==================== pc_next_unit
pc_next_unit, placed cells, one colour a class:
The bar under the picture is 20 um long.
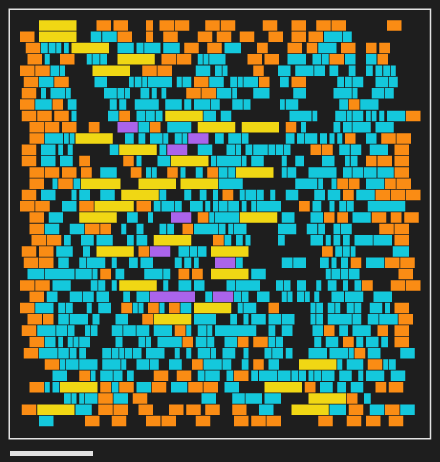
pc_next_unit, routing congestion:
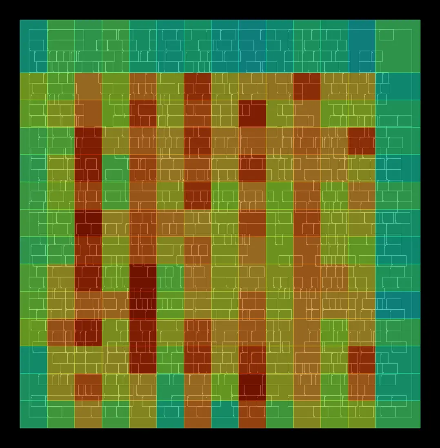
**src/rtl/pc_next_unit.sv**
```systemverilog
`default_nettype none
// +--------------------------------------------------------------------------+
// | pc_next_unit: MIPS program counter and next-PC selection                  |
// | Revision: 1.0                                                            |
// +--------------------------------------------------------------------------+
module pc_next_unit (
   input  logic        clk,
   input  logic        rst,
   input  logic        enable,
   input  logic        Beq,
   input  logic        Bne,
   input  logic        BLTZ,
   input  logic        JMP,
   input  logic        JR,
   input  logic        JAL,
   input  logic        SH,
   input  logic        AluEqual,
   input  logic [31:0] R1,
   input  logic [31:0] I_imm,
   input  logic [31:0] J_imm,
   output logic        branch_ok,
   output logic [31:0] normal_pc,
   output logic [9:0]  addr
);

   logic [31:0] r_pc;
   logic [31:0] w_branch_pc;
   logic [31:0] w_j_pc;
   logic [31:0] w_jmp_pc;
   logic [31:0] w_next_pc;
   logic        w_branch;
   logic        w_bltz_branch;
   logic        w_r1_neg;

   // JAL and SH are decoded upstream; they steer nothing in this block.
   logic        w_unused;
   assign w_unused = &{1'b0, JAL, SH};

   assign normal_pc     = r_pc + 32'd4;
   assign w_branch_pc   = normal_pc + (I_imm << 2);
   assign w_j_pc        = J_imm << 2;
   assign w_jmp_pc      = JR ? R1 : w_j_pc;

   assign w_r1_neg      = R1[31];
   assign w_branch      = (Beq & AluEqual) | (Bne & ~AluEqual);
   assign w_bltz_branch = BLTZ & w_r1_neg;
   assign branch_ok     = w_branch | w_bltz_branch;

   // Jumps take priority over any branch condition.
   assign w_next_pc     = JMP ? w_jmp_pc : (branch_ok ? w_branch_pc : normal_pc);

   assign addr          = r_pc[11:2];

   always_ff @(posedge clk or negedge rst) begin
      if (!rst) begin
         r_pc <= 32'd0;
      end else if (enable) begin
         r_pc <= w_next_pc;
      end
   end

endmodule
`default_nettype wire

```
**config.mk**
```make
export PLATFORM = sky130hd
export DESIGN_NAME = pc_next_unit
export DESIGN_NICKNAME = d
export VERILOG_FILES = /design/src/rtl/pc_next_unit.sv
export SDC_FILE = /design/constraint.sdc
export NUM_CORES = 1
export LEC_CHECK = 0
export CAP_MARGIN = 20
export CORE_AREA = 2 2 99 101
export CTS_CLUSTER_DIAMETER = 100
export DETAILED_ROUTE_END_ITERATION = 6
export DIE_AREA = 0 0 101 103
export HOLD_SLACK_MARGIN = 0.15
export PLACE_DENSITY_LB_ADDON = 0.05
export SLEW_MARGIN = 20
export SYNTH_ARGS = -nofsm -noshare
export SYNTH_HDL_FRONTEND = slang
export SYNTH_SLANG_ARGS = --single-unit
```
**constraint.sdc**
```tcl
create_clock -name clk -period 4.05 [get_ports clk]
set_clock_uncertainty 0.15 [all_clocks]
set_input_delay 0.81 -clock clk [delete_from_list [all_inputs] [get_ports clk]]
set_output_delay 0.81 -clock clk [all_outputs]
set_load 0.005 [all_outputs]
```
==> qor.tcl <==
set qor(outcome) {completed}
set qor(dr.pass1.iters) 5
set qor(num-clock-buffers) 7
set qor(worst_r2r_startpoint) {r_pc[13]$_DFFE_PN0P_}
set qor(drc) 0
set qor(cp_slowest_stage_delay_ns) 0.41
set qor(largest_reg_flops) 32
set qor(clock_tree_area_fraction) 0.0197
set qor(worst_slew_margin_rel) 0.586
set qor(grtUsageTotal) 0.284
set qor(drt-wirelength-per-cell_um) 17.7
set qor(yosys.area_share.simple) 0.173
set qor(grt_start_max_net_pins) 33
set qor(nWellTaps) 114
set qor(timing.setup.tns_ns) 0
set qor(total_leakage_power_nw) 2.82
set qor(final_layout_size_suffix_gt1_frac) 0.173
set qor(route.antenna.remaining_nets) 0
set qor(synthCells) 549
set qor(final_core_util) 0.678
set qor(timing.critical_path.mode_cell) {o21ai_0}
set qor(pwr-share-comb) 0.718
set qor(antenna_found_initial) 0
set qor(post_drt_via_cell_ratio) 5.74
Notes on 'placed cells, one colour a class' of pc_next_unit above:
colour	class	cells
orange	remaining buffers and delay cells	206
cyan	combinational and other logic	481
purple	clock drivers and dummy loads	8
yellow	sequential cells	32

Notes on 'routing congestion' of pc_next_unit above:
met2 Resource Use GR: 0.467
met1 usage: 0.396

[worst min-delay path, cell delays in order (launching register included)]
cell     delay [ns]
dfrtp_1        0.35
nand2_1        0.05
o21ai_0        0.06
[synth_stat cells, types with 13 or more instances]
| master | count | share of area |
|---|---|---|
| inv_1 | 14 | 0.012 |
| nand3_1 | 17 | 0.020 |
| dfrtp_1 | 32 | 0.19 |
| a21o_1 | 16 | 0.028 |
| buf_4 | 13 | 0.023 |
| mux2_2 | 21 | 0.055 |
| o21ai_0 | 46 | 0.053 |
| ha_1 | 36 | 0.10 |
| xnor2_1 | 31 | 0.063 |
| a21oi_1 | 48 | 0.056 |
| nand2_1 | 58 | 0.051 |
| nor2_1 | 40 | 0.035 |
| clkbuf_1 | 19 | 0.017 |
| mux2i_1 | 26 | 0.060 |
| xor2_1 | 21 | 0.043 |
| and3_1 | 13 | 0.019 |
[metal layers]
layer  track usage  share of wire  vias to the layer above  routed length (um)
li1              -              -                     2347                   -
met1         0.396           0.46                     2269                6780
met2         0.467           0.46                      188                6830
met3        0.0386          0.069                       21                1020
met4        0.0655          0.017                        0                 250
met5             0              0                        -                   0

==================== aggregator_frame_accumulator
aggregator_frame_accumulator, routing congestion:
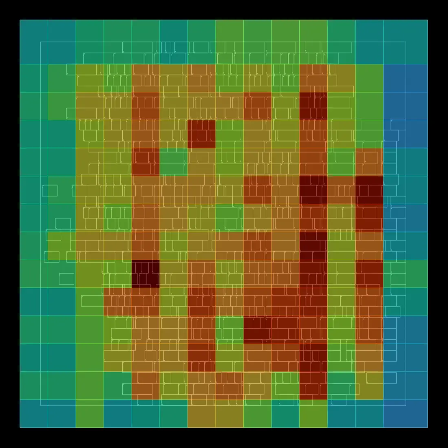
aggregator_frame_accumulator, routed metal, one colour a layer:
The bar under the picture is 20 um long. Two of the layers only.
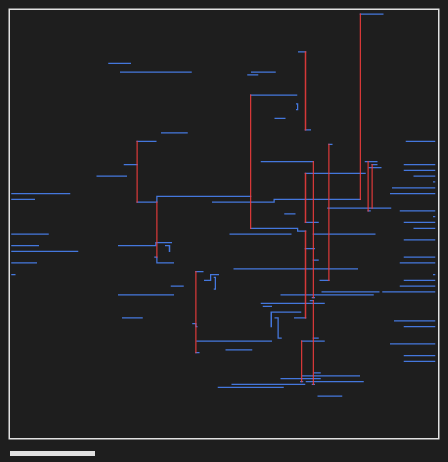
**src/rtl/aggregator_frame_accumulator.sv**
```systemverilog
// Frame accumulator behind the Aggregator: sums FRAME_LEN widened samples, tracks the peak,
// and presents sum/peak/frame index on a held valid/ready output.
module aggregator_frame_accumulator #(
    parameter int DATA_WIDTH = 12,
    parameter int FRAME_LEN  = 16,
    parameter int FCNT_WIDTH = 16
) (
    input  logic                                  clk,
    input  logic                                  reset,
    input  logic                                  start,
    input  logic [DATA_WIDTH:0]                   DATA_IN,
    input  logic                                  valid_in,
    output logic                                  ready,
    output logic [DATA_WIDTH+$clog2(FRAME_LEN):0] SUM_OUT,
    output logic [DATA_WIDTH:0]                   PEAK_OUT,
    output logic [FCNT_WIDTH-1:0]                 FRAME_IDX,
    output logic                                  valid_out,
    input  logic                                  ready_in
);

    localparam int SMP_WIDTH = DATA_WIDTH + 1;
    localparam int ACC_WIDTH = DATA_WIDTH + 1 + $clog2(FRAME_LEN);
    localparam int CNT_WIDTH = $clog2(FRAME_LEN);

    typedef enum logic [1:0] {
        IDLE  = 2'd0,
        ACCUM = 2'd1,
        HOLD  = 2'd2
    } state_t;

    state_t                 r_state,     w_state_next;
    logic                   r_ready,     w_ready_next;
    logic                   r_valid_out, w_valid_out_next;
    logic [ACC_WIDTH-1:0]   r_acc,       w_acc_next;
    logic [SMP_WIDTH-1:0]   r_peak,      w_peak_next;
    logic [CNT_WIDTH-1:0]   r_cnt,       w_cnt_next;
    logic [FCNT_WIDTH-1:0]  r_fcnt,      w_fcnt_next;
    logic [ACC_WIDTH-1:0]   r_sum_out,   w_sum_out_next;
    logic [SMP_WIDTH-1:0]   r_peak_out,  w_peak_out_next;
    logic [FCNT_WIDTH-1:0]  r_frame_idx, w_frame_idx_next;

    logic                   w_accept;
    logic                   w_present_hs;
    logic                   w_last_sample;
    logic [ACC_WIDTH-1:0]   w_acc_sum;
    logic [SMP_WIDTH-1:0]   w_peak_max;

    assign w_accept      = valid_in && r_ready;
    assign w_present_hs  = r_valid_out && ready_in;
    assign w_last_sample = (r_cnt == CNT_WIDTH'(FRAME_LEN - 1));
    assign w_acc_sum     = r_acc + {{(ACC_WIDTH-SMP_WIDTH){1'b0}}, DATA_IN};
    assign w_peak_max    = (DATA_IN > r_peak) ? DATA_IN : r_peak;

    always_comb begin
        w_state_next     = r_state;
        w_ready_next     = r_ready;
        w_valid_out_next = r_valid_out;
        w_acc_next       = r_acc;
        w_peak_next      = r_peak;
        w_cnt_next       = r_cnt;
        w_fcnt_next      = r_fcnt;
        w_sum_out_next   = r_sum_out;
        w_peak_out_next  = r_peak_out;
        w_frame_idx_next = r_frame_idx;

        case (r_state)
            IDLE: begin
                w_ready_next     = 1'b0;
                w_valid_out_next = 1'b0;
                if (start) begin
                    w_state_next = ACCUM;
                    w_ready_next = 1'b1;
                    w_acc_next   = '0;
                    w_peak_next  = '0;
                    w_cnt_next   = '0;
                end
            end
            ACCUM: begin
                if (w_accept) begin
                    if (w_last_sample) begin
                        // Final sample folds straight into the presented result.
                        w_sum_out_next   = w_acc_sum;
                        w_peak_out_next  = w_peak_max;
                        w_frame_idx_next = r_fcnt;
                        w_valid_out_next = 1'b1;
                        w_ready_next     = 1'b0;
                        w_state_next     = HOLD;
                        w_acc_next       = '0;
                        w_peak_next      = '0;
                        w_cnt_next       = '0;
                    end else begin
                        w_acc_next  = w_acc_sum;
                        w_peak_next = w_peak_max;
                        w_cnt_next  = r_cnt + CNT_WIDTH'(1);
                    end
                end
            end
            HOLD: begin
                w_ready_next = 1'b0;
                if (w_present_hs) begin
                    w_valid_out_next = 1'b0;
                    w_fcnt_next      = r_fcnt + FCNT_WIDTH'(1);
                    w_acc_next       = '0;
                    w_peak_next      = '0;
                    w_cnt_next       = '0;
                    if (start) begin
                        w_state_next = ACCUM;
                        w_ready_next = 1'b1;
                    end else begin
                        w_state_next = IDLE;
                    end
                end
            end
            default: begin
                w_state_next     = IDLE;
                w_ready_next     = 1'b0;
                w_valid_out_next = 1'b0;
            end
        endcase
    end

    always_ff @(posedge clk) begin
        if (!reset) begin
            r_state     <= IDLE;
            r_ready     <= 1'b0;
            r_valid_out <= 1'b0;
            r_acc       <= '0;
            r_peak      <= '0;
            r_cnt       <= '0;
            r_fcnt      <= '0;
            r_sum_out   <= '0;
            r_peak_out  <= '0;
            r_frame_idx <= '0;
        end else begin
            r_state     <= w_state_next;
            r_ready     <= w_ready_next;
            r_valid_out <= w_valid_out_next;
            r_acc       <= w_acc_next;
            r_peak      <= w_peak_next;
            r_cnt       <= w_cnt_next;
            r_fcnt      <= w_fcnt_next;
            r_sum_out   <= w_sum_out_next;
            r_peak_out  <= w_peak_out_next;
            r_frame_idx <= w_frame_idx_next;
        end
    end

    assign ready     = r_ready;
    assign valid_out = r_valid_out;
    assign SUM_OUT   = r_sum_out;
    assign PEAK_OUT  = r_peak_out;
    assign FRAME_IDX = r_frame_idx;

endmodule

```
**config.mk**
```make
export PLATFORM = sky130hd
export DESIGN_NAME = aggregator_frame_accumulator
export DESIGN_NICKNAME = d
export VERILOG_FILES = /design/src/rtl/aggregator_frame_accumulator.sv
export SDC_FILE = /design/constraint.sdc
export NUM_CORES = 1
export LEC_CHECK = 0
export CORE_MARGIN = 5
export CORE_UTILIZATION = 59
export CTS_CLUSTER_DIAMETER = 40
export DETAILED_ROUTE_END_ITERATION = 10
export PLACE_DENSITY = 0.94
export SETUP_SLACK_MARGIN = 0.05
export SLEW_MARGIN = 20
export SYNTH_ARGS = -nofsm -noshare
export SYNTH_HDL_FRONTEND = slang
export SYNTH_SLANG_ARGS = --single-unit
```
**constraint.sdc**
```tcl
create_clock -name clk -period 4.7 [get_ports clk]
set_input_delay 1.41 -clock clk [delete_from_list [all_inputs] [get_ports clk]]
set_output_delay 1.41 -clock clk [all_outputs]
set_load 0.02 [all_outputs]
```
==> qor.tcl <==
set qor(outcome) {completed}
set qor(total_power_mw) 1.55
set qor(drt_first_iter_violations) 307
set qor(synthCells) 575
set qor(grt_setup_unrepaired) {false}
set qor(critical_path_cell_count) 8
set qor(clock_tree_area_fraction) 0.0324
set qor(hold_ws_ns) 0.464
set qor(die_w_um) 101
set qor(crit_path_end) {r_peak[0]$_SDFFE_PN0P_}
set qor(post-cts-setup-buffer-count) 0
set qor(timing.setup.tns_ns) 0
set qor(die-height_um) 101
set qor(gp_congestion) 0.891
set qor(worst_r2r_startpoint) {r_cnt[0]$_SDFFE_PN0P_}
set qor(timing.critical_path.mode_cell) {nand2_1}
set qor(row_count) 33
set qor(grt_overflow) 0
set qor(hold_path_class) {flop to flop}
set qor(seq_share) 0.350
set qor(worstPathBufferInverterCount) 1
set qor(asyncSetResetFlopFracSynth) 0
set qor(finish.instance_area_um2) 5720
set qor(synth_dominant_cell_count) {dfxtp_1}
set qor(root_buffer) {clkbuf_8}
set qor(combinationalPower_uw) 167
set qor(worst_path_max_delay_cell) {clkdlybuf4s50_1}
set qor(clock_power_uw) 518
set qor(num_vias) 4427
set qor(clock_tree_from_tritoncts) {built}
Notes on 'routing congestion' of aggregator_frame_accumulator above:
GR met3 Demand/Resource: 0.0415
met2 Resource Use GR: 0.397

Notes on 'routed metal, one colour a layer' of aggregator_frame_accumulator above:
colour	layer	wire length
red	metal 4	286 um
blue	metal 3	709 um

==> worst min-delay path by stage <==
stage,to,cells past startpoint
final,FRAME_IDX[7]$_SDFFE_PN0P_,2
after global routing,r_acc[0]$_SDFFE_PN0P_,2
after CTS,FRAME_IDX[7]$_SDFFE_PN0P_,2
after detailed placement,FRAME_IDX[7]$_SDFFE_PN0P_,2
after global placement,r_acc[8]$_SDFFE_PN0P_,2
after floorplan,r_acc[11]$_SDFFE_PN0P_,2
==> cells by family after synthesis <==
family / share of synthesized area
xor gates and xnor gates: 0.0434
DFF: 0.413
and+or+nand+nor: 0.199
AOI/OAI and AO/OA: 0.221
adders and majority gates: 0.0765
buffers and inverters: 0.0465
==> per-layer routing <==
| metal | global-route usage | wire length, um | share of wire | vias up |
|---|---|---|---|---|
| li1 | - | - | - | 2146 |
| met1 | 0.293 | 5010 | 0.43 | 2105 |
| met2 | 0.397 | 5760 | 0.49 | 142 |
| met3 | 0.0415 | 708 | 0.060 | 34 |
| met4 | 0.107 | 286 | 0.024 | 0 |
| met5 | 0 | 0 | 0 | - |

==================== sseg_scan_decoder_flat
sseg_scan_decoder_flat, sequential cells grouped by signal name:
The bar under the picture is 20 um long. Other sequential cells in the stronger grey, the rest of the logic in the fainter grey.
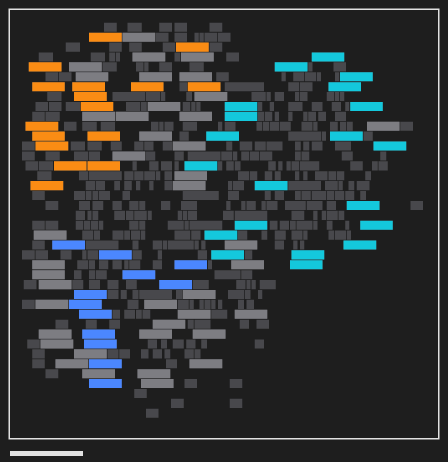
sseg_scan_decoder_flat, placed cells, one colour a class:
The bar under the picture is 20 um long.
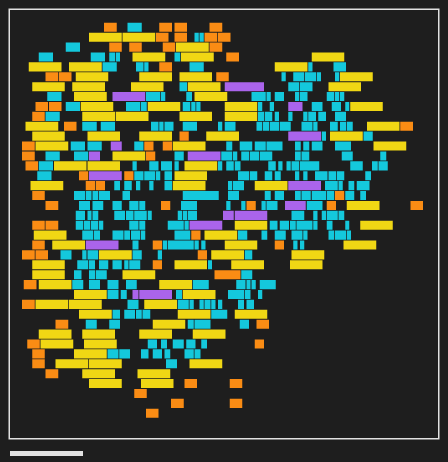
sseg_scan_decoder_flat, gate-type map:
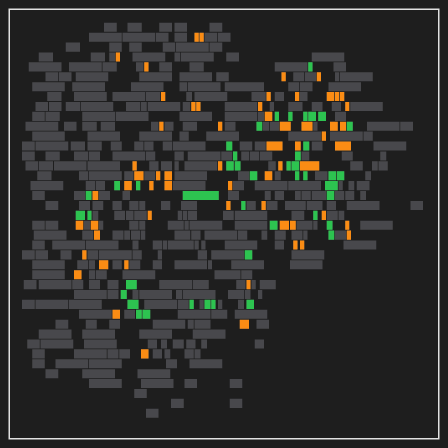
File: config.mk
export PLATFORM = sky130hd
export DESIGN_NAME = sseg_scan_decoder_flat
export DESIGN_NICKNAME = d
export VERILOG_FILES = /design/src/rtl/sseg_pkg.sv /design/src/rtl/sseg_scan_decoder_if.sv /design/src/rtl/sseg_stable_filter.sv /design/src/rtl/sseg_scan_decoder.sv /design/src/flat_wrapper.sv
export SDC_FILE = /design/constraint.sdc
export NUM_CORES = 1
export LEC_CHECK = 0
export CAP_MARGIN = 20
export CORE_MARGIN = 3
export CORE_UTILIZATION = 35
export DETAILED_ROUTE_END_ITERATION = 6
export PLACE_DENSITY = 0.65
export SLEW_MARGIN = 10
export SYNTH_ARGS = -nofsm -noshare
export SYNTH_HDL_FRONTEND = slang
export SYNTH_SLANG_ARGS = --single-unit
File: constraint.sdc
create_clock -name clk -period 2.66 [get_ports clk]
set_input_delay 0.798 -clock clk [delete_from_list [all_inputs] [get_ports clk]]
set_output_delay 0.798 -clock clk [all_outputs]
set_load 0.01 [all_outputs]
File: src/rtl/sseg_pkg.sv
// Shared definitions for the seven-segment scan path: the hex glyph table
// (active-low a..g, bit 0 = a), the special blank/minus patterns, the
// decoder FSM state type and the pattern <-> nibble helpers.
package sseg_pkg;

   localparam logic [6:0] SEG_BLANK = 7'h7F;
   localparam logic [6:0] SEG_MINUS = 7'h3F;

   // Entry k is the active-low pattern for hex digit k.
   localparam logic [15:0][6:0] GLYPH_TABLE = {
      7'h0E, 7'h06, 7'h21, 7'h46,   // F E d C
      7'h03, 7'h08, 7'h10, 7'h00,   // b A 9 8
      7'h78, 7'h02, 7'h12, 7'h19,   // 7 6 5 4
      7'h30, 7'h24, 7'h79, 7'h40    // 3 2 1 0
   };

   typedef enum logic [1:0] {
      ST_IDLE,
      ST_SETTLE,
      ST_CAPTURE,
      ST_HOLD
   } state_t;

   typedef struct packed {
      logic       hit;
      logic [3:0] nibble;
   } glyph_hit_t;

   // Reverse lookup of a 7-bit segment pattern; hit=0 when no hex glyph matches.
   function automatic glyph_hit_t glyph_to_nibble(input logic [6:0] pattern);
      glyph_hit_t result;
      result = '0;
      for (int k = 0; k < 16; k++) begin
         if (GLYPH_TABLE[k] == pattern) begin
            result.hit    = 1'b1;
            result.nibble = 4'(k);
         end
      end
      return result;
   endfunction

   // Forward lookup used by the display driver's encoder.
   function automatic logic [6:0] nibble_to_glyph(input logic [3:0] nibble);
      return GLYPH_TABLE[nibble];
   endfunction

endpackage

File: src/rtl/sseg_scan_decoder_if.sv
// Scan bus (active-low seg/an) plus the decoded readback of all four digits.
// The master side drives the scan bus; the slave side is the decoder.
interface sseg_scan_decoder_if;

   logic [7:0]  seg;
   logic [3:0]  an;
   logic [15:0] digits;
   logic [3:0]  known;
   logic [3:0]  blank;
   logic [3:0]  minus;
   logic [3:0]  dp;
   logic        frame_done;
   logic        multi_err;
   logic        stale;

   modport master (
      output seg, an,
      input  digits, known, blank, minus, dp, frame_done, multi_err, stale
   );

   modport slave (
      input  seg, an,
      output digits, known, blank, minus, dp, frame_done, multi_err, stale
   );

endinterface

File: src/rtl/sseg_stable_filter.sv
// Input register and run-length filter for the scan bus. 'change' flags a
// sample that differs from the one before it; 'stable' fires on the single
// cycle where the run counter is about to reach STABLE_CYCLES, so the decoder
// can capture on the very edge the run becomes long enough. 'sample' is the
// delayed copy of the input register, which still holds the stable value on
// the cycle after that edge even if the bus has moved on.
module sseg_stable_filter #(
   parameter int STABLE_CYCLES = 4
) (
   input  logic        clk,
   input  logic        rst_n,
   input  logic [7:0]  seg,
   input  logic [3:0]  an,
   output logic [11:0] sample,
   output logic        change,
   output logic        stable
);

   localparam int CW = $clog2(STABLE_CYCLES + 1);

   logic [7:0]    s_q;
   logic [3:0]    a_q;
   logic [11:0]   prev_q;
   logic [CW-1:0] run_cnt;

   assign change = ({a_q, s_q} != prev_q);
   assign stable = !change && (run_cnt == CW'(STABLE_CYCLES - 1));
   assign sample = prev_q;

   // Sample the bus, keep one previous sample, count the length of the current run.
   always_ff @(posedge clk or negedge rst_n) begin
      if (!rst_n) begin
         s_q     <= 8'h00;
         a_q     <= 4'h0;
         prev_q  <= 12'h000;
         run_cnt <= '0;
      end else begin
         s_q    <= seg;
         a_q    <= an;
         prev_q <= {a_q, s_q};
         if (change) begin
            run_cnt <= CW'(1);
         end else if (run_cnt != CW'(STABLE_CYCLES)) begin
            run_cnt <= run_cnt + CW'(1);
         end
      end
   end

endmodule

File: src/rtl/sseg_scan_decoder.sv
// Readback decoder for the multiplexed seven-segment scan bus. Each stable
// anode/segment combination is captured once, decoded back to a hex nibble
// with blank/minus/dp flags and stored per position. Frame completion,
// multiple-anode faults and bus inactivity are reported alongside.
module sseg_scan_decoder
   import sseg_pkg::*;
#(
   parameter int STABLE_CYCLES  = 4,
   parameter int TIMEOUT_CYCLES = 1_000_000
) (
   input  logic               clk,
   input  logic               rst_n,
   sseg_scan_decoder_if.slave bus
);

   localparam int IW = $clog2(TIMEOUT_CYCLES + 1);

   logic [11:0]   sample;
   logic          change;
   logic          stable;

   state_t        state;
   state_t        state_next;
   logic          capture;

   logic [3:0]    anode;
   logic [7:0]    pattern;
   logic [2:0]    zero_cnt;
   logic [3:0]    sel;
   logic          multi_hit;
   glyph_hit_t    glyph;

   logic [3:0]    seen_mask;
   logic [3:0]    mask_upd;
   logic          frame_done_q;
   logic          multi_err_q;
   logic          stale_q;
   logic [IW-1:0] idle_cnt;
   logic [IW-1:0] idle_next;

   logic [15:0]   digits_w;
   logic [3:0]    known_w;
   logic [3:0]    blank_w;
   logic [3:0]    minus_w;
   logic [3:0]    dp_w;

   sseg_stable_filter #(
      .STABLE_CYCLES (STABLE_CYCLES)
   ) u_filter (
      .clk    (clk),
      .rst_n  (rst_n),
      .seg    (bus.seg),
      .an     (bus.an),
      .sample (sample),
      .change (change),
      .stable (stable)
   );

   // FSM state register.
   always_ff @(posedge clk or negedge rst_n) begin
      if (!rst_n) begin
         state <= ST_IDLE;
      end else begin
         state <= state_next;
      end
   end

   // Next state: one capture per stable run; a change during the capture
   // cycle starts the next run immediately instead of parking in HOLD.
   always_comb begin
      state_next = state;
      capture    = 1'b0;
      case (state)
         ST_IDLE: begin
            if (change) state_next = ST_SETTLE;
         end
         ST_SETTLE: begin
            if (stable) state_next = ST_CAPTURE;
         end
         ST_CAPTURE: begin
            capture    = 1'b1;
            state_next = change ? ST_SETTLE : ST_HOLD;
         end
         ST_HOLD: begin
            if (change) state_next = ST_SETTLE;
         end
         default: state_next = ST_IDLE;
      endcase
   end

   // Classify the captured sample: which position (if exactly one), and which glyph.
   always_comb begin
      anode    = sample[11:8];
      pattern  = sample[7:0];
      zero_cnt = 3'd0;
      for (int k = 0; k < 4; k++) begin
         zero_cnt = zero_cnt + {2'b00, ~anode[k]};
      end
      sel       = (zero_cnt == 3'd1) ? ~anode : 4'h0;
      multi_hit = capture && (zero_cnt >= 3'd2);
      glyph     = glyph_to_nibble(pattern[6:0]);
      mask_upd  = seen_mask | (capture ? sel : 4'h0);
      idle_next = capture ? '0 :
                  (idle_cnt == IW'(TIMEOUT_CYCLES)) ? idle_cnt : idle_cnt + IW'(1);
   end

   for (genvar gi = 0; gi < 4; gi++) begin : g_pos
      logic [3:0] nibble_q;
      logic       known_q;
      logic       blank_q;
      logic       minus_q;
      logic       dp_q;

      // Per-position result registers, written only when this position is captured.
      always_ff @(posedge clk or negedge rst_n) begin
         if (!rst_n) begin
            nibble_q <= 4'h0;
            known_q  <= 1'b0;
            blank_q  <= 1'b0;
            minus_q  <= 1'b0;
            dp_q     <= 1'b0;
         end else if (capture && sel[gi]) begin
            nibble_q <= glyph.hit ? glyph.nibble : 4'h0;
            known_q  <= glyph.hit;
            blank_q  <= (pattern[6:0] == SEG_BLANK);
            minus_q  <= (pattern[6:0] == SEG_MINUS);
            dp_q     <= ~pattern[7];
         end
      end

      assign digits_w[4*gi +: 4] = nibble_q;
      assign known_w[gi]         = known_q;
      assign blank_w[gi]         = blank_q;
      assign minus_w[gi]         = minus_q;
      assign dp_w[gi]            = dp_q;
   end

   // Frame tracking, sticky multi-anode fault and inactivity timeout.
   always_ff @(posedge clk or negedge rst_n) begin
      if (!rst_n) begin
         seen_mask    <= 4'h0;
         frame_done_q <= 1'b0;
         multi_err_q  <= 1'b0;
         idle_cnt     <= '0;
         stale_q      <= 1'b0;
      end else begin
         if (mask_upd == 4'hF) begin
            frame_done_q <= 1'b1;
            seen_mask    <= 4'h0;
         end else begin
            frame_done_q <= 1'b0;
            seen_mask    <= mask_upd;
         end
         if (multi_hit) multi_err_q <= 1'b1;
         idle_cnt <= idle_next;
         stale_q  <= (idle_next == IW'(TIMEOUT_CYCLES));
      end
   end

   assign bus.digits     = digits_w;
   assign bus.known      = known_w;
   assign bus.blank      = blank_w;
   assign bus.minus      = minus_w;
   assign bus.dp         = dp_w;
   assign bus.frame_done = frame_done_q;
   assign bus.multi_err  = multi_err_q;
   assign bus.stale      = stale_q;

endmodule

File: src/flat_wrapper.sv
// flat-port wrapper written by rule: the top's interface ports become plain ports
module sseg_scan_decoder_flat import sseg_pkg::*;
#(
   parameter int STABLE_CYCLES  = 4,
   parameter int TIMEOUT_CYCLES = 1_000_000
)
  (clk, rst_n, bus_seg, bus_an, bus_digits, bus_known, bus_blank, bus_minus, bus_dp, bus_frame_done, bus_multi_err, bus_stale);
  sseg_scan_decoder_if bus_i ();
  input  logic clk;
  input  logic rst_n;
  input wire logic [$bits(bus_i.seg)-1:0] bus_seg;
  input wire logic [$bits(bus_i.an)-1:0] bus_an;
  output wire logic [$bits(bus_i.digits)-1:0] bus_digits;
  output wire logic [$bits(bus_i.known)-1:0] bus_known;
  output wire logic [$bits(bus_i.blank)-1:0] bus_blank;
  output wire logic [$bits(bus_i.minus)-1:0] bus_minus;
  output wire logic [$bits(bus_i.dp)-1:0] bus_dp;
  output wire logic [$bits(bus_i.frame_done)-1:0] bus_frame_done;
  output wire logic [$bits(bus_i.multi_err)-1:0] bus_multi_err;
  output wire logic [$bits(bus_i.stale)-1:0] bus_stale;
  assign bus_i.seg = bus_seg;
  assign bus_i.an = bus_an;
  assign bus_digits = bus_i.digits;
  assign bus_known = bus_i.known;
  assign bus_blank = bus_i.blank;
  assign bus_minus = bus_i.minus;
  assign bus_dp = bus_i.dp;
  assign bus_frame_done = bus_i.frame_done;
  assign bus_multi_err = bus_i.multi_err;
  assign bus_stale = bus_i.stale;
  sseg_scan_decoder #(.STABLE_CYCLES(STABLE_CYCLES), .TIMEOUT_CYCLES(TIMEOUT_CYCLES)) u_core (.clk(clk), .rst_n(rst_n), .bus(bus_i));
endmodule
==> qor.tcl <==
set qor(outcome) {completed}
set qor(setup.worst_path.end_class) {flop}
set qor(r2r_setup_slack_ns) 0.20
set qor(synth.top_cell.area_share) 0.505
set qor(die_area_um2) 13800
set qor(crit_chain) {inv_1, ha_1, fa_1, inv_1, ha_1, nand4bb_4, nor2_1, buf_4, mux2_2}
set qor(post-dp-hpwl_um) 6560
set qor(finish.instance_area_um2) 5300
set qor(layout.buffer.nonclock.area_share) 0.118
set qor(gp_congestion) 0.822
set qor(dr.pass1.iters) 4
set qor(clock_tree_area_fraction) 0.0593
set qor(num-clock-buffers) 9
set qor(setup_slack_ns) 0.198
set qor(cts.sinks) 88
set qor(ys.flop_type) {dfrtp_1}
set qor(route.antenna.remaining_nets) 0
set qor(ys_seq_elements) 88
set qor(pwr-share-comb) 0.075
set qor(top_power_group) {sequential cells}
set qor(comb_area_frac) 0.353
set qor(worst_r2r_startpoint) {u_core.u_filter.sample[8]$_DFF_PN0_}
set qor(cp_slowest_stage_delay_ns) 0.39
set qor(synthCells) 406
set qor(hold_ws_ns) 0.394
set qor(post_cts.resized_instances) 0
set qor(die-height_um) 118
set qor(hold_path_class) {input pin to async pin}
set qor(top_signal_layer_used) {met4}
set qor(first_global_vias) 3131
set qor(power_density_nw_per_um2) 567
set qor(clkTransAtPathRegs_ns) 0.07
set qor(globalRouteMet1Util) 0.170
set qor(synth-edff-count) 0
set qor(cts.htree.levels) 3
set qor(met2_wirelength_um) 4560
set qor(synth_area_per_cell_um2) 10.7
set qor(largest_cell_class) {sequential cells}
set qor(clock.latency.late_pin_ns) 0.34
set qor(ys_area_um2) 4360
set qor(number_of_setup_violations_in_the_final_report) 0
set qor(drt-wirelength-per-cell_um) 14.6
set qor(top_register) {u_core.idle_cnt}
set qor(worstSetupStartpoint) {u_core.u_filter.sample[8]$_DFF_PN0_}
set qor(post-cts-setup-buffer-count) 0
set qor(fp_util) 0.360
set qor(n_all_buffers) 66
set qor(critical_path_cell_count) 9
set qor(slew_viol_final) 0
set qor(met2_resource_use_gr) 0.229
set qor(core_area_um2) 12100
set qor(total_power_mw) 3.00
set qor(root_buffer) {clkbuf_16}
set qor(finalWorstPathRequiredPeriod_ns) 2.46
set qor(vdd_ir_drop_max_uv) 294
set qor(grt_start_max_net_pins) 55
set qor(p_int_mw) 2.25
About 'sequential cells grouped by signal name' of sseg_scan_decoder_flat:
colour	netlist name	flops
blue	`u_core.u_filter.sample`	12
orange	`u_core.g_pos.nibble_q`	16
cyan	`u_core.idle_cnt`	20
not coloured	40
sequential logic power: 1.48 mW
share of the core filled with cells: 0.438
footprint of the flip-flops and latches: 2200 um^2
proportion of cell area occupied by registers: 0.415

About 'placed cells, one colour a class' of sseg_scan_decoder_flat:
colour	class	cells
yellow	sequential cells	88
cyan	combinational and other logic	281
purple	clock drivers and dummy loads	16
orange	remaining buffers and delay cells	66

About 'gate-type map' of sseg_scan_decoder_flat:
colour	family	cells	most used
orange	nor cells	61	nor2_1
green	nand cells	44	nand2_1

==> cells by family (layout without fill, tap and decap cells) <==
kind of cell             Yosys count  in the layout  synth area share
AND/OR/NAND/NOR                  127            127             0.166
flip-flops                        88             88             0.505
AND-OR/OR-AND                     68             68             0.103
buffers and inverters             58            103            0.0714
XOR/XNOR                          30             30            0.0602
multiplexers                      24             24            0.0611
adder cells (fa/ha/maj)           11             11            0.0333
==> cells in the final DEF, fill, tap and decap left out, types with 2 or more instances in the layout <==
cell type         n
xor2_1           23
ha_1             10
and3_1            2
nor4_2            2
nand3_1          13
a211oi_1          2
nor2_2            2
buf_4            18
or2_2             2
o211ai_1          2
clkbuf_16         9
nor4_1            9
a21oi_1          17
clkdlybuf4s50_1  47
or3b_2            3
nand4_1           8
nor2_1           35
or3_2             4
xnor2_1           7
or4_1             3
o41ai_1           2
o21a_1            5
nor3b_1           4
inv_6             2
nand2_1          14
and2b_1           2
inv_1            21
nand2b_1          4
mux2_2           21
nor4b_1           2
mux2i_1           3
o31ai_1           7
nand4b_1          2
o21ai_0          15
nor3_1            5
dfrtp_1          88
a31oi_1           5

==================== uart_rx_flat
uart_rx_flat, gate-type map:
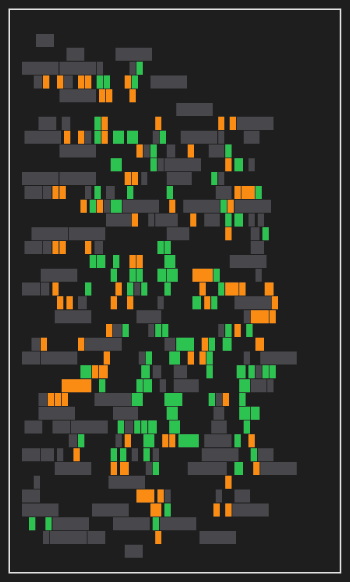
## src/rtl/uart_pkg.sv

```systemverilog
// Shared UART definitions: FSM state encoding and baud arithmetic used by
// both the receiver and the transmitter.
package uart_pkg;

    typedef enum logic [2:0] {
        IDLE      = 3'd0,
        START_BIT = 3'd1,
        DATA_BITS = 3'd2,
        STOP_BIT  = 3'd3,
        CLEANUP   = 3'd4
    } state_t;

    function automatic int clks_per_bit(input int freq, input int baud);
        return freq / baud;
    endfunction

endpackage

```

## src/rtl/uart_rx_if.sv

```systemverilog
// Receiver-facing bundle: serial line in, received byte and status out.
interface uart_rx_if;
    logic       rx;
    logic [7:0] data_out;
    logic       data_valid;
    logic       framing_err;
    logic       busy;

    modport master (
        output rx,
        input  data_out,
        input  data_valid,
        input  framing_err,
        input  busy
    );

    modport slave (
        input  rx,
        output data_out,
        output data_valid,
        output framing_err,
        output busy
    );
endinterface

```

## src/rtl/sync_2ff.sv

```systemverilog
// Single-bit two-flop synchroniser for asynchronous pin inputs; resets to 1
// so an idle-high line produces no spurious edge after reset.
module sync_2ff (
    input  logic clk,
    input  logic rst_n,
    input  logic d,
    output logic q
);
    logic meta_r;
    logic q_r;

    // Two-stage capture of the asynchronous input.
    always_ff @(posedge clk) begin
        if (!rst_n) begin
            meta_r <= 1'b1;
            q_r    <= 1'b1;
        end else begin
            meta_r <= d;
            q_r    <= meta_r;
        end
    end

    assign q = q_r;
endmodule

```

## src/rtl/uart_rx.sv

```systemverilog
// 8N1 UART receiver: centre-samples each bit by clock counting and emits a
// one-cycle data_valid or framing_err pulse per frame.
module uart_rx
    import uart_pkg::*;
#(
    parameter int CLOCK_FREQ = 50000000,
    parameter int BAUD_RATE  = 9600
) (
    input  logic     clk,
    input  logic     rst_n,
    uart_rx_if.slave bus
);
    localparam int CLKS_PER_BIT = clks_per_bit(CLOCK_FREQ, BAUD_RATE);
    localparam int HALF_BIT     = CLKS_PER_BIT / 2;
    localparam int CNT_W        = $clog2(CLKS_PER_BIT);

    localparam logic [CNT_W-1:0] CNT_ZERO  = {CNT_W{1'b0}};
    localparam logic [CNT_W-1:0] CNT_ONE   = {{(CNT_W-1){1'b0}}, 1'b1};
    localparam logic [CNT_W-1:0] HALF_LAST = CNT_W'(HALF_BIT - 1);
    localparam logic [CNT_W-1:0] BIT_LAST  = CNT_W'(CLKS_PER_BIT - 1);

    generate
        if (CLKS_PER_BIT < 4) begin : g_bad_baud
            $error("uart_rx: CLKS_PER_BIT must be at least 4");
        end
    endgenerate

    logic             rx_sync_s;
    logic             rx_prev_r;
    state_t           state_r;
    logic [CNT_W-1:0] clk_count_r;
    logic [2:0]       bit_index_r;
    logic [7:0]       shift_r;
    logic [7:0]       data_out_r;
    logic             data_valid_r;
    logic             framing_err_r;
    logic             busy_r;

    sync_2ff u_sync (
        .clk   (clk),
        .rst_n (rst_n),
        .d     (bus.rx),
        .q     (rx_sync_s)
    );

    // Receive FSM with registered outputs; the counter restarts on every state change.
    always_ff @(posedge clk) begin
        if (!rst_n) begin
            rx_prev_r     <= 1'b1;
            state_r       <= IDLE;
            clk_count_r   <= CNT_ZERO;
            bit_index_r   <= 3'd0;
            shift_r       <= 8'h00;
            data_out_r    <= 8'h00;
            data_valid_r  <= 1'b0;
            framing_err_r <= 1'b0;
            busy_r        <= 1'b0;
        end else begin
            rx_prev_r     <= rx_sync_s;
            data_valid_r  <= 1'b0;
            framing_err_r <= 1'b0;
            case (state_r)
                IDLE: begin
                    clk_count_r <= CNT_ZERO;
                    bit_index_r <= 3'd0;
                    // Edge-triggered start: a line stuck low never re-arms.
                    if (rx_prev_r && !rx_sync_s) begin
                        state_r <= START_BIT;
                        busy_r  <= 1'b1;
                    end else begin
                        busy_r  <= 1'b0;
                    end
                end
                START_BIT: begin
                    if (clk_count_r == HALF_LAST) begin
                        clk_count_r <= CNT_ZERO;
                        if (!rx_sync_s) begin
                            state_r     <= DATA_BITS;
                            bit_index_r <= 3'd0;
                        end else begin
                            state_r <= IDLE;
                            busy_r  <= 1'b0;
                        end
                    end else begin
                        clk_count_r <= clk_count_r + CNT_ONE;
                    end
                end
                DATA_BITS: begin
                    if (clk_count_r == BIT_LAST) begin
                        clk_count_r          <= CNT_ZERO;
                        shift_r[bit_index_r] <= rx_sync_s;
                        if (bit_index_r == 3'd7) begin
                            state_r <= STOP_BIT;
                        end else begin
                            bit_index_r <= bit_index_r + 3'd1;
                        end
                    end else begin
                        clk_count_r <= clk_count_r + CNT_ONE;
                    end
                end
                STOP_BIT: begin
                    if (clk_count_r == BIT_LAST) begin
                        clk_count_r <= CNT_ZERO;
                        state_r     <= CLEANUP;
                        if (rx_sync_s) begin
                            data_out_r   <= shift_r;
                            data_valid_r <= 1'b1;
                        end else begin
                            framing_err_r <= 1'b1;
                        end
                    end else begin
                        clk_count_r <= clk_count_r + CNT_ONE;
                    end
                end
                CLEANUP: begin
                    clk_count_r <= CNT_ZERO;
                    state_r     <= IDLE;
                    busy_r      <= 1'b0;
                end
                default: begin
                    clk_count_r <= CNT_ZERO;
                    state_r     <= IDLE;
                    busy_r      <= 1'b0;
                end
            endcase
        end
    end

    assign bus.data_out    = data_out_r;
    assign bus.data_valid  = data_valid_r;
    assign bus.framing_err = framing_err_r;
    assign bus.busy        = busy_r;
endmodule

```

## src/flat_wrapper.sv

```systemverilog
// flat-port wrapper written by rule: the top's interface ports become plain ports
module uart_rx_flat import uart_pkg::*;
#(
    parameter int CLOCK_FREQ = 50000000,
    parameter int BAUD_RATE  = 9600
)
  (clk, rst_n, bus_rx, bus_data_out, bus_data_valid, bus_framing_err, bus_busy);
  uart_rx_if bus_i ();
  input  logic clk;
  input  logic rst_n;
  input wire logic [$bits(bus_i.rx)-1:0] bus_rx;
  output wire logic [$bits(bus_i.data_out)-1:0] bus_data_out;
  output wire logic [$bits(bus_i.data_valid)-1:0] bus_data_valid;
  output wire logic [$bits(bus_i.framing_err)-1:0] bus_framing_err;
  output wire logic [$bits(bus_i.busy)-1:0] bus_busy;
  assign bus_i.rx = bus_rx;
  assign bus_data_out = bus_i.data_out;
  assign bus_data_valid = bus_i.data_valid;
  assign bus_framing_err = bus_i.framing_err;
  assign bus_busy = bus_i.busy;
  uart_rx #(.CLOCK_FREQ(CLOCK_FREQ), .BAUD_RATE(BAUD_RATE)) u_core (.clk(clk), .rst_n(rst_n), .bus(bus_i));
endmodule
```

## config.mk

```make
export PLATFORM = sky130hd
export DESIGN_NAME = uart_rx_flat
export DESIGN_NICKNAME = d
export VERILOG_FILES = /design/src/rtl/uart_pkg.sv /design/src/rtl/uart_rx_if.sv /design/src/rtl/sync_2ff.sv /design/src/rtl/uart_rx.sv /design/src/flat_wrapper.sv
export SDC_FILE = /design/constraint.sdc
export NUM_CORES = 1
export LEC_CHECK = 0
export ABC_AREA = 1
export CORE_ASPECT_RATIO = 1.75
export CORE_MARGIN = 2
export CORE_UTILIZATION = 30
export DETAILED_ROUTE_END_ITERATION = 6
export PLACE_DENSITY_LB_ADDON = 0.12
export SLEW_MARGIN = 10
export SYNTH_ARGS = -nofsm -noshare
export SYNTH_HDL_FRONTEND = slang
export SYNTH_HIERARCHICAL = 1
export SYNTH_SLANG_ARGS = --single-unit
```

## constraint.sdc

```tcl
create_clock -name clk -period 1.95 [get_ports clk]
set_input_delay 0.39 -clock clk [delete_from_list [all_inputs] [get_ports clk]]
set_output_delay 0.39 -clock clk [all_outputs]
set_load 0.05 [all_outputs]
```

==> qor.tcl <==
set qor(max_clock_freq_ghz) 0.544
set qor(root_buffer) {clkbuf_8}
set qor(crit_chain) {clkdlybuf4s50_1}
set qor(place.port_buffers) 13
set qor(met2_resource_use_gr) 0.258
set qor(clkTransAtPathRegs_ns) 0.08
set qor(die_w_um) 65.0
set qor(vdd_ir_drop_max_uv) 375
set qor(cts.htree.levels) 2
set qor(clock_power_uw) 549
set qor(layout_top_cell) {nor2_1}
set qor(grt_use_met3) 0.0213
set qor(yosys.area_share.simple) 0.403
set qor(worst_path_max_delay_cell) {clkdlybuf4s50_1}
set qor(grt_start_max_net_pins) 22
set qor(synth_area_per_cell_um2) 6.90
set qor(final_net_count) 308
set qor(power_density_nw_per_um2) 831
set qor(p_int_mw) 1.25
set qor(m1WireLength_um) 1740
set qor(ys.flop_type) {dfxtp_1}
set qor(clock_tree_from_tritoncts) {built}
set qor(drc) 0
set qor(timing.critical_path.from_type) {flop}
set qor(cts-hold-fix-buffers) 0
set qor(worstPathBufferInverterCount) 1
set qor(synth.cellmix.xorXnorShare) 0.0269
set qor(worstHoldPathCells) 2
set qor(synth_top_cell_by_area) {dfxtp_1}
set qor(multiInputGateArea_um2) 972
set qor(worstSetupPathType) {flop to output port}
set qor(outcome) {completed}
set qor(ys_warn_count) 6
set qor(globalRoute.busiestLayer) {met2}
set qor(n_antenna_cell) 0
set qor(final_layout_size_suffix_gt1_frac) 0.109
set qor(setup_slack_ns) 0.111
set qor(synth.top_cell.area_share) 0.420
set qor(cts.sinks) 41
set qor(num_vias) 1693
set qor(category_of_cells_accounting_for_the_largest_share_of_critical_path_delay) {buffers and inverters}
set qor(setup.worst_path.end_class) {output port}
set qor(top_signal_layer_used) {met4}
set qor(critical_path_arrival_ns) 1.45
set qor(min_from) {u_core/u_sync/meta_r$_SDFF_PN1_}
set qor(timing.critical_path.fanout_max) 2
set qor(min_delay_worst_endpoint) {u_core/u_sync/q$_SDFF_PN1_}
set qor(hold_viol) 0
set qor(ys_area_um2) 1950
set qor(synth.net_count) 289
set qor(ys_seq_elements) 41
set qor(global_route_wire_length_before_repair_um) 7640
set qor(clk_path_buf_depth) 2
set qor(post-dp-hpwl_um) 3460
set qor(drt_first_iter_violations) 58
Notes on 'gate-type map' of uart_rx_flat above:
colour	family	cells	most used
orange	nor cells	82	nor2_1
green	nand cells	93	nand2_1

-- state kept, by name (all words and copies together) (netlist names) --
signal and cells:
u_core/state_r 3, u_core/bus.framing_err 1, u_core/u_sync/meta_r 1, u_core/bus.data_valid 1
u_core/clk_count_r 13, u_core/bus.data_out 8, u_core/bit_index_r 3, u_core/shift_r 8
u_core/u_sync/q 1, u_core/bus.busy 1, u_core/rx_prev_r 1
-- synthesized netlist by cell type (3+ instances only) --
cell type  number
nor2_1         71
a21oi_1         3
nand3_1        12
xor2_1          6
nand2_2         5
nand2_1        64
nand4_1         9
dfxtp_1        41
ha_1            3
o21ai_0        12
inv_1          31
inv_2           5
nor3_1          4
-- cell type report --
type | count | share of cell area
clock buffer | 5 | 0.0304
clock inverter | 3 | 0.00775
inverter | 36 | 0.0598
multi-input combinational | 203 | 0.430
sequential | 41 | 0.364
tap | 80 | 0.0443
timing repair buffer | 15 | 0.0642
-- metrics by stage --
step,utilization,cells,hold WS (ns),area [um^2]
detailed placement,0.349,375,0.398,2170
finish,0.363,383,0.418,2260
CTS,0.362,383,0.419,2260
global route,0.363,383,0.442,2260
global placement,0.349,375,0.386,2170
floorplan,-,283,0.380,1950

==================== reindeer_csr_access_seq_flat
reindeer_csr_access_seq_flat, gate-type map:
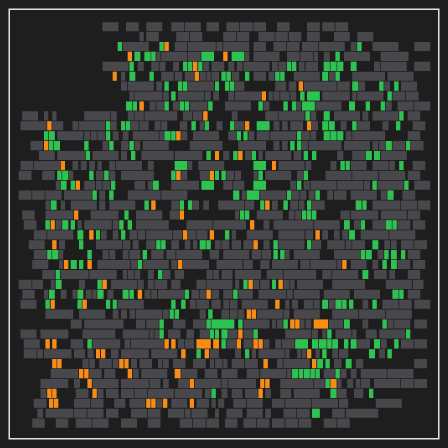
reindeer_csr_access_seq_flat, routing congestion:
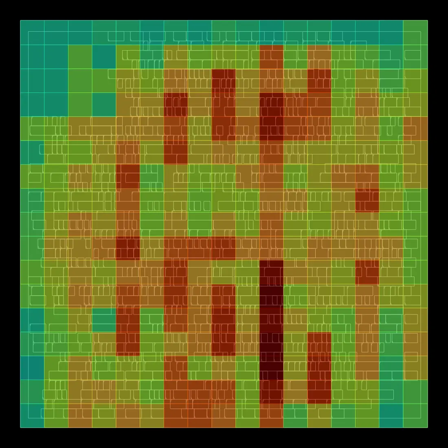
==> config.mk <==
export PLATFORM = sky130hd
export DESIGN_NAME = reindeer_csr_access_seq_flat
export DESIGN_NICKNAME = d
export VERILOG_FILES = /design/src/rtl/reindeer_csr_access_seq_if.sv /design/src/rtl/reindeer_csr_access_seq.sv /design/src/flat_wrapper.sv
export SDC_FILE = /design/constraint.sdc
export NUM_CORES = 1
export LEC_CHECK = 0
export ABC_AREA = 1
export CORE_MARGIN = 2
export CORE_UTILIZATION = 46
export DETAILED_ROUTE_END_ITERATION = 7
export GPL_ROUTABILITY_DRIVEN = 0
export GPL_TIMING_DRIVEN = 1
export PLACE_DENSITY = 0.8
export SLEW_MARGIN = 10
export SYNTH_ARGS = -nofsm -noshare
export SYNTH_HDL_FRONTEND = slang
export SYNTH_SLANG_ARGS = --single-unit
==> constraint.sdc <==
create_clock -name clk -period 1.6 [get_ports clk]
set_input_delay 0.32 -clock clk [delete_from_list [all_inputs] [get_ports clk]]
set_output_delay 0.32 -clock clk [all_outputs]
set_load 0.005 [all_outputs]
==> src/rtl/reindeer_csr_access_seq_if.sv <==
// CSR file port: read/write strobes from the sequencer, read data and fault back from the CSR file.
interface reindeer_csr_access_seq_if;
  localparam int unsigned XLEN   = 32;
  localparam int unsigned ADDR_W = 12;

  logic              csr_read_enable;
  logic [ADDR_W-1:0] csr_read_addr;
  logic              csr_read_valid;
  logic [XLEN-1:0]   csr_read_data;
  logic              csr_write_enable;
  logic [ADDR_W-1:0] csr_write_addr;
  logic [XLEN-1:0]   csr_write_data;
  logic              csr_fault;

  modport master (
    output csr_read_enable, csr_read_addr, csr_write_enable, csr_write_addr, csr_write_data,
    input  csr_read_valid, csr_read_data, csr_fault
  );

  modport slave (
    input  csr_read_enable, csr_read_addr, csr_write_enable, csr_write_addr, csr_write_data,
    output csr_read_valid, csr_read_data, csr_fault
  );
endinterface

==> src/rtl/reindeer_csr_access_seq.sv <==
// Zicsr access sequencer: one instruction becomes an ordered CSR read, then write,
// with the read-modify-write merge done here; returns the old CSR value for rd.
module reindeer_csr_access_seq (
  input  logic        clk,
  input  logic        sync_reset,
  input  logic        start,
  input  logic [2:0]  funct3,
  input  logic [11:0] csr_addr,
  input  logic [4:0]  rs1_index,
  input  logic [31:0] rs1_value,
  input  logic [4:0]  rd_index,
  reindeer_csr_access_seq_if.master csr,
  output logic        busy,
  output logic        done,
  output logic        illegal,
  output logic        rd_write_enable,
  output logic [4:0]  rd_index_out,
  output logic [31:0] rd_data
);
  localparam int unsigned XLEN   = 32;
  localparam int unsigned ADDR_W = 12;
  localparam int unsigned REG_W  = 5;

  typedef enum logic [2:0] {IDLE, RD_REQ, RD_WAIT, WR_REQ, WR_CHK, DONE} state_t;

  state_t            state_q, state_d;
  logic [1:0]        op_q, op_d;
  logic [XLEN-1:0]   src_q, src_d;
  logic              do_read_q, do_read_d;
  logic              do_write_q, do_write_d;
  logic [1:0]        tmo_q, tmo_d;
  logic              rd_en_q, rd_en_d;
  logic              wr_en_q, wr_en_d;
  logic [ADDR_W-1:0] addr_q, addr_d;
  logic [XLEN-1:0]   wdata_q, wdata_d;
  logic              busy_q, busy_d;
  logic              done_q, done_d;
  logic              illegal_q, illegal_d;
  logic              rwe_q, rwe_d;
  logic [REG_W-1:0]  rd_idx_q, rd_idx_d;
  logic [XLEN-1:0]   rd_data_q, rd_data_d;

  // Decode of the incoming instruction, used only on the accept cycle
  logic [XLEN-1:0] in_src;
  logic            in_do_read, in_do_write, in_illegal;
  always_comb begin
    in_src      = funct3[2] ? {27'd0, rs1_index} : rs1_value;
    in_do_read  = !((funct3[1:0] == 2'b01) && (rd_index == '0));
    in_do_write = (funct3[1:0] == 2'b01) || (rs1_index != '0);
    in_illegal  = (funct3[1:0] == 2'b00) || (in_do_write && (csr_addr[11:10] == 2'b11));
  end

  function automatic logic [XLEN-1:0] merge(input logic [1:0] op, input logic [XLEN-1:0] old,
                                            input logic [XLEN-1:0] src);
    case (op)
      2'b10:   merge = old | src;
      2'b11:   merge = old & ~src;
      default: merge = src;
    endcase
  endfunction

  always_comb begin
    state_d    = state_q;
    op_d       = op_q;
    src_d      = src_q;
    do_read_d  = do_read_q;
    do_write_d = do_write_q;
    tmo_d      = tmo_q;
    addr_d     = addr_q;
    wdata_d    = wdata_q;
    rd_idx_d   = rd_idx_q;
    rd_data_d  = rd_data_q;
    rd_en_d    = 1'b0;
    wr_en_d    = 1'b0;
    done_d     = 1'b0;
    illegal_d  = 1'b0;
    rwe_d      = 1'b0;
    case (state_q)
      IDLE: if (start) begin
        op_d       = funct3[1:0];
        src_d      = in_src;
        do_read_d  = in_do_read;
        do_write_d = in_do_write;
        addr_d     = csr_addr;
        rd_idx_d   = rd_index;
        if (in_illegal) begin
          state_d   = DONE;
          done_d    = 1'b1;
          illegal_d = 1'b1;
        end else if (in_do_read) begin
          state_d = RD_REQ;
          rd_en_d = 1'b1;
        end else begin
          state_d = WR_REQ;
          wr_en_d = 1'b1;
          wdata_d = in_src;
        end
      end
      RD_REQ: begin
        state_d = RD_WAIT;
        tmo_d   = 2'd0;
      end
      RD_WAIT: begin
        if (csr.csr_read_valid) begin
          rd_data_d = csr.csr_read_data;
          if (csr.csr_fault) begin
            state_d   = DONE;
            done_d    = 1'b1;
            illegal_d = 1'b1;
          end else if (do_write_q) begin
            state_d = WR_REQ;
            wr_en_d = 1'b1;
            wdata_d = merge(op_q, csr.csr_read_data, src_q);
          end else begin
            state_d = DONE;
            done_d  = 1'b1;
            rwe_d   = (rd_idx_q != '0);
          end
        end else if (tmo_q == 2'd3) begin
          state_d   = DONE;
          done_d    = 1'b1;
          illegal_d = 1'b1;
        end else begin
          tmo_d = 2'(tmo_q + 2'd1);
        end
      end
      WR_REQ: state_d = WR_CHK;
      WR_CHK: begin
        state_d   = DONE;
        done_d    = 1'b1;
        illegal_d = csr.csr_fault;
        rwe_d     = !csr.csr_fault && do_read_q && (rd_idx_q != '0);
      end
      DONE:    state_d = IDLE;
      default: state_d = IDLE;
    endcase
    busy_d = (state_d != IDLE);
  end

  always_ff @(posedge clk) begin
    if (sync_reset) begin
      state_q    <= IDLE;
      op_q       <= '0;
      src_q      <= '0;
      do_read_q  <= 1'b0;
      do_write_q <= 1'b0;
      tmo_q      <= '0;
      rd_en_q    <= 1'b0;
      wr_en_q    <= 1'b0;
      addr_q     <= '0;
      wdata_q    <= '0;
      busy_q     <= 1'b0;
      done_q     <= 1'b0;
      illegal_q  <= 1'b0;
      rwe_q      <= 1'b0;
      rd_idx_q   <= '0;
      rd_data_q  <= '0;
    end else begin
      state_q    <= state_d;
      op_q       <= op_d;
      src_q      <= src_d;
      do_read_q  <= do_read_d;
      do_write_q <= do_write_d;
      tmo_q      <= tmo_d;
      rd_en_q    <= rd_en_d;
      wr_en_q    <= wr_en_d;
      addr_q     <= addr_d;
      wdata_q    <= wdata_d;
      busy_q     <= busy_d;
      done_q     <= done_d;
      illegal_q  <= illegal_d;
      rwe_q      <= rwe_d;
      rd_idx_q   <= rd_idx_d;
      rd_data_q  <= rd_data_d;
    end
  end

  // A strobe already queued for the cycle in which reset arrives never reaches the CSR file
  assign csr.csr_read_enable  = rd_en_q && !sync_reset;
  assign csr.csr_write_enable = wr_en_q && !sync_reset;
  assign csr.csr_read_addr    = addr_q;
  assign csr.csr_write_addr   = addr_q;
  assign csr.csr_write_data   = wdata_q;
  assign busy                 = busy_q;
  assign done                 = done_q;
  assign illegal              = illegal_q;
  assign rd_write_enable      = rwe_q;
  assign rd_index_out         = rd_idx_q;
  assign rd_data              = rd_data_q;
endmodule

==> src/flat_wrapper.sv <==
// flat-port wrapper written by rule: the top's interface ports become plain ports
module reindeer_csr_access_seq_flat 
  (clk, sync_reset, start, funct3, csr_addr, rs1_index, rs1_value, rd_index, busy, done, illegal, rd_write_enable, rd_index_out, rd_data, csr_csr_read_enable, csr_csr_read_addr, csr_csr_write_enable, csr_csr_write_addr, csr_csr_write_data, csr_csr_read_valid, csr_csr_read_data, csr_csr_fault);
  reindeer_csr_access_seq_if csr_i ();
  input  logic clk;
  input  logic sync_reset;
  input  logic start;
  input  logic [2:0] funct3;
  input  logic [11:0] csr_addr;
  input  logic [4:0] rs1_index;
  input  logic [31:0] rs1_value;
  input  logic [4:0] rd_index;
  output logic busy;
  output logic done;
  output logic illegal;
  output logic rd_write_enable;
  output logic [4:0] rd_index_out;
  output logic [31:0] rd_data;
  output wire logic [$bits(csr_i.csr_read_enable)-1:0] csr_csr_read_enable;
  output wire logic [$bits(csr_i.csr_read_addr)-1:0] csr_csr_read_addr;
  output wire logic [$bits(csr_i.csr_write_enable)-1:0] csr_csr_write_enable;
  output wire logic [$bits(csr_i.csr_write_addr)-1:0] csr_csr_write_addr;
  output wire logic [$bits(csr_i.csr_write_data)-1:0] csr_csr_write_data;
  input wire logic [$bits(csr_i.csr_read_valid)-1:0] csr_csr_read_valid;
  input wire logic [$bits(csr_i.csr_read_data)-1:0] csr_csr_read_data;
  input wire logic [$bits(csr_i.csr_fault)-1:0] csr_csr_fault;
  assign csr_csr_read_enable = csr_i.csr_read_enable;
  assign csr_csr_read_addr = csr_i.csr_read_addr;
  assign csr_csr_write_enable = csr_i.csr_write_enable;
  assign csr_csr_write_addr = csr_i.csr_write_addr;
  assign csr_csr_write_data = csr_i.csr_write_data;
  assign csr_i.csr_read_valid = csr_csr_read_valid;
  assign csr_i.csr_read_data = csr_csr_read_data;
  assign csr_i.csr_fault = csr_csr_fault;
  reindeer_csr_access_seq u_core (.clk(clk), .sync_reset(sync_reset), .start(start), .funct3(funct3), .csr_addr(csr_addr), .rs1_index(rs1_index), .rs1_value(rs1_value), .rd_index(rd_index), .csr(csr_i), .busy(busy), .done(done), .illegal(illegal), .rd_write_enable(rd_write_enable), .rd_index_out(rd_index_out), .rd_data(rd_data));
endmodule
==> qor.tcl <==
set qor(die_w_um) 117
set qor(category_of_cells_accounting_for_the_largest_share_of_critical_path_delay) {buffers and inverters}
set qor(crit_chain) {clkdlybuf4s50_1}
set qor(final_layout_size_suffix_gt1_frac) 0.132
set qor(power_density_nw_per_um2) 1080
set qor(grt_overflow) 0
set qor(timing.setup.tns_ns) 0
set qor(max_clock_freq_ghz) 0.635
set qor(final_layout_top_logic_cells) {177 x nand2_1, 131 x clkdlybuf4s50_1, 125 x a21oi_1, 99 x dfxtp_1, 86 x nor2_1}
set qor(critical_path_cell_count) 1
set qor(worst_path_max_delay_cell) {clkdlybuf4s50_1}
set qor(power_switching_share) 0.281
set qor(clock_tree_from_tritoncts) {built}
set qor(total_leakage_power_nw) 4.34
set qor(n_antenna_cell) 0
set qor(worst_r2r_startpoint) {u_core.state_q[2]$_SDFF_PP0_}
set qor(grt_start_max_net_pins) 57
set qor(num-clock-buffers) 21
set qor(top_signal_layer_used) {met4}
set qor(ys_warn_count) 0
set qor(dr.pass1.iters) 6
set qor(worstPathBufferInverterCount) 1
set qor(antenna_found_initial) 0
set qor(route.antenna.remaining_nets) 0
set qor(n_all_buffers) 239
set qor(synth_area_per_cell_um2) 7.05
set qor(total_power_mw) 9.54
set qor(hold_viol) 0
set qor(timing.critical_path.fanout_max) 3
set qor(synth.area.mux_share) 0
set qor(fill_cells) 1038
set qor(finish.instance_area_um2) 8860
set qor(power.share.clock) 0.396
set qor(outcome) {completed}
set qor(cap_violations) 0
set qor(drt_wl_total_um) 19500
set qor(drt_first_iter_violations) 624
set qor(cts.htree.levels) 4
set qor(clock_power_mw) 3.78
set qor(place.port_buffers) 192
set qor(synth.cellmix.xorXnorShare) 0
set qor(m1WireLength_um) 8280
set qor(post_drt_via_cell_ratio) 5.31
set qor(synth_top_cell_by_area) {dfxtp_1}
set qor(setup_slack_ns) 0.0250
set qor(synthCells) 840
set qor(final_net_count) 1114
set qor(hold_ws_ns) 0.265
set qor(post-dp-hpwl_um) 13400
set qor(pwr-share-comb) 0.214
set qor(die_area_um2) 13800
set qor(setup.worst_path.end_class) {output port}
set qor(num-multi-input-gates) 575
set qor(fp_util) 0.469
set qor(yosysUniqueCellTypes) 26
set qor(row_count) 41
set qor(worstSetupPathType) {flop to output port}
set qor(worstRegToRegCells) 8
set qor(ys_cells) 840
set qor(ys_seq_elements) 128
set qor(combinationalPower_mw) 2.04
set qor(power.sequential.fraction) 0.391
set qor(cts.sinks) 128
set qor(number_of_setup_violations_in_the_final_report) 0
set qor(cp_slowest_stage_delay_ns) 0.50
set qor(final_core_util) 0.702
About 'gate-type map' of reindeer_csr_access_seq_flat:
colour	family	cells	most used
green	nand cells	254	nand2_1
orange	nor cells	91	nor2_1
commonest non-fill, non-tap cell in the layout: nand2_1
multi-input gate share of total cell area: 0.308
non-filler cells in the finished layout: 1204

About 'routing congestion' of reindeer_csr_access_seq_flat:
GR met3 Demand/Resource: 0.0664
routed wirelength normalized by instance count: 16.2 um

[Yosys cell counts]
cell / count
inv_2: 5
or2_2: 5
inv_1: 53
o21ai_1: 7
a31oi_1: 2
a211oi_1: 11
clkbuf_1: 27
o22ai_1: 31
nand3_2: 11
a221oi_1: 1
nand2_1: 177
o21ai_0: 46
buf_4: 20
a21oi_1: 126
dfxtp_1: 128
nor3_1: 3
nand2_2: 1
nand4_1: 1
nor2_4: 1
buf_1: 1
nor2_1: 86
buf_2: 26
buf_6: 5
nor2_2: 1
nand3_1: 64
ha_1: 1
[state kept, by name (all words and copies together) (netlist names)]
signal / cells
u_core.src_q: 32
u_core.state_q: 3
u_core.rd_en_q: 1
u_core.do_write_q: 1
u_core.rd_data: 32
u_core.op_q: 2
u_core.wr_en_q: 1
u_core.rd_index_out: 5
u_core.csr.csr_read_addr: 12
u_core.busy: 1
u_core.tmo_q: 2
u_core.csr.csr_write_data: 32
u_core.done: 1
u_core.do_read_q: 1
u_core.illegal: 1
u_core.rd_write_enable: 1

==================== burst_counter
<file path="src/rtl/burst_counter.sv">
// burst_counter: load-triggered sequence counter with programmable terminal
// count, one-shot/continuous mode, pause, abort, retrigger and status flags.
module burst_counter #(
    parameter int WIDTH        = 4,
    parameter int DEFAULT_TERM = 2**WIDTH-1
) (
    input  logic             clk,
    input  logic             rst_n,
    input  logic             load_in_sync,
    input  logic [WIDTH-1:0] term_cnt,
    input  logic             mode_cont,
    input  logic             halt,
    input  logic             abort,
    output logic [WIDTH-1:0] count,
    output logic             busy,
    output logic             last,
    output logic             done
);

    typedef enum logic [1:0] {
        IDLE  = 2'd0,
        RUN   = 2'd1,
        PAUSE = 2'd2
    } state_t;

    localparam logic [WIDTH-1:0] TERM_RST = WIDTH'(DEFAULT_TERM);

    state_t           state_q, state_d;
    logic [WIDTH-1:0] count_q, count_d;
    logic [WIDTH-1:0] term_q, term_d;
    logic             mode_q, mode_d;
    logic             done_q, done_d;
    logic             at_term;

    assign at_term = (count_q == term_q);

    // State and datapath registers; reset drops any burst without a done pulse
    always_ff @(posedge clk or negedge rst_n) begin
        if (!rst_n) begin
            state_q <= IDLE;
            count_q <= '0;
            term_q  <= TERM_RST;
            mode_q  <= 1'b0;
            done_q  <= 1'b0;
        end else begin
            state_q <= state_d;
            count_q <= count_d;
            term_q  <= term_d;
            mode_q  <= mode_d;
            done_q  <= done_d;
        end
    end

    // Next state: abort beats load, load beats halt, halt beats advance
    always_comb begin
        state_d = state_q;
        count_d = count_q;
        term_d  = term_q;
        mode_d  = mode_q;
        done_d  = 1'b0;
        if (abort) begin
            state_d = IDLE;
            count_d = '0;
        end else if (load_in_sync) begin
            term_d  = term_cnt;
            mode_d  = mode_cont;
            count_d = '0;
            state_d = halt ? PAUSE : RUN;
        end else begin
            case (state_q)
                RUN, PAUSE: begin
                    if (halt) begin
                        state_d = PAUSE;
                    end else if (!at_term) begin
                        state_d = RUN;
                        count_d = count_q + WIDTH'(1);
                    end else begin
                        // End of sequence: wrap in continuous mode
                        count_d = '0;
                        done_d  = 1'b1;
                        state_d = mode_q ? RUN : IDLE;
                    end
                end
                default: begin
                    state_d = IDLE;
                    count_d = '0;
                end
            endcase
        end
    end

    // Outputs: all registered except last, which tracks halt directly
    always_comb begin
        count = count_q;
        busy  = (state_q != IDLE);
        done  = done_q;
        last  = busy & ~halt & at_term;
    end

endmodule
</file>
<file path="config.mk">
export PLATFORM = sky130hd
export DESIGN_NAME = burst_counter
export DESIGN_NICKNAME = d
export VERILOG_FILES = /design/src/rtl/burst_counter.sv
export SDC_FILE = /design/constraint.sdc
export NUM_CORES = 1
export LEC_CHECK = 0
export CAP_MARGIN = 30
export CORE_MARGIN = 2
export CORE_UTILIZATION = 40
export CTS_BUF_LIST = sky130_fd_sc_hd__clkbuf_4
export DETAILED_ROUTE_END_ITERATION = 16
export GPL_ROUTABILITY_DRIVEN = 1
export GPL_TIMING_DRIVEN = 0
export PLACE_DENSITY = 0.81
export SYNTH_ARGS = -nofsm -noshare
export SYNTH_HDL_FRONTEND = slang
export SYNTH_SLANG_ARGS = --single-unit
</file>
<file path="constraint.sdc">
create_clock -name clk -period 1.4 [get_ports clk]
set_input_delay 0.35 -clock clk [delete_from_list [all_inputs] [get_ports clk]]
set_output_delay 0.35 -clock clk [all_outputs]
set_load 0.02 [all_outputs]
</file>
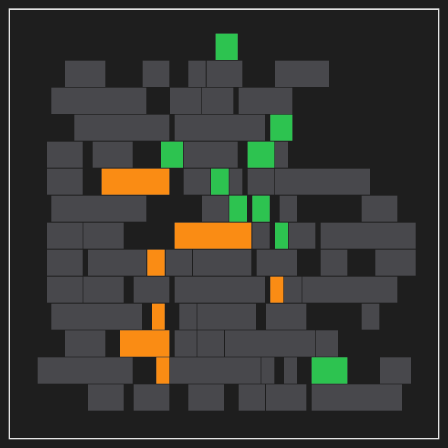
burst_counter: gate-type map
colour	family	cells
green	nand cells	9
orange	nor cells	7
multi-input gate share of total cell area: 0.392
non-filler cells in the finished layout: 95
commonest non-fill, non-tap cell in the layout: clkdlybuf4s50_1

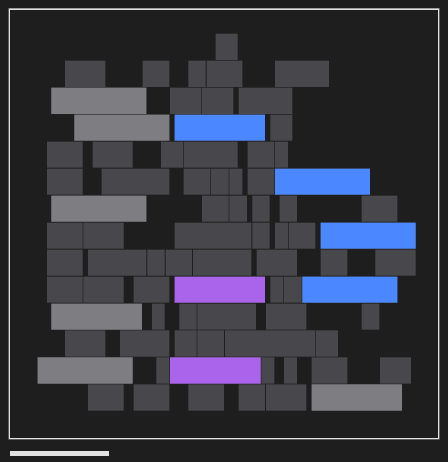
burst_counter: sequential cells grouped by signal name
The bar under the picture is 10 um long. Other sequential cells in the stronger grey, the rest of the logic in the fainter grey.
colour	netlist name	flops
purple	`state_q`	2
blue	`count`	4
share of the core filled with cells: 0.636
proportion of cell area occupied by registers: 0.330
footprint of the flip-flops and latches: 309 um^2

==> qor.tcl <==
set qor(grtUsageTotal) 0.164
set qor(category_of_cells_accounting_for_the_largest_share_of_critical_path_delay) {simple AND/OR/NAND/NOR gates}
set qor(num_vias) 522
set qor(ys_seq_elements) 12
set qor(gp_congestion) 0.759
set qor(clkTransAtPathRegs_ns) 0.08
set qor(synthCells) 54
set qor(skew_ns) 0.00823
set qor(max_slew.worst_pin.slew_ns) 0.556
set qor(n_antenna_cell) 0
set qor(drc) 0
set qor(setup_slack_ns) -0.497
set qor(top_power_group) {sequential cells}
set qor(total_power_uw) 825
set qor(total_leakage_power_nw) 0.399
set qor(post-dp-hpwl_um) 924
set qor(drt-wirelength-per-cell_um) 15.3
set qor(crit_chain) {xor2_2, nor4_4, and3_4, buf_6}
set qor(r2r_setup_slack_ns) -0.01
set qor(combinationalPower_uw) 166
set qor(synth.net_count) 66
set qor(cp_slowest_stage_delay_ns) 0.46
set qor(route.antenna.remaining_nets) 0
set qor(power_density_nw_per_um2) 881
set qor(violations_in_the_final_reports) {negative setup slack}
set qor(area_growth_pct) 52.7
set qor(yosys.area_share.simple) 0.204
set qor(worst_r2r_startpoint) {state_q[0]$_DFF_PN0_}
set qor(synth.cellmix.xorXnorShare) 0.0571
set qor(placed_instance_area_um2) 801
set qor(finalCritPeriodShare) 1.36
set qor(outcome) {complete, but fails checks}
set qor(power.sequential.fraction) 0.495
set qor(finalWorstPathRequiredPeriod_ns) 1.90
set qor(ys_area_um2) 613
set qor(clk_path_buf_depth) 2
set qor(number_of_setup_violations_in_the_final_report) 2
set qor(clock_power_uw) 251
set qor(row_count) 14
set qor(drt_wl_total_um) 1460
set qor(power.share.clock) 0.304
set qor(slew_viol_final) 0
set qor(hold_path_class) {input pin to async pin}
set qor(timing.critical_path.fanout_max) 4
set qor(power_sequential_uw) 408
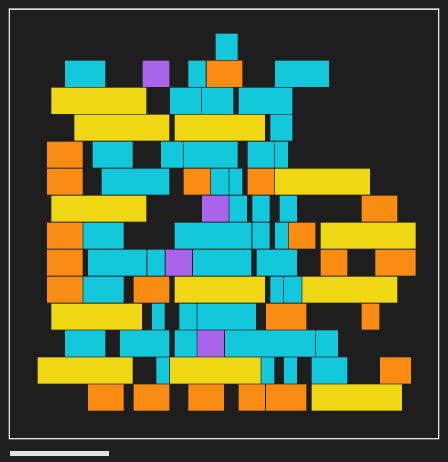
burst_counter: placed cells, one colour a class
The bar under the picture is 10 um long.
colour	class	cells
purple	clock drivers and dummy loads	4
yellow	sequential cells	12
cyan	combinational and other logic	42
orange	remaining buffers and delay cells	21

registers in the layout, summed over array words and instances, names as in the netlist:
signal   flops
term_q       4
mode_q       1
count        4
state_q      2
done         1
repair_timing:
| item | 4_1_cts | 5_1_grt |
|---|---|---|
| setup endpoints to repair | 15 | 9 |
| resized | 24 | 16 |
| setup buffers | 1 | 5 |
| pin swaps | 2 | 8 |
Yosys cell counts, types with 2 or more instances:
cell type  number  area [um^2]
o2111ai_1       2         17.5
nand2b_1        3         18.8
mux2_2          5         56.3
inv_1           4         15.0
dfstp_2         4          105
ha_1            2         25.0
a21oi_1         3         15.0
and3_1          2         12.5
xor2_1          4         35.0
dfrtp_1         8          200
o21ai_0         2         10.0
nor2_1          3         11.3
nand3_1         4         20.0
layout make-up:
class	count	area share
inverter	4	0.0160
sequential	12	0.330
timing repair buffer	21	0.209
multi-input combinational	38	0.392
clock buffer	4	0.0321
tap	16	0.0214
routing by layer:
layer  vias up  GRT usage  wire, um
met5         -          0         0
met1       267      0.200       582
met4         0     0.0848        13
met2        14      0.272       807
li1        239          -         -
met3         2     0.0298        54

==================== rx_frame_sequencer
**config.mk**
```make
export PLATFORM = sky130hd
export DESIGN_NAME = rx_frame_sequencer
export DESIGN_NICKNAME = d
export VERILOG_FILES = /design/src/rtl/rx_frame_sequencer.sv
export SDC_FILE = /design/constraint.sdc
export NUM_CORES = 1
export LEC_CHECK = 0
export CORE_MARGIN = 2
export CORE_UTILIZATION = 50
export DETAILED_ROUTE_END_ITERATION = 10
export PLACE_DENSITY = 0.78
export SKIP_LAST_GASP = 1
export SLEW_MARGIN = 20
export SYNTH_ARGS = -nofsm -noshare
export SYNTH_HDL_FRONTEND = slang
export SYNTH_SLANG_ARGS = --single-unit
```
**constraint.sdc**
```tcl
create_clock -name clk -period 2.2 [get_ports clk]
set_input_delay 0.44 -clock clk [delete_from_list [all_inputs] [get_ports clk]]
set_output_delay 0.44 -clock clk [all_outputs]
set_load 0.05 [all_outputs]
```
**src/rtl/rx_frame_sequencer.sv**
```systemverilog
// rx_frame_sequencer: control FSM for an oversampled UART receiver.
// Turns a baud_tick enable and the raw serial line into shift/parity_load/
// check_stop strobes for an external datapath, then holds the completed-frame
// handshake (frame_valid/frame_err) and a sticky overrun flag.
//
// Build option: define RX_SEQ_PARITY_EN to include the PARITY bit-time and
// fold parity_error into frame_err. Without it DATA goes straight to STOP and
// parity_load is tied low.
//
// OVERSAMPLE must be 8 or 16; DATA_BITS >= 1.
//
// state  | meaning
// -------+-----------------------------------------------------------------
// IDLE   | line idle, waiting for a low sample on baud_tick
// START  | half a bit-time into the start bit, rejects glitches at midpoint
// DATA   | one bit-time per data bit, shift strobe at each bit centre
// PARITY | one bit-time, parity_load strobe at the bit centre
// STOP   | one bit-time, check_stop strobe at the bit centre, back to IDLE

module rx_frame_sequencer #(
  parameter int OVERSAMPLE = 16,
  parameter int DATA_BITS  = 8
) (
  input  logic clk,
  input  logic reset,
  input  logic baud_tick,
  input  logic rx_inp,
  input  logic parity_error,
  input  logic stop_error,
  input  logic frame_ready,
  output logic shift,
  output logic parity_load,
  output logic check_stop,
  output logic busy,
  output logic frame_valid,
  output logic frame_err,
  output logic overrun
);

  localparam int CW = $clog2(OVERSAMPLE);
  localparam int IW = $clog2(DATA_BITS + 1);
  localparam logic [CW-1:0] CNT_HALF = CW'(OVERSAMPLE / 2 - 1);
  localparam logic [CW-1:0] CNT_FULL = CW'(OVERSAMPLE - 1);
  localparam logic [IW-1:0] IDX_LAST = IW'(DATA_BITS - 1);

  typedef enum logic [2:0] {
    S_IDLE,
    S_START,
    S_DATA,
    S_PARITY,
    S_STOP
  } state_t;

  state_t        state, state_nxt;
  logic [CW-1:0] cnt, cnt_nxt;
  logic [IW-1:0] idx, idx_nxt;
  // Set once the line has been seen high in IDLE; a line that is already low
  // when reset releases is not a start edge.
  logic          armed, armed_nxt;
  logic          err_now;

`ifdef RX_SEQ_PARITY_EN
  assign err_now = parity_error | stop_error;
`else
  // Parity flag has no consumer in this build.
  logic unused_parity;
  assign unused_parity = parity_error;
  assign err_now       = stop_error;
  assign parity_load   = 1'b0;
`endif

  assign busy = (state != S_IDLE);

  // State, sample counter, bit index and line-arming flag.
  always_ff @(posedge clk or negedge reset) begin
    if (!reset) begin
      state <= S_IDLE;
      cnt   <= '0;
      idx   <= '0;
      armed <= 1'b0;
    end else begin
      state <= state_nxt;
      cnt   <= cnt_nxt;
      idx   <= idx_nxt;
      armed <= armed_nxt;
    end
  end

  // Next-state and strobe decode; nothing moves without baud_tick.
  always_comb begin
    state_nxt  = state;
    cnt_nxt    = cnt;
    idx_nxt    = idx;
    armed_nxt  = armed;
    shift      = 1'b0;
    check_stop = 1'b0;
`ifdef RX_SEQ_PARITY_EN
    parity_load = 1'b0;
`endif
    if (baud_tick) begin
      case (state)
        S_IDLE: begin
          if (rx_inp) begin
            armed_nxt = 1'b1;
          end else if (armed) begin
            state_nxt = S_START;
            cnt_nxt   = '0;
          end
        end
        S_START: begin
          if (cnt == CNT_HALF) begin
            cnt_nxt = '0;
            if (rx_inp) begin
              state_nxt = S_IDLE;
            end else begin
              state_nxt = S_DATA;
              idx_nxt   = '0;
            end
          end else begin
            cnt_nxt = cnt + CW'(1);
          end
        end
        S_DATA: begin
          if (cnt == CNT_FULL) begin
            shift   = 1'b1;
            cnt_nxt = '0;
            idx_nxt = idx + IW'(1);
            if (idx == IDX_LAST) begin
`ifdef RX_SEQ_PARITY_EN
              state_nxt = S_PARITY;
`else
              state_nxt = S_STOP;
`endif
            end
          end else begin
            cnt_nxt = cnt + CW'(1);
          end
        end
`ifdef RX_SEQ_PARITY_EN
        S_PARITY: begin
          if (cnt == CNT_FULL) begin
            parity_load = 1'b1;
            cnt_nxt     = '0;
            state_nxt   = S_STOP;
          end else begin
            cnt_nxt = cnt + CW'(1);
          end
        end
`endif
        S_STOP: begin
          if (cnt == CNT_FULL) begin
            check_stop = 1'b1;
            cnt_nxt    = '0;
            idx_nxt    = '0;
            state_nxt  = S_IDLE;
          end else begin
            cnt_nxt = cnt + CW'(1);
          end
        end
        default: begin
          state_nxt = S_IDLE;
          cnt_nxt   = '0;
          idx_nxt   = '0;
        end
      endcase
    end
  end

  // Frame handshake: completion wins over frame_ready so a frame landing on
  // the accept cycle stays presented; overrun only clears on reset.
  always_ff @(posedge clk or negedge reset) begin
    if (!reset) begin
      frame_valid <= 1'b0;
      frame_err   <= 1'b0;
      overrun     <= 1'b0;
    end else if (check_stop) begin
      frame_valid <= 1'b1;
      frame_err   <= err_now;
      if (frame_valid && !frame_ready) begin
        overrun <= 1'b1;
      end
    end else if (frame_ready) begin
      frame_valid <= 1'b0;
    end
  end

endmodule
```
==> qor.tcl <==
set qor(post_drt_via_cell_ratio) 5.56
set qor(worst_slew_margin_rel) 0.545
set qor(largest_cell_class) {multi-input combinational cells}
set qor(r2r_setup_slack_ns) 0.42
set qor(crit_chain) {nor3b_4, nand3_1, inv_1, buf_12}
set qor(setup_slack_ns) 0.134
set qor(global_route_wire_length_before_repair_um) 2800
set qor(critical_path_cell_count) 4
set qor(multiInputGateArea_um2) 475
set qor(finish.instance_area_um2) 1060
set qor(timing.setup.tns_ns) 0
set qor(outcome) {completed}
set qor(clock.latency.late_pin_ns) 0.28
set qor(grt_start_max_net_pins) 16
set qor(critical_path_arrival_ns) 1.63
set qor(core_area_um2) 1730
-- metal layers --
metal  global-route usage  vias to the layer above  wire [um]
li1                     -                      326          -
met1                0.225                      320        807
met2                0.319                       16        747
met3               0.0275                        5         59
met4                0.100                        0         38
met5                    0                        -          0
-- kinds of logic after synthesis --
kind of cell | after synthesis | synth area share
xor+xnor | 2 | 0.0193
compound gates | 19 | 0.191
simple gates | 30 | 0.201
flops | 15 | 0.413
mux | 6 | 0.0730
other cells | 1 | 0.00413
buf+inv | 8 | 0.0702
fa+ha+maj | 2 | 0.0275
-- state kept, by name, indices dropped and copies added (netlist names) --
register	flops
frame_err	1
armed	1
overrun	1
state	3
frame_valid	1
idx	4
cnt	4
-- power breakdown --
part / switching (mW) / internal (mW)
combinational: 0.222 / 0.187
clock: 0.0884 / 0.0704
sequential: 0.0945 / 0.324
total: 0.405 / 0.581
-- synth_stat cells (2+ instances only) --
cell / count
nor2_1: 4
nor3b_1: 3
nor2b_1: 2
clkbuf_8: 3
o21ai_0: 4
mux2_2: 5
xor2_1: 2
dfrtp_1: 15
and2b_2: 2
nand2_1: 5
a22o_1: 2
ha_1: 2
nor3_1: 2
nand3_1: 6
inv_1: 4
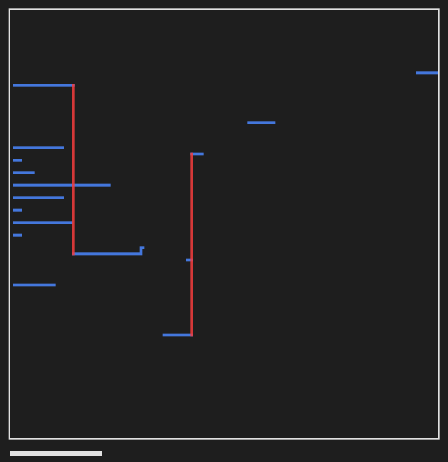
rx_frame_sequencer: routed metal, one colour a layer
The bar under the picture is 10 um long. Two of the layers only.
colour	layer	wire length
blue	metal 3	59.6 um
red	metal 4	38.1 um
number of vias in the routed layout: 667
GRT Util Overall: 0.187
routed wirelength normalized by instance count: 13.8 um
wirelength, routed: 1650 um

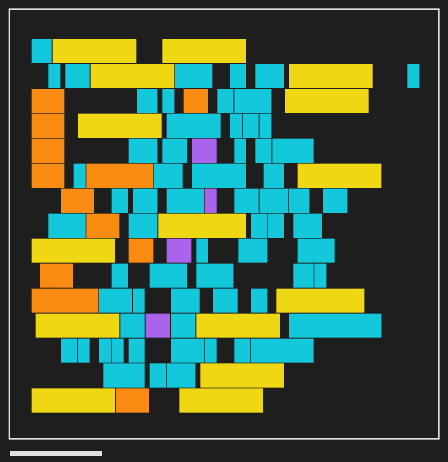
rx_frame_sequencer: placed cells, one colour a class
The bar under the picture is 10 um long.
colour	class	cells
yellow	sequential cells	15
orange	remaining buffers and delay cells	12
cyan	combinational and other logic	64
purple	clock drivers and dummy loads	4


==================== reg_bank_wr_arbiter
## src/rtl/reg_bank_wr_arbiter_pkg.sv

```systemverilog
// Shared definitions for the register-bank write arbiter: FSM state encodings
// and default bank geometry.
`timescale 1ns/1ps
package reg_bank_wr_arbiter_pkg;

  localparam int WIDTH_DEF = 8;
  localparam int NREG_DEF  = 4;
  localparam int AW_DEF    = 2;

  // 2'd3 is unreachable in normal operation and is recovered to IDLE.
  typedef enum logic [1:0] {
    ST_IDLE    = 2'd0,
    ST_WRITE   = 2'd1,
    ST_ACK     = 2'd2,
    ST_ILLEGAL = 2'd3
  } state_e;

endpackage

```

## src/rtl/reg_bank_wr_arbiter_rr_arb2.sv

```systemverilog
// Combinational two-input round-robin picker: a lone request wins outright,
// a tie goes to the requester named by prio.
`timescale 1ns/1ps
module rr_arb2 (
  input  logic req0,
  input  logic req1,
  input  logic prio,
  output logic gnt_valid,
  output logic gnt_id
);

  always_comb begin
    gnt_valid = req0 | req1;
    gnt_id    = (req0 & req1) ? prio : req1;
  end

endmodule

```

## src/rtl/reg_bank_wr_arbiter.sv

```systemverilog
// Two-requester four-phase write sequencer for a bank of NREG registers.
// One grant at a time: IDLE -> WRITE (one-cycle enable) -> ACK (hold until req drops).
`timescale 1ns/1ps
module reg_bank_wr_arbiter
  import reg_bank_wr_arbiter_pkg::*;
#(
  parameter int WIDTH = WIDTH_DEF,
  parameter int NREG  = NREG_DEF,
  parameter int AW    = AW_DEF
) (
  input  logic             clk,
  input  logic             reset_n,
  input  logic             req0,
  input  logic [AW-1:0]    addr0,
  input  logic [WIDTH-1:0] data0,
  output logic             ack0,
  input  logic             req1,
  input  logic [AW-1:0]    addr1,
  input  logic [WIDTH-1:0] data1,
  output logic             ack1,
  output logic [NREG-1:0]  reg_en,
  output logic [WIDTH-1:0] reg_d,
  output logic             busy,
  output logic             prio
);

  state_e           state_q, state_d;
  logic             grant_q, grant_d;
  logic             ack0_q, ack0_d;
  logic             ack1_q, ack1_d;
  logic [NREG-1:0]  reg_en_q, reg_en_d;
  logic [WIDTH-1:0] reg_d_q, reg_d_d;
  logic             busy_q, busy_d;
  logic             prio_q, prio_d;

  logic             gnt_valid;
  logic             gnt_id;
  logic [AW-1:0]    addr_sel;
  logic [WIDTH-1:0] data_sel;
  logic [NREG-1:0]  addr_dec;
  logic             req_g;

  rr_arb2 u_rr_arb2 (
    .req0      (req0),
    .req1      (req1),
    .prio      (prio_q),
    .gnt_valid (gnt_valid),
    .gnt_id    (gnt_id)
  );

  assign addr_sel = gnt_id ? addr1 : addr0;
  assign data_sel = gnt_id ? data1 : data0;
  assign req_g    = grant_q ? req1 : req0;

  for (genvar gi = 0; gi < NREG; gi++) begin : g_dec
    assign addr_dec[gi] = (addr_sel == AW'(gi));
  end

  always_comb begin
    state_d  = state_q;
    grant_d  = grant_q;
    ack0_d   = ack0_q;
    ack1_d   = ack1_q;
    prio_d   = prio_q;
    reg_en_d = '0;
    reg_d_d  = '0;

    case (state_q)
      ST_IDLE: begin
        if (gnt_valid) begin
          state_d  = ST_WRITE;
          grant_d  = gnt_id;
          reg_en_d = addr_dec;
          reg_d_d  = data_sel;
        end
      end
      ST_WRITE: begin
        // The bank captures on this edge; the enable drops by default.
        state_d = ST_ACK;
        if (grant_q) ack1_d = 1'b1;
        else         ack0_d = 1'b1;
      end
      ST_ACK: begin
        if (!req_g) begin
          state_d = ST_IDLE;
          ack0_d  = 1'b0;
          ack1_d  = 1'b0;
          prio_d  = ~grant_q;
        end
      end
      default: begin
        state_d = ST_IDLE;
        ack0_d  = 1'b0;
        ack1_d  = 1'b0;
      end
    endcase

    busy_d = (state_d != ST_IDLE);
  end

  always_ff @(posedge clk or negedge reset_n) begin
    if (!reset_n) begin
      state_q  <= ST_IDLE;
      grant_q  <= 1'b0;
      ack0_q   <= 1'b0;
      ack1_q   <= 1'b0;
      reg_en_q <= '0;
      reg_d_q  <= '0;
      busy_q   <= 1'b0;
      prio_q   <= 1'b0;
    end else begin
      state_q  <= state_d;
      grant_q  <= grant_d;
      ack0_q   <= ack0_d;
      ack1_q   <= ack1_d;
      reg_en_q <= reg_en_d;
      reg_d_q  <= reg_d_d;
      busy_q   <= busy_d;
      prio_q   <= prio_d;
    end
  end

  assign ack0   = ack0_q;
  assign ack1   = ack1_q;
  assign reg_en = reg_en_q;
  assign reg_d  = reg_d_q;
  assign busy   = busy_q;
  assign prio   = prio_q;

endmodule

```

## config.mk

```make
export PLATFORM = sky130hd
export DESIGN_NAME = reg_bank_wr_arbiter
export DESIGN_NICKNAME = d
export VERILOG_FILES = /design/src/rtl/reg_bank_wr_arbiter_pkg.sv /design/src/rtl/reg_bank_wr_arbiter_rr_arb2.sv /design/src/rtl/reg_bank_wr_arbiter.sv
export SDC_FILE = /design/constraint.sdc
export NUM_CORES = 1
export LEC_CHECK = 0
export CORE_UTILIZATION = 60
export CTS_CLUSTER_DIAMETER = 40
export DETAILED_ROUTE_END_ITERATION = 10
export DONT_BUFFER_PORTS = 1
export PLACE_DENSITY_LB_ADDON = 0.25
export SLEW_MARGIN = 20
export SYNTH_ARGS = -nofsm -noshare
export SYNTH_HDL_FRONTEND = slang
export SYNTH_HIERARCHICAL = 1
export SYNTH_SLANG_ARGS = --single-unit
```

## constraint.sdc

```tcl
create_clock -name clk -period 2.2 [get_ports clk]
set_input_delay 0.44 -clock clk [delete_from_list [all_inputs] [get_ports clk]]
set_output_delay 0.44 -clock clk [all_outputs]
set_load 0.02 [all_outputs]
```

==> qor.tcl <==
set qor(final_cell_count_no_fill) 91
set qor(worst_r2r_startpoint) {prio$_DFFE_PN0P_}
set qor(logic_family) {simple AND/OR/NAND/NOR gates}
set qor(crit_path_end) {reg_en[2]$_DFF_PN0_}
set qor(final_net_count) 102
set qor(ys_cells) 74
set qor(clock.latency.late_pin_ns) 0.29
set qor(num_vias) 557
set qor(area_growth_pct) 4.74
set qor(outcome) {completed}
set qor(seq_area_frac_synth) 0.581
set qor(crit-reg2reg-capture) {reg_en[2]$_DFF_PN0_}
set qor(crit_chain) {inv_1, a21boi_1, buf_4, nor2_1, a32oi_1, nor2_1}
set qor(synth-edff-count) 0
set qor(root_buffer) {clkbuf_4}
set qor(final_core_util) 0.723
set qor(floorplan.io_pins) 40
set qor(hold_viol) 0
set qor(max_clock_freq_ghz) 0.734
set qor(drt-wirelength-per-cell_um) 15.4
set qor(syn-cell-area_um2) 818
set qor(global_route_wire_length_before_repair_um) 1950
set qor(worst_slew_margin_rel) 0.446
set qor(grt_overflow) 0
set qor(worst_path_max_delay_cell) {dfrtp_1}
set qor(timing.critical_path.mode_cell) {nor2_1}
set qor(power_density_nw_per_um2) 1290
set qor(synth_area_per_cell_um2) 11.1
set qor(worstHoldPathCells) 1
set qor(first_global_vias) 476
set qor(critPathRequiredTime_ns) 2.37
set qor(critical_path_cell_count) 6
set qor(yosysUniqueCellTypes) 22
set qor(placed_instance_area_um2) 821
set qor(drc) 0
set qor(die_area_um2) 1520
set qor(synthTopCellsByArea) {dfrtp_1 58%, mux2i_1 11%, nor2_1 7.3%}
set qor(cp_slowest_stage_delay_ns) 0.48
set qor(slew_viol_final) 0
set qor(number_of_setup_violations_in_the_final_report) 0
set qor(drt_wl_total_um) 1400
set qor(synthCells) 74
set qor(clk_path_buf_depth) 2
set qor(skew_ns) 0.00377
set qor(gp_congestion) 0.635
set qor(max_slew.worst_pin.slew_ns) 0.828
set qor(finish.instance_area_um2) 857
set qor(worstPathBufferInverterCount) 2
set qor(row_count) 12
set qor(route.antenna.remaining_nets) 0
set qor(ys.flop_type) {dfrtp_1}
set qor(clock_tree_from_tritoncts) {built}
set qor(cts.htree.levels) 1
set qor(asyncSetResetFlopFracSynth) 1.00
set qor(fp_util) 0.690
set qor(r2r_setup_slack_ns) 0.84
set qor(grt_start_max_net_pins) 20
set qor(min_from) {req0}
## worst reg2reg max path: stages (launching register included)
cell and delay, ns:
dfrtp_1 0.48, inv_1 0.07, a21boi_1 0.14, buf_4 0.25
nor2_1 0.08, a32oi_1 0.16, nor2_1 0.07
## what timing repair did
| item | 4_1_cts | 5_1_grt |
|---|---|---|
| endpoints found under the hold margin | 19 | 0 |
| hold buffers | 1 | 0 |
| buffers inserted | 0 | 0 |
## synthesized netlist by cell type, drive strengths merged, types with 2 or more instances
master,count
dfrtp,19
o2bb2ai,2
nor2,16
nand2,2
buf,3
a21oi,4
o31ai,2
inv,5
nand2b,2
mux2i,9
## layer usage
layer,up-vias,share of wire,wire length [um]
met5,-,0,0
met4,0,0.016,23
met3,2,0.077,107
met2,36,0.51,712
met1,263,0.40,555
li1,256,-,-
## report_power, final
part           internal (mW)  switching (mW)
Clock                 0.0705          0.0994
Sequential             0.466           0.206
Combinational          0.118           0.147
Total                  0.654           0.453
## cell type report
class,count,area [um^2],area share
Inverter,5,18.8,0.0219
Clock buffer,4,26.3,0.0307
Tap cell,14,17.5,0.0204
Sequential cell,19,475,0.555
Multi-Input combinational cell,47,302,0.352
Timing Repair Buffer,2,17.5,0.0204
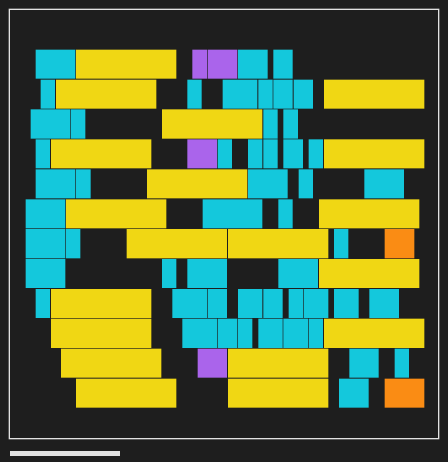
reg_bank_wr_arbiter: placed cells, one colour a class
The bar under the picture is 10 um long.
colour	class	cells
orange	remaining buffers and delay cells	2
cyan	combinational and other logic	52
purple	clock drivers and dummy loads	4
yellow	sequential cells	19

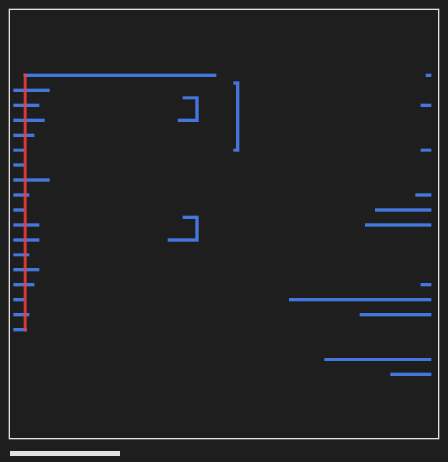
reg_bank_wr_arbiter: routed metal, one colour a layer
The bar under the picture is 10 um long. Two of the layers only.
colour	layer	wire length
red	metal 4	23.1 um
blue	metal 3	107 um

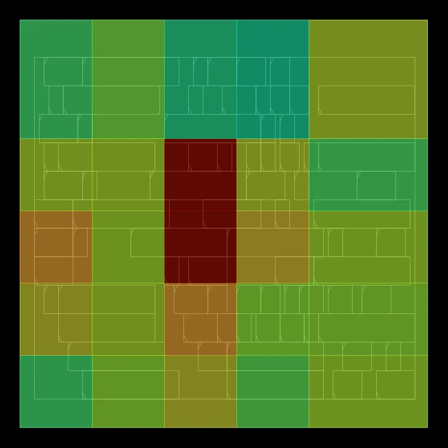
reg_bank_wr_arbiter: routing congestion
met2 Resource Use GR: 0.346
GR met3 Demand/Resource: 0.0347
busiest layer in global routing: met2
GRT Util Overall: 0.206
met1 usage: 0.230


==================== add_pipe
add_pipe, routing congestion:
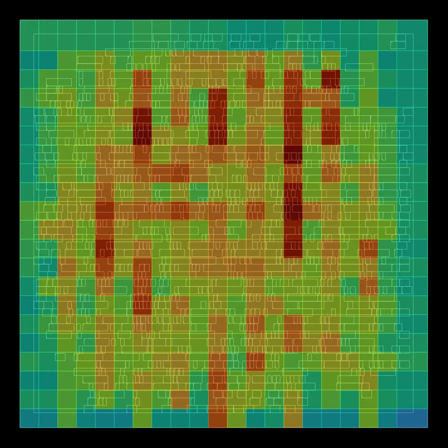
add_pipe, placed cells, one colour a class:
The bar under the picture is 50 um long.
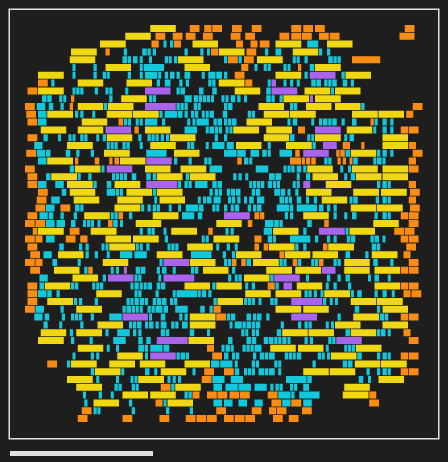
==> src/rtl/add_pipe_pkg.sv <==
// Shared defaults and helpers for the chunked pipelined adder.
// Latency: n/a (package only).
// Backpressure: n/a (package only).
package add_pipe_pkg;

    localparam int ADD_PIPE_WIDTH_DEF = 32;
    localparam int ADD_PIPE_CHUNK_DEF = 8;

    // Number of pipeline stages: one chunk of the operands is added per stage.
    function automatic int add_pipe_stages(input int width, input int chunk_w);
        return width / chunk_w;
    endfunction

endpackage

==> src/rtl/add_chunk.sv <==
// Combinational CHUNK_W-bit adder slice with carry in/out.
// Latency: 0 cycles (pure combinational).
// Backpressure: none; the enclosing pipeline stage owns flow control.
// Ports: a, b, ci -> s (CHUNK_W bits), co (carry out of the slice MSB).
module add_chunk #(
    parameter int CHUNK_W = 8
) (
    input  logic [CHUNK_W-1:0] a,
    input  logic [CHUNK_W-1:0] b,
    input  logic               ci,
    output logic [CHUNK_W-1:0] s,
    output logic               co
);

    logic [CHUNK_W:0] sum_full;

    always_comb begin
        sum_full = {1'b0, a} + {1'b0, b} + {{CHUNK_W{1'b0}}, ci};
        s        = sum_full[CHUNK_W-1:0];
        co       = sum_full[CHUNK_W];
    end

endmodule

==> src/rtl/add_pipe.sv <==
// Pipelined WIDTH-bit add/sub; chunk k of the operands is summed in stage k.
// Latency: STAGES cycles from accepted beat to out_valid with out_ready high.
// Backpressure: whole pipe freezes when out_valid && !out_ready; in_ready = advance.
// Ports: clk, rst_n (async active-low); in_valid/in_ready with in_a, in_b,
//        in_ci, in_sub; out_valid/out_ready with out_sum, out_co and, when
//        ADD_PIPE_OVF_EN is defined, out_ovf (signed overflow).
module add_pipe
    import add_pipe_pkg::*;
#(
    parameter int WIDTH   = ADD_PIPE_WIDTH_DEF,
    parameter int CHUNK_W = ADD_PIPE_CHUNK_DEF
) (
    input  logic             clk,
    input  logic             rst_n,
    input  logic             in_valid,
    output logic             in_ready,
    input  logic [WIDTH-1:0] in_a,
    input  logic [WIDTH-1:0] in_b,
    input  logic             in_ci,
    input  logic             in_sub,
    output logic             out_valid,
    input  logic             out_ready,
    output logic [WIDTH-1:0] out_sum,
    output logic             out_co
`ifdef ADD_PIPE_OVF_EN
    ,
    output logic             out_ovf
`endif
);

    localparam int STAGES = add_pipe_stages(WIDTH, CHUNK_W);
    localparam int LAST   = STAGES - 1;

    if (((WIDTH % CHUNK_W) != 0) || (CHUNK_W > WIDTH)) begin : g_bad_cfg
        $error("add_pipe: WIDTH must be a non-zero multiple of CHUNK_W");
    end

    logic adv;

    // Stage registers. a/b travel whole so each stage can pick its own chunk;
    // s accumulates finished low chunks so the full sum exits together.
    logic [STAGES-1:0] vld_q, vld_d;
    logic [STAGES-1:0] c_q, c_d;
    logic [WIDTH-1:0]  a_q [STAGES];
    logic [WIDTH-1:0]  a_d [STAGES];
    logic [WIDTH-1:0]  b_q [STAGES];
    logic [WIDTH-1:0]  b_d [STAGES];
    logic [WIDTH-1:0]  s_q [STAGES];
    logic [WIDTH-1:0]  s_d [STAGES];

    // Inputs seen by each stage's adder slice.
    logic [STAGES-1:0] src_vld, src_c;
    logic [WIDTH-1:0]  src_a [STAGES];
    logic [WIDTH-1:0]  src_b [STAGES];
    logic [WIDTH-1:0]  src_s [STAGES];

    logic [CHUNK_W-1:0] chunk_s [STAGES];
    logic [STAGES-1:0]  chunk_co;

    assign adv      = !vld_q[LAST] || out_ready;
    assign in_ready = adv;

    // Subtract is folded into stage 0: A + ~B with the carry-in forced to 1.
    always_comb begin
        src_vld = '0;
        src_c   = '0;
        src_a   = '{default: '0};
        src_b   = '{default: '0};
        src_s   = '{default: '0};
        src_vld[0] = in_valid;
        src_a[0]   = in_a;
        src_b[0]   = in_sub ? ~in_b : in_b;
        src_c[0]   = in_sub ? 1'b1 : in_ci;
        for (int k = 1; k < STAGES; k++) begin
            src_vld[k] = vld_q[k-1];
            src_a[k]   = a_q[k-1];
            src_b[k]   = b_q[k-1];
            src_s[k]   = s_q[k-1];
            src_c[k]   = c_q[k-1];
        end
    end

    for (genvar k = 0; k < STAGES; k++) begin : g_stage
        add_chunk #(
            .CHUNK_W (CHUNK_W)
        ) u_chunk (
            .a  (src_a[k][k*CHUNK_W +: CHUNK_W]),
            .b  (src_b[k][k*CHUNK_W +: CHUNK_W]),
            .ci (src_c[k]),
            .s  (chunk_s[k]),
            .co (chunk_co[k])
        );
    end

    always_comb begin
        vld_d = vld_q;
        c_d   = c_q;
        a_d   = a_q;
        b_d   = b_q;
        s_d   = s_q;
        if (adv) begin
            for (int k = 0; k < STAGES; k++) begin
                vld_d[k] = src_vld[k];
                a_d[k]   = src_a[k];
                b_d[k]   = src_b[k];
                s_d[k]   = src_s[k];
                s_d[k][k*CHUNK_W +: CHUNK_W] = chunk_s[k];
                c_d[k]   = chunk_co[k];
            end
        end
    end

    always_ff @(posedge clk or negedge rst_n) begin
        if (!rst_n) begin
            vld_q <= '0;
            c_q   <= '0;
            for (int k = 0; k < STAGES; k++) begin
                a_q[k] <= '0;
                b_q[k] <= '0;
                s_q[k] <= '0;
            end
        end else begin
            vld_q <= vld_d;
            c_q   <= c_d;
            for (int k = 0; k < STAGES; k++) begin
                a_q[k] <= a_d[k];
                b_q[k] <= b_d[k];
                s_q[k] <= s_d[k];
            end
        end
    end

    assign out_valid = vld_q[LAST];
    assign out_sum   = s_q[LAST];
    assign out_co    = c_q[LAST];

`ifdef ADD_PIPE_OVF_EN
    // Signed overflow: operands (B already inverted for sub) share a sign
    // that differs from the result sign; equals carry-into-MSB ^ carry-out.
    logic ovf_d, ovf_q;

    always_comb begin
        ovf_d = ovf_q;
        if (adv) begin
            ovf_d = (src_a[LAST][WIDTH-1] == src_b[LAST][WIDTH-1]) &&
                    (chunk_s[LAST][CHUNK_W-1] != src_a[LAST][WIDTH-1]);
        end
    end

    always_ff @(posedge clk or negedge rst_n) begin
        if (!rst_n) begin
            ovf_q <= 1'b0;
        end else begin
            ovf_q <= ovf_d;
        end
    end

    assign out_ovf = ovf_q;
`endif

endmodule

==> config.mk <==
export PLATFORM = sky130hd
export DESIGN_NAME = add_pipe
export DESIGN_NICKNAME = d
export VERILOG_FILES = /design/src/rtl/add_pipe_pkg.sv /design/src/rtl/add_chunk.sv /design/src/rtl/add_pipe.sv
export SDC_FILE = /design/constraint.sdc
export NUM_CORES = 1
export LEC_CHECK = 0
export ABC_AREA = 1
export CAP_MARGIN = 10
export CORE_MARGIN = 5
export CORE_UTILIZATION = 45
export DETAILED_ROUTE_END_ITERATION = 7
export GPL_TIMING_DRIVEN = 0
export PLACE_DENSITY_LB_ADDON = 0.12
export SLEW_MARGIN = 20
export SYNTH_ARGS = -nofsm -noshare
export SYNTH_HDL_FRONTEND = slang
export SYNTH_SLANG_ARGS = --single-unit
export TNS_END_PERCENT = 50
==> constraint.sdc <==
create_clock -name clk -period 2.89 [get_ports clk]
set_clock_uncertainty 0.2 [all_clocks]
set_input_delay 0.4335 -clock clk [delete_from_list [all_inputs] [get_ports clk]]
set_output_delay 0.4335 -clock clk [all_outputs]
set_load 0.01 [all_outputs]
==> qor.tcl <==
set qor(outcome) {completed}
set qor(max_clock_freq_ghz) 0.366
set qor(antenna_found_initial) 0
set qor(vdd_ir_drop_max_uv) 478
set qor(power_density_nw_per_um2) 1070
set qor(asyncSetResetFlopFracSynth) 1.00
set qor(synth_top_cell_by_area) {dfrtp_1}
set qor(max_slew.worst_pin.slew_ns) 0.827
set qor(die_area_um2) 22300
set qor(timing.setup.tns_ns) 0
set qor(post_cts.resized_instances) 0
set qor(gp_congestion) 0.848
set qor(area_growth_pct) 23.5
set qor(dr.pass1.iters) 5
set qor(m1WireLength_um) 9570
set qor(finish.instance_area_um2) 10800
set qor(combinationalPower_mw) 4.63
set qor(placed_cells) 1393
set qor(hold_ws_ns) 0.237
set qor(comb_area_frac) 0.314
set qor(total_power_mw) 11.5
set qor(placed_instance_area_um2) 10100
set qor(die_w_um) 149
set qor(root_buffer) {clkbuf_16}
set qor(num_vias) 6717
set qor(met2_resource_use_gr) 0.318
set qor(critical_path_arrival_ns) 2.10
set qor(syn-cell-area_um2) 8730
set qor(grt_setup_unrepaired) {false}
set qor(post-dp-hpwl_um) 14900
set qor(synthTopCellsByArea) {dfrtp_1 53%, nand2_1 18%, o21ai_0 5.4%}
set qor(fill_cells) 1848
set qor(worstSetupStartpoint) {out_ready}
set qor(synth.top_cell.area_share) 0.528
set qor(synthCells) 1024
set qor(cts.sinks) 184
set qor(num-clock-buffers) 21
set qor(power.share.clock) 0.218
set qor(drt_first_iter_violations) 390
set qor(largest_cell_class) {sequential cells}
set qor(cts.htree.levels) 4
set qor(cts-hold-fix-buffers) 1
set qor(yosysUniqueCellTypes) 24
set qor(setup_slack_ns) 0.158
set qor(worstRegToRegCells) 8
set qor(power_sequential_mw) 4.37
set qor(top_signal_layer_used) {met4}
set qor(power.sequential.fraction) 0.380
set qor(clkTransAtPathRegs_ns) 0.06
set qor(ys_cells) 1024
set qor(clk_path_buf_depth) 2
set qor(flop-count) 184
set qor(fp_util) 0.453
set qor(nWellTaps) 265
set qor(p_int_mw) 7.34
## Picture notes: 'routing congestion' of add_pipe
GRT Util Overall: 0.196
GR met3 Demand/Resource: 0.0380

## Picture notes: 'placed cells, one colour a class' of add_pipe
colour	class	cells
purple	clock drivers and dummy loads	29
yellow	sequential cells	184
orange	remaining buffers and delay cells	182
cyan	combinational and other logic	765
proportion of cell area occupied by registers: 0.427
standard-cell rows: 51
Core ar.: 19300 um^2
share of the core filled with cells: 0.559

-- cells by family (layout without fill, tap and decap cells) --
| group | after synthesis | count (layout) | synth area share |
|---|---|---|---|
| AND/OR/NAND/NOR | 504 | 504 | 0.229 |
| flip-flops | 184 | 184 | 0.528 |
| XOR/XNOR | 32 | 32 | 0.0321 |
| AND-OR/OR-AND | 117 | 117 | 0.0681 |
| adder cells (fa/ha/maj) | 36 | 36 | 0.0585 |
| buffers and inverters | 151 | 287 | 0.0847 |
-- registers in the layout, summed over array words and instances (netlist names) --
name	cells
a_q	48
s_q	48
out_sum	32
vld_q	4
b_q	48
c_q	4
-- worst max-delay path: stages --
cell and delay, ns:
clkdlybuf4s50_1 0.50, nor2_4 0.06, inv_2 0.11, buf_6 0.17
buf_2 0.23, clkdlybuf4s50_1 0.57
-- layout by cell type (no fill, tap or decap), drive strengths merged, types with 2 or more instances in the layout --
cell,n
o22ai,3
nor2,23
nand3b,7
clkbuf,33
or2,8
fa,8
xor2,7
bufinv,5
a31oi,2
xnor2,25
inv,76
buf,67
o21ai,95
a21oi,16
and2,2
ha,28
nand2,427
nand3,37
clkdlybuf4s50,102
dfrtp,184
clkinv,2

==================== conv_window_sequencer_flat
conv_window_sequencer_flat, sequential cells grouped by signal name:
The bar under the picture is 20 um long. Other sequential cells in the stronger grey, the rest of the logic in the fainter grey.
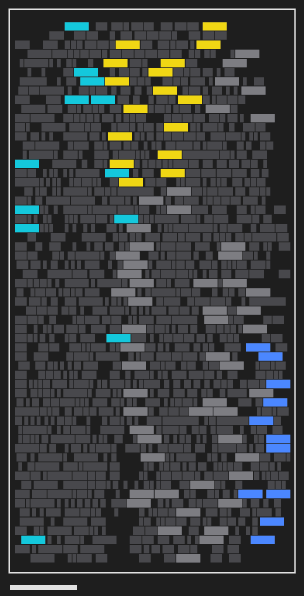
File: src/rtl/conv_seq_pkg.sv
// conv_seq_pkg: shared state encoding, widths and config helpers for the window sequencer
package conv_seq_pkg;
  localparam int ROW_W = 7;
  localparam int WIN_W = 12;
  typedef enum logic [2:0] {IDLE, FILL, FLUSH, DRAIN, NEXT} state_t;
  function automatic logic cfg_is_zero(input logic [ROW_W-1:0] w, input logic [ROW_W-1:0] h,
                                       input logic grp_nz);
    return w == '0 || h == '0 || !grp_nz;
  endfunction
  function automatic logic [ROW_W-1:0] ceil_half(input logic [ROW_W-1:0] x);
    return ROW_W'(({1'b0, x} + (ROW_W+1)'(1)) >> 1);
  endfunction
  function automatic logic [WIN_W-1:0] window_size(input logic [ROW_W-1:0] w,
                                                    input logic [ROW_W-1:0] h, input logic stride);
    return WIN_W'(stride ? {{ROW_W{1'b0}}, ceil_half(w)} * {{ROW_W{1'b0}}, ceil_half(h)}
                         : {{ROW_W{1'b0}}, w} * {{ROW_W{1'b0}}, h});
  endfunction
endpackage

File: src/rtl/conv_window_sequencer_if.sv
// conv_window_sequencer_if: memory-read and window-FIFO side of the sequencer
interface conv_window_sequencer_if import conv_seq_pkg::*; #(parameter int ADDR_W = 16) ();
  logic              mem_rd_en;
  logic [ADDR_W-1:0] mem_rd_addr;
  logic              fifo_wr_en;
  logic              fifo_zero_buffering;
  logic              fifo_ex_window_done;
  logic [ROW_W-1:0]  fifo_row_size;
  logic [WIN_W-1:0]  fifo_full_window_size;
  logic              depth_window_done;
  modport master(output mem_rd_en, mem_rd_addr, fifo_wr_en, fifo_zero_buffering,
                 fifo_ex_window_done, fifo_row_size, fifo_full_window_size,
                 input depth_window_done);
  modport slave(input mem_rd_en, mem_rd_addr, fifo_wr_en, fifo_zero_buffering,
                fifo_ex_window_done, fifo_row_size, fifo_full_window_size,
                output depth_window_done);
endinterface

File: src/rtl/conv_window_sequencer_pad_raster_counter.sv
// pad_raster_counter: raster walk over the zero-padded frame with pad classification
module pad_raster_counter import conv_seq_pkg::*; (
  input  logic             clk,
  input  logic             rst,
  input  logic             clr,
  input  logic             adv,
  input  logic [ROW_W-1:0] row_size,
  input  logic [ROW_W-1:0] col_size,
  input  logic [1:0]       pad,
  output logic             last,
  output logic             is_pad
);
  logic [ROW_W:0] r_q, r_d, c_q, c_d, wp, hp, p_ext;
  logic eol;
  always_comb begin
    p_ext = {{(ROW_W-1){1'b0}}, pad};
    wp = {1'b0, row_size} + (p_ext << 1);
    hp = {1'b0, col_size} + (p_ext << 1);
    eol = c_q == wp - (ROW_W+1)'(1);
    last = eol && r_q == hp - (ROW_W+1)'(1);
    is_pad = r_q < p_ext || r_q >= {1'b0, col_size} + p_ext ||
             c_q < p_ext || c_q >= {1'b0, row_size} + p_ext;
    c_d = clr ? '0 : adv ? (eol ? '0 : c_q + (ROW_W+1)'(1)) : c_q;
    r_d = clr ? '0 : (adv && eol) ? (last ? '0 : r_q + (ROW_W+1)'(1)) : r_q;
  end
  always_ff @(posedge clk) begin
    if (rst) begin
      r_q <= '0;
      c_q <= '0;
    end else begin
      r_q <= r_d;
      c_q <= c_d;
    end
  end
endmodule

File: src/rtl/conv_window_sequencer.sv
// conv_window_sequencer: walks the padded frame per depth group, feeding the 5x5 window FIFO
module conv_window_sequencer import conv_seq_pkg::*; #(
  parameter int ADDR_W    = 16,
  parameter int GRP_W     = 6,
  parameter int DRAIN_MAX = 1024
) (
  input  logic                  clk,
  input  logic                  rst,
  input  logic                  start,
  input  logic [ROW_W-1:0]      cfg_row_size,
  input  logic [ROW_W-1:0]      cfg_col_size,
  input  logic [1:0]            cfg_pad,
  input  logic                  cfg_stride,
  input  logic [GRP_W-1:0]      cfg_depth_groups,
  input  logic [ADDR_W-1:0]     cfg_base_addr,
  input  logic                  pause,
  conv_window_sequencer_if.master bus,
  output logic [GRP_W-1:0]      group_idx,
  output logic                  busy,
  output logic                  done,
  output logic                  err
);
  localparam int CNT_W = $clog2(DRAIN_MAX + 1);
  state_t state_q, state_d;
  logic [ADDR_W-1:0] addr_q, addr_d;
  logic [ROW_W-1:0] w_q, w_d, h_q, h_d;
  logic [1:0] p_q, p_d;
  logic [GRP_W-1:0] grp_q, grp_d, gcnt_q, gcnt_d;
  logic [WIN_W-1:0] win_q, win_d;
  logic [CNT_W-1:0] dcnt_q, dcnt_d;
  logic flag_q, flag_d, wr_q, wr_d, zb_q, zb_d;
  logic busy_q, busy_d, done_q, done_d, err_q, err_d;
  logic accept, zero, slot, seen, last, is_pad, clr, drain_wr;
  pad_raster_counter u_cnt (
    .clk(clk), .rst(rst), .clr(clr), .adv(slot), .row_size(w_q), .col_size(h_q),
    .pad(p_q), .last(last), .is_pad(is_pad)
  );
  always_comb begin
    accept = state_q == IDLE && start && !done_q;
    zero = cfg_is_zero(cfg_row_size, cfg_col_size, |cfg_depth_groups);
    slot = state_q == FILL && !pause;
    seen = flag_q || bus.depth_window_done;
    state_d = state_q;
    addr_d = (slot && !is_pad) ? addr_q + ADDR_W'(1) : addr_q;
    {w_d, h_d, p_d, gcnt_d, win_d} = {w_q, h_q, p_q, gcnt_q, win_q};
    grp_d = grp_q;
    dcnt_d = dcnt_q;
    err_d = err_q;
    done_d = 1'b0;
    clr = 1'b0;
    wr_d = slot;
    zb_d = slot && is_pad;
    flag_d = (state_q == FILL || state_q == FLUSH || state_q == DRAIN) ? seen : 1'b0;
    case (state_q)
      IDLE: if (accept) begin
        {w_d, h_d, p_d, gcnt_d} = {cfg_row_size, cfg_col_size, cfg_pad, cfg_depth_groups};
        win_d = window_size(cfg_row_size, cfg_col_size, cfg_stride);
        addr_d = cfg_base_addr;
        grp_d = '0;
        clr = 1'b1;
        err_d = zero;
        done_d = zero;
        state_d = zero ? IDLE : FILL;
      end
      FILL: state_d = (slot && last) ? FLUSH : FILL;
      FLUSH: begin
        dcnt_d = '0;
        state_d = seen ? NEXT : DRAIN;
      end
      DRAIN: if (seen) state_d = NEXT;
      else if (!pause) begin
        dcnt_d = dcnt_q + CNT_W'(1);
        // a window-done that never comes must not wedge the layer
        if (dcnt_q == CNT_W'(DRAIN_MAX - 1)) begin
          err_d = 1'b1;
          state_d = NEXT;
        end
      end
      NEXT: begin
        clr = 1'b1;
        done_d = grp_q == gcnt_q - GRP_W'(1);
        grp_d = done_d ? grp_q : grp_q + GRP_W'(1);
        state_d = done_d ? IDLE : FILL;
      end
      default: state_d = IDLE;
    endcase
    busy_d = state_d != IDLE || (accept && zero);
  end
  always_ff @(posedge clk) begin
    if (rst) begin
      state_q <= IDLE;
      {addr_q, w_q, h_q, p_q, grp_q, gcnt_q, win_q, dcnt_q} <= '0;
      {flag_q, wr_q, zb_q, busy_q, done_q, err_q} <= '0;
    end else begin
      state_q <= state_d;
      {addr_q, w_q, h_q, p_q, grp_q, gcnt_q, win_q, dcnt_q} <=
        {addr_d, w_d, h_d, p_d, grp_d, gcnt_d, win_d, dcnt_d};
      {flag_q, wr_q, zb_q, busy_q, done_q, err_q} <= {flag_d, wr_d, zb_d, busy_d, done_d, err_d};
    end
  end
  always_comb begin
    drain_wr = state_q == DRAIN && !pause;
    bus.mem_rd_en = slot && !is_pad;
    bus.mem_rd_addr = addr_q;
    bus.fifo_wr_en = wr_q || drain_wr;
    bus.fifo_zero_buffering = zb_q || drain_wr;
    bus.fifo_ex_window_done = state_q == FLUSH;
    bus.fifo_row_size = w_q;
    bus.fifo_full_window_size = win_q;
    group_idx = grp_q;
    busy = busy_q;
    done = done_q;
    err = err_q;
  end
endmodule

File: src/flat_wrapper.sv
// flat-port wrapper written by rule: the top's interface ports become plain ports
module conv_window_sequencer_flat import conv_seq_pkg::*;
#(
  parameter int ADDR_W    = 16,
  parameter int GRP_W     = 6,
  parameter int DRAIN_MAX = 1024
)
  (clk, rst, start, cfg_row_size, cfg_col_size, cfg_pad, cfg_stride, cfg_depth_groups, cfg_base_addr, pause, group_idx, busy, done, err, bus_mem_rd_en, bus_mem_rd_addr, bus_fifo_wr_en, bus_fifo_zero_buffering, bus_fifo_ex_window_done, bus_fifo_row_size, bus_fifo_full_window_size, bus_depth_window_done);
  conv_window_sequencer_if #(.ADDR_W(ADDR_W)) bus_i ();
  input  logic clk;
  input  logic rst;
  input  logic start;
  input  logic [ROW_W-1:0] cfg_row_size;
  input  logic [ROW_W-1:0] cfg_col_size;
  input  logic [1:0] cfg_pad;
  input  logic cfg_stride;
  input  logic [GRP_W-1:0] cfg_depth_groups;
  input  logic [ADDR_W-1:0] cfg_base_addr;
  input  logic pause;
  output logic [GRP_W-1:0] group_idx;
  output logic busy;
  output logic done;
  output logic err;
  output wire logic [$bits(bus_i.mem_rd_en)-1:0] bus_mem_rd_en;
  output wire logic [$bits(bus_i.mem_rd_addr)-1:0] bus_mem_rd_addr;
  output wire logic [$bits(bus_i.fifo_wr_en)-1:0] bus_fifo_wr_en;
  output wire logic [$bits(bus_i.fifo_zero_buffering)-1:0] bus_fifo_zero_buffering;
  output wire logic [$bits(bus_i.fifo_ex_window_done)-1:0] bus_fifo_ex_window_done;
  output wire logic [$bits(bus_i.fifo_row_size)-1:0] bus_fifo_row_size;
  output wire logic [$bits(bus_i.fifo_full_window_size)-1:0] bus_fifo_full_window_size;
  input wire logic [$bits(bus_i.depth_window_done)-1:0] bus_depth_window_done;
  assign bus_mem_rd_en = bus_i.mem_rd_en;
  assign bus_mem_rd_addr = bus_i.mem_rd_addr;
  assign bus_fifo_wr_en = bus_i.fifo_wr_en;
  assign bus_fifo_zero_buffering = bus_i.fifo_zero_buffering;
  assign bus_fifo_ex_window_done = bus_i.fifo_ex_window_done;
  assign bus_fifo_row_size = bus_i.fifo_row_size;
  assign bus_fifo_full_window_size = bus_i.fifo_full_window_size;
  assign bus_i.depth_window_done = bus_depth_window_done;
  conv_window_sequencer #(.ADDR_W(ADDR_W), .GRP_W(GRP_W), .DRAIN_MAX(DRAIN_MAX)) u_core (.clk(clk), .rst(rst), .start(start), .cfg_row_size(cfg_row_size), .cfg_col_size(cfg_col_size), .cfg_pad(cfg_pad), .cfg_stride(cfg_stride), .cfg_depth_groups(cfg_depth_groups), .cfg_base_addr(cfg_base_addr), .pause(pause), .bus(bus_i), .group_idx(group_idx), .busy(busy), .done(done), .err(err));
endmodule
File: config.mk
export PLATFORM = sky130hd
export DESIGN_NAME = conv_window_sequencer_flat
export DESIGN_NICKNAME = d
export VERILOG_FILES = /design/src/rtl/conv_seq_pkg.sv /design/src/rtl/conv_window_sequencer_if.sv /design/src/rtl/conv_window_sequencer_pad_raster_counter.sv /design/src/rtl/conv_window_sequencer.sv /design/src/flat_wrapper.sv
export SDC_FILE = /design/constraint.sdc
export NUM_CORES = 1
export LEC_CHECK = 0
export CAP_MARGIN = 15
export CORE_ASPECT_RATIO = 2
export CORE_UTILIZATION = 65
export CTS_BUF_LIST = sky130_fd_sc_hd__clkbuf_8
export CTS_CLUSTER_SIZE = 28
export DETAILED_ROUTE_END_ITERATION = 7
export PLACE_DENSITY = 0.9
export SYNTH_ARGS = -nofsm -noshare
export SYNTH_HDL_FRONTEND = slang
export SYNTH_SLANG_ARGS = --single-unit
File: constraint.sdc
create_clock -name clk -period 11.36 [get_ports clk]
set_input_delay 1.136 -clock clk [delete_from_list [all_inputs] [get_ports clk]]
set_output_delay 1.136 -clock clk [all_outputs]
set_load 0.05 [all_outputs]
==> qor.tcl <==
set qor(layout.buffer.nonclock.area_share) 0.0933
set qor(placed_cells) 1281
set qor(ys_area_um2) 8820
set qor(antenna_found_initial) 1
set qor(seq_area_frac_synth) 0.209
set qor(drc) 1
set qor(synthTopCellsByArea) {dfxtp_1 21%, ha_1 15%, fa_1 11%}
set qor(wl_met3_um) 780
set qor(finalCritPeriodShare) 0.567
set qor(post_cts.resized_instances) 0
set qor(violations_in_the_final_reports) {design-rule violations}
set qor(clock_tree_area_fraction) 0.0268
set qor(ys_cells) 1077
set qor(nWellTaps) 152
set qor(post-dp-hpwl_um) 19000
set qor(drt-wirelength-per-cell_um) 18.6
set qor(setup_slack_ns) 4.92
set qor(outcome) {complete, but fails checks}
set qor(worst_r2r_startpoint) {u_core.p_q[1]$_SDFFE_PP0P_}
set qor(crit_chain) {clkdlybuf4s50_1, ha_1, nand3_1, xor2_1, nor2_1, fa_1, inv_1, fa_1, inv_1, fa_1, inv_1, fa_1, inv_1, ha_1, inv_1, o21bai_1, a2111oi_0, nor3_1, xor2_1, o21a_1}
set qor(critical_path_cell_count) 20
set qor(worst_slew_margin_rel) 0.403
set qor(clock.latency.late_pin_ns) 0.38
## Picture notes: 'sequential cells grouped by signal name' of conv_window_sequencer_flat
colour	netlist name	flops
yellow	`u_core.bus.mem_rd_addr`	16
cyan	`u_core.bus.fifo_full_window_size`	12
blue	`u_core.dcnt_q`	11
not coloured	53

-- worst max-delay path by stage --
| stage | from | end | slack, ns |
|---|---|---|---|
| 2_1_floorplan | cfg_col_size[0] | u_core.bus.fifo_full_window_size[10]$_SDFFE_PP0P_ | 5.71 |
| 3_3_place_gp | cfg_col_size[0] | u_core.bus.fifo_full_window_size[10]$_SDFFE_PP0P_ | 4.87 |
| 3_5_place_dp | cfg_col_size[0] | u_core.bus.fifo_full_window_size[10]$_SDFFE_PP0P_ | 4.58 |
| 4_1_cts | cfg_col_size[0] | u_core.bus.fifo_full_window_size[10]$_SDFFE_PP0P_ | 4.98 |
| 5_1_grt | cfg_col_size[0] | u_core.bus.fifo_full_window_size[10]$_SDFFE_PP0P_ | 4.61 |
| 6_report | cfg_row_size[1] | u_core.bus.fifo_full_window_size[10]$_SDFFE_PP0P_ | 4.92 |
-- power breakdown --
part | total (mW) | internal, mW | switching, mW | leakage [nW]
logic | 0.652 | 0.254 | 0.398 | 3.43
registers | 0.366 | 0.343 | 0.0235 | 0.752
clock network | 0.301 | 0.170 | 0.130 | 0.136
total | 1.32 | 0.767 | 0.552 | 4.32


==> gallery <==
Sequential cells grouped by signal name.
image #1
The bar under the picture is 10 um long. Other sequential cells in the stronger grey, the rest of the logic in the fainter grey.
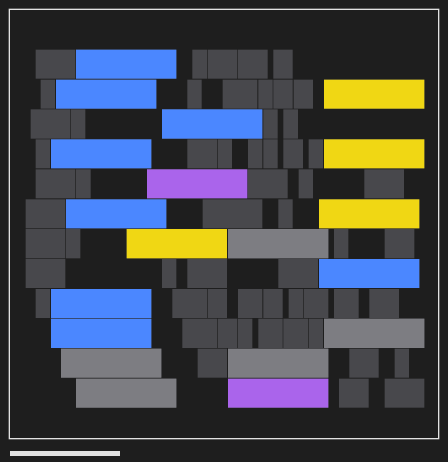
image #2
The bar under the picture is 20 um long. Other sequential cells in the stronger grey, the rest of the logic in the fainter grey.
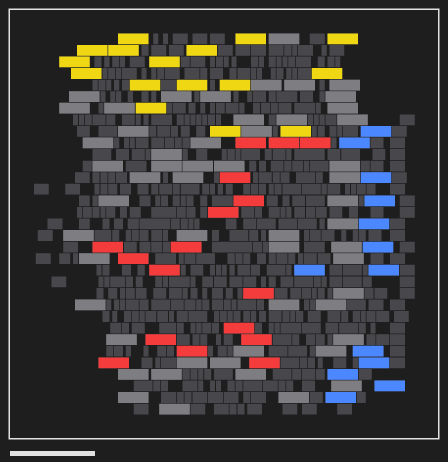
image #3
The bar under the picture is 50 um long. Other sequential cells in the stronger grey, the rest of the logic in the fainter grey.
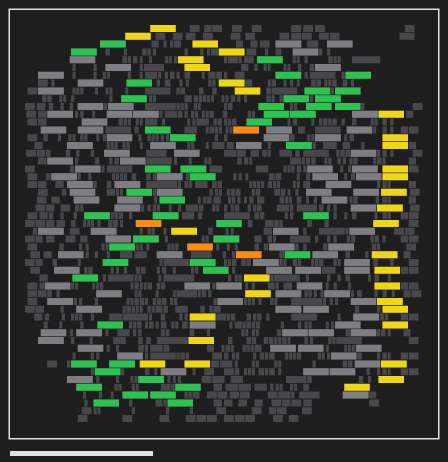
image #4
The bar under the picture is 20 um long. Other sequential cells in the stronger grey, the rest of the logic in the fainter grey.
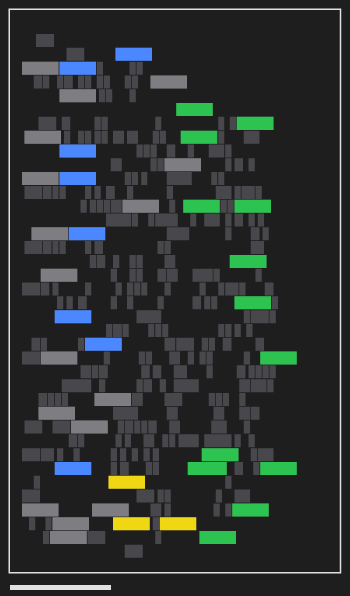
image #5
The bar under the picture is 20 um long. Other sequential cells in the stronger grey, the rest of the logic in the fainter grey.
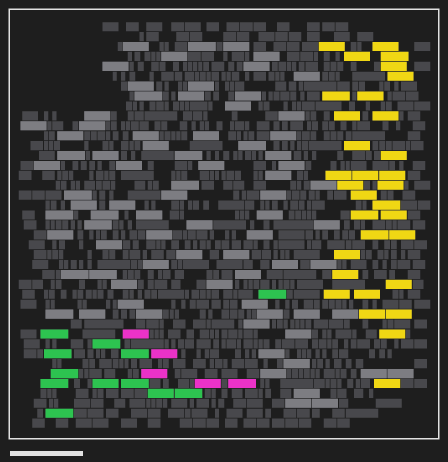
image #6
The bar under the picture is 10 um long. Other sequential cells in the stronger grey, the rest of the logic in the fainter grey.
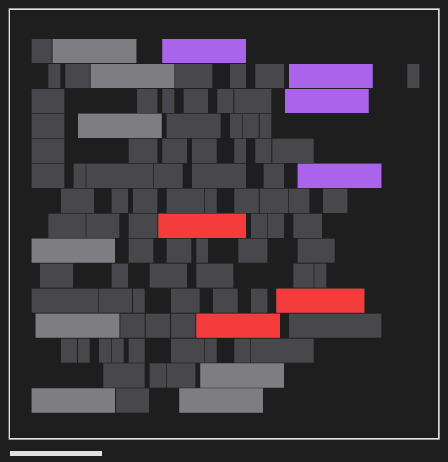
The one with the fewest cells is image #1.
reindeer_csr_access_seq_flat is image #5.
aggregator_frame_accumulator is image #2.
add_pipe is image #3.
uart_rx_flat is image #4.
reg_bank_wr_arbiter is image #1.
rx_frame_sequencer is image #6.

Key to image #4:
colour	netlist name	flops
yellow	`u_core/state_r`	3
green	`u_core/clk_count_r`	13
blue	`u_core/shift_r`	8


==> notes/layouts.md <==
Pictures saved along the way, in no particular order.

Gate-type map.
Plate I
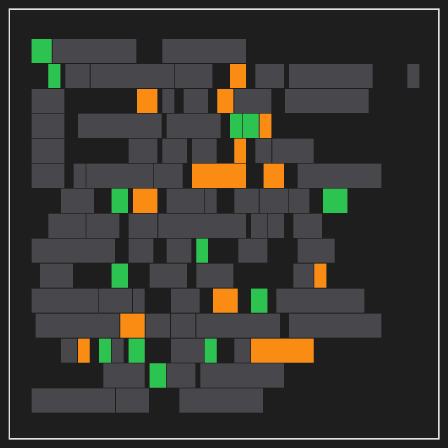
Plate II
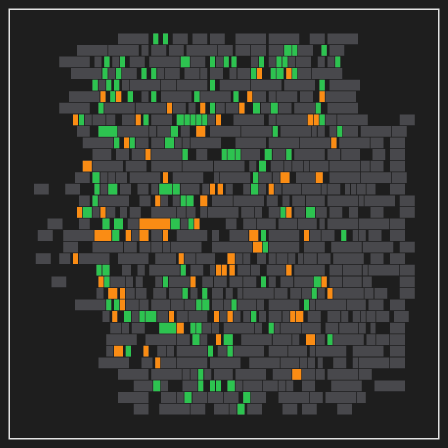
Plate III
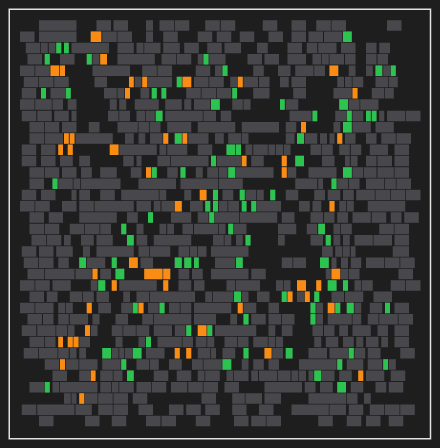
Plate IV
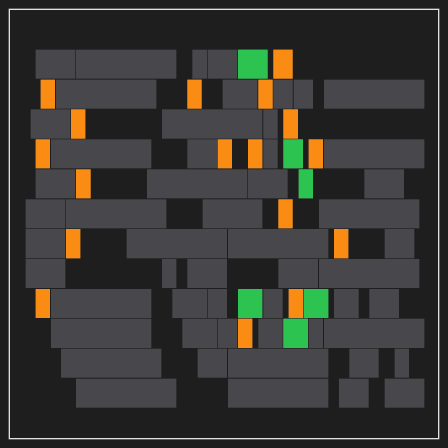
Plate V
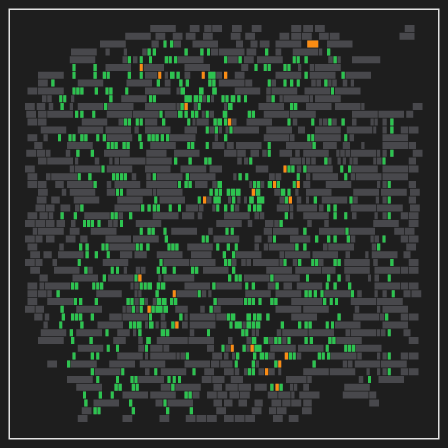
Plate VI
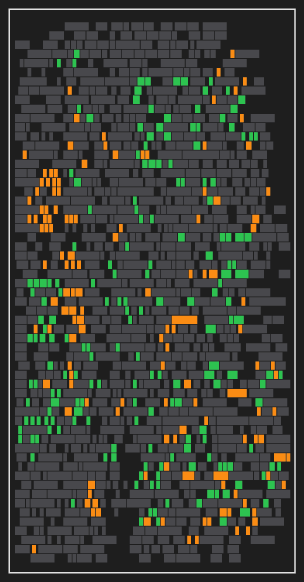
- aggregator_frame_accumulator = Plate II
- conv_window_sequencer_flat = Plate VI
- pc_next_unit = Plate III
- reg_bank_wr_arbiter = Plate IV
- rx_frame_sequencer = Plate I
- add_pipe = Plate V
- fewest cells: Plate IV

Power and IR drop assume default switching activity.
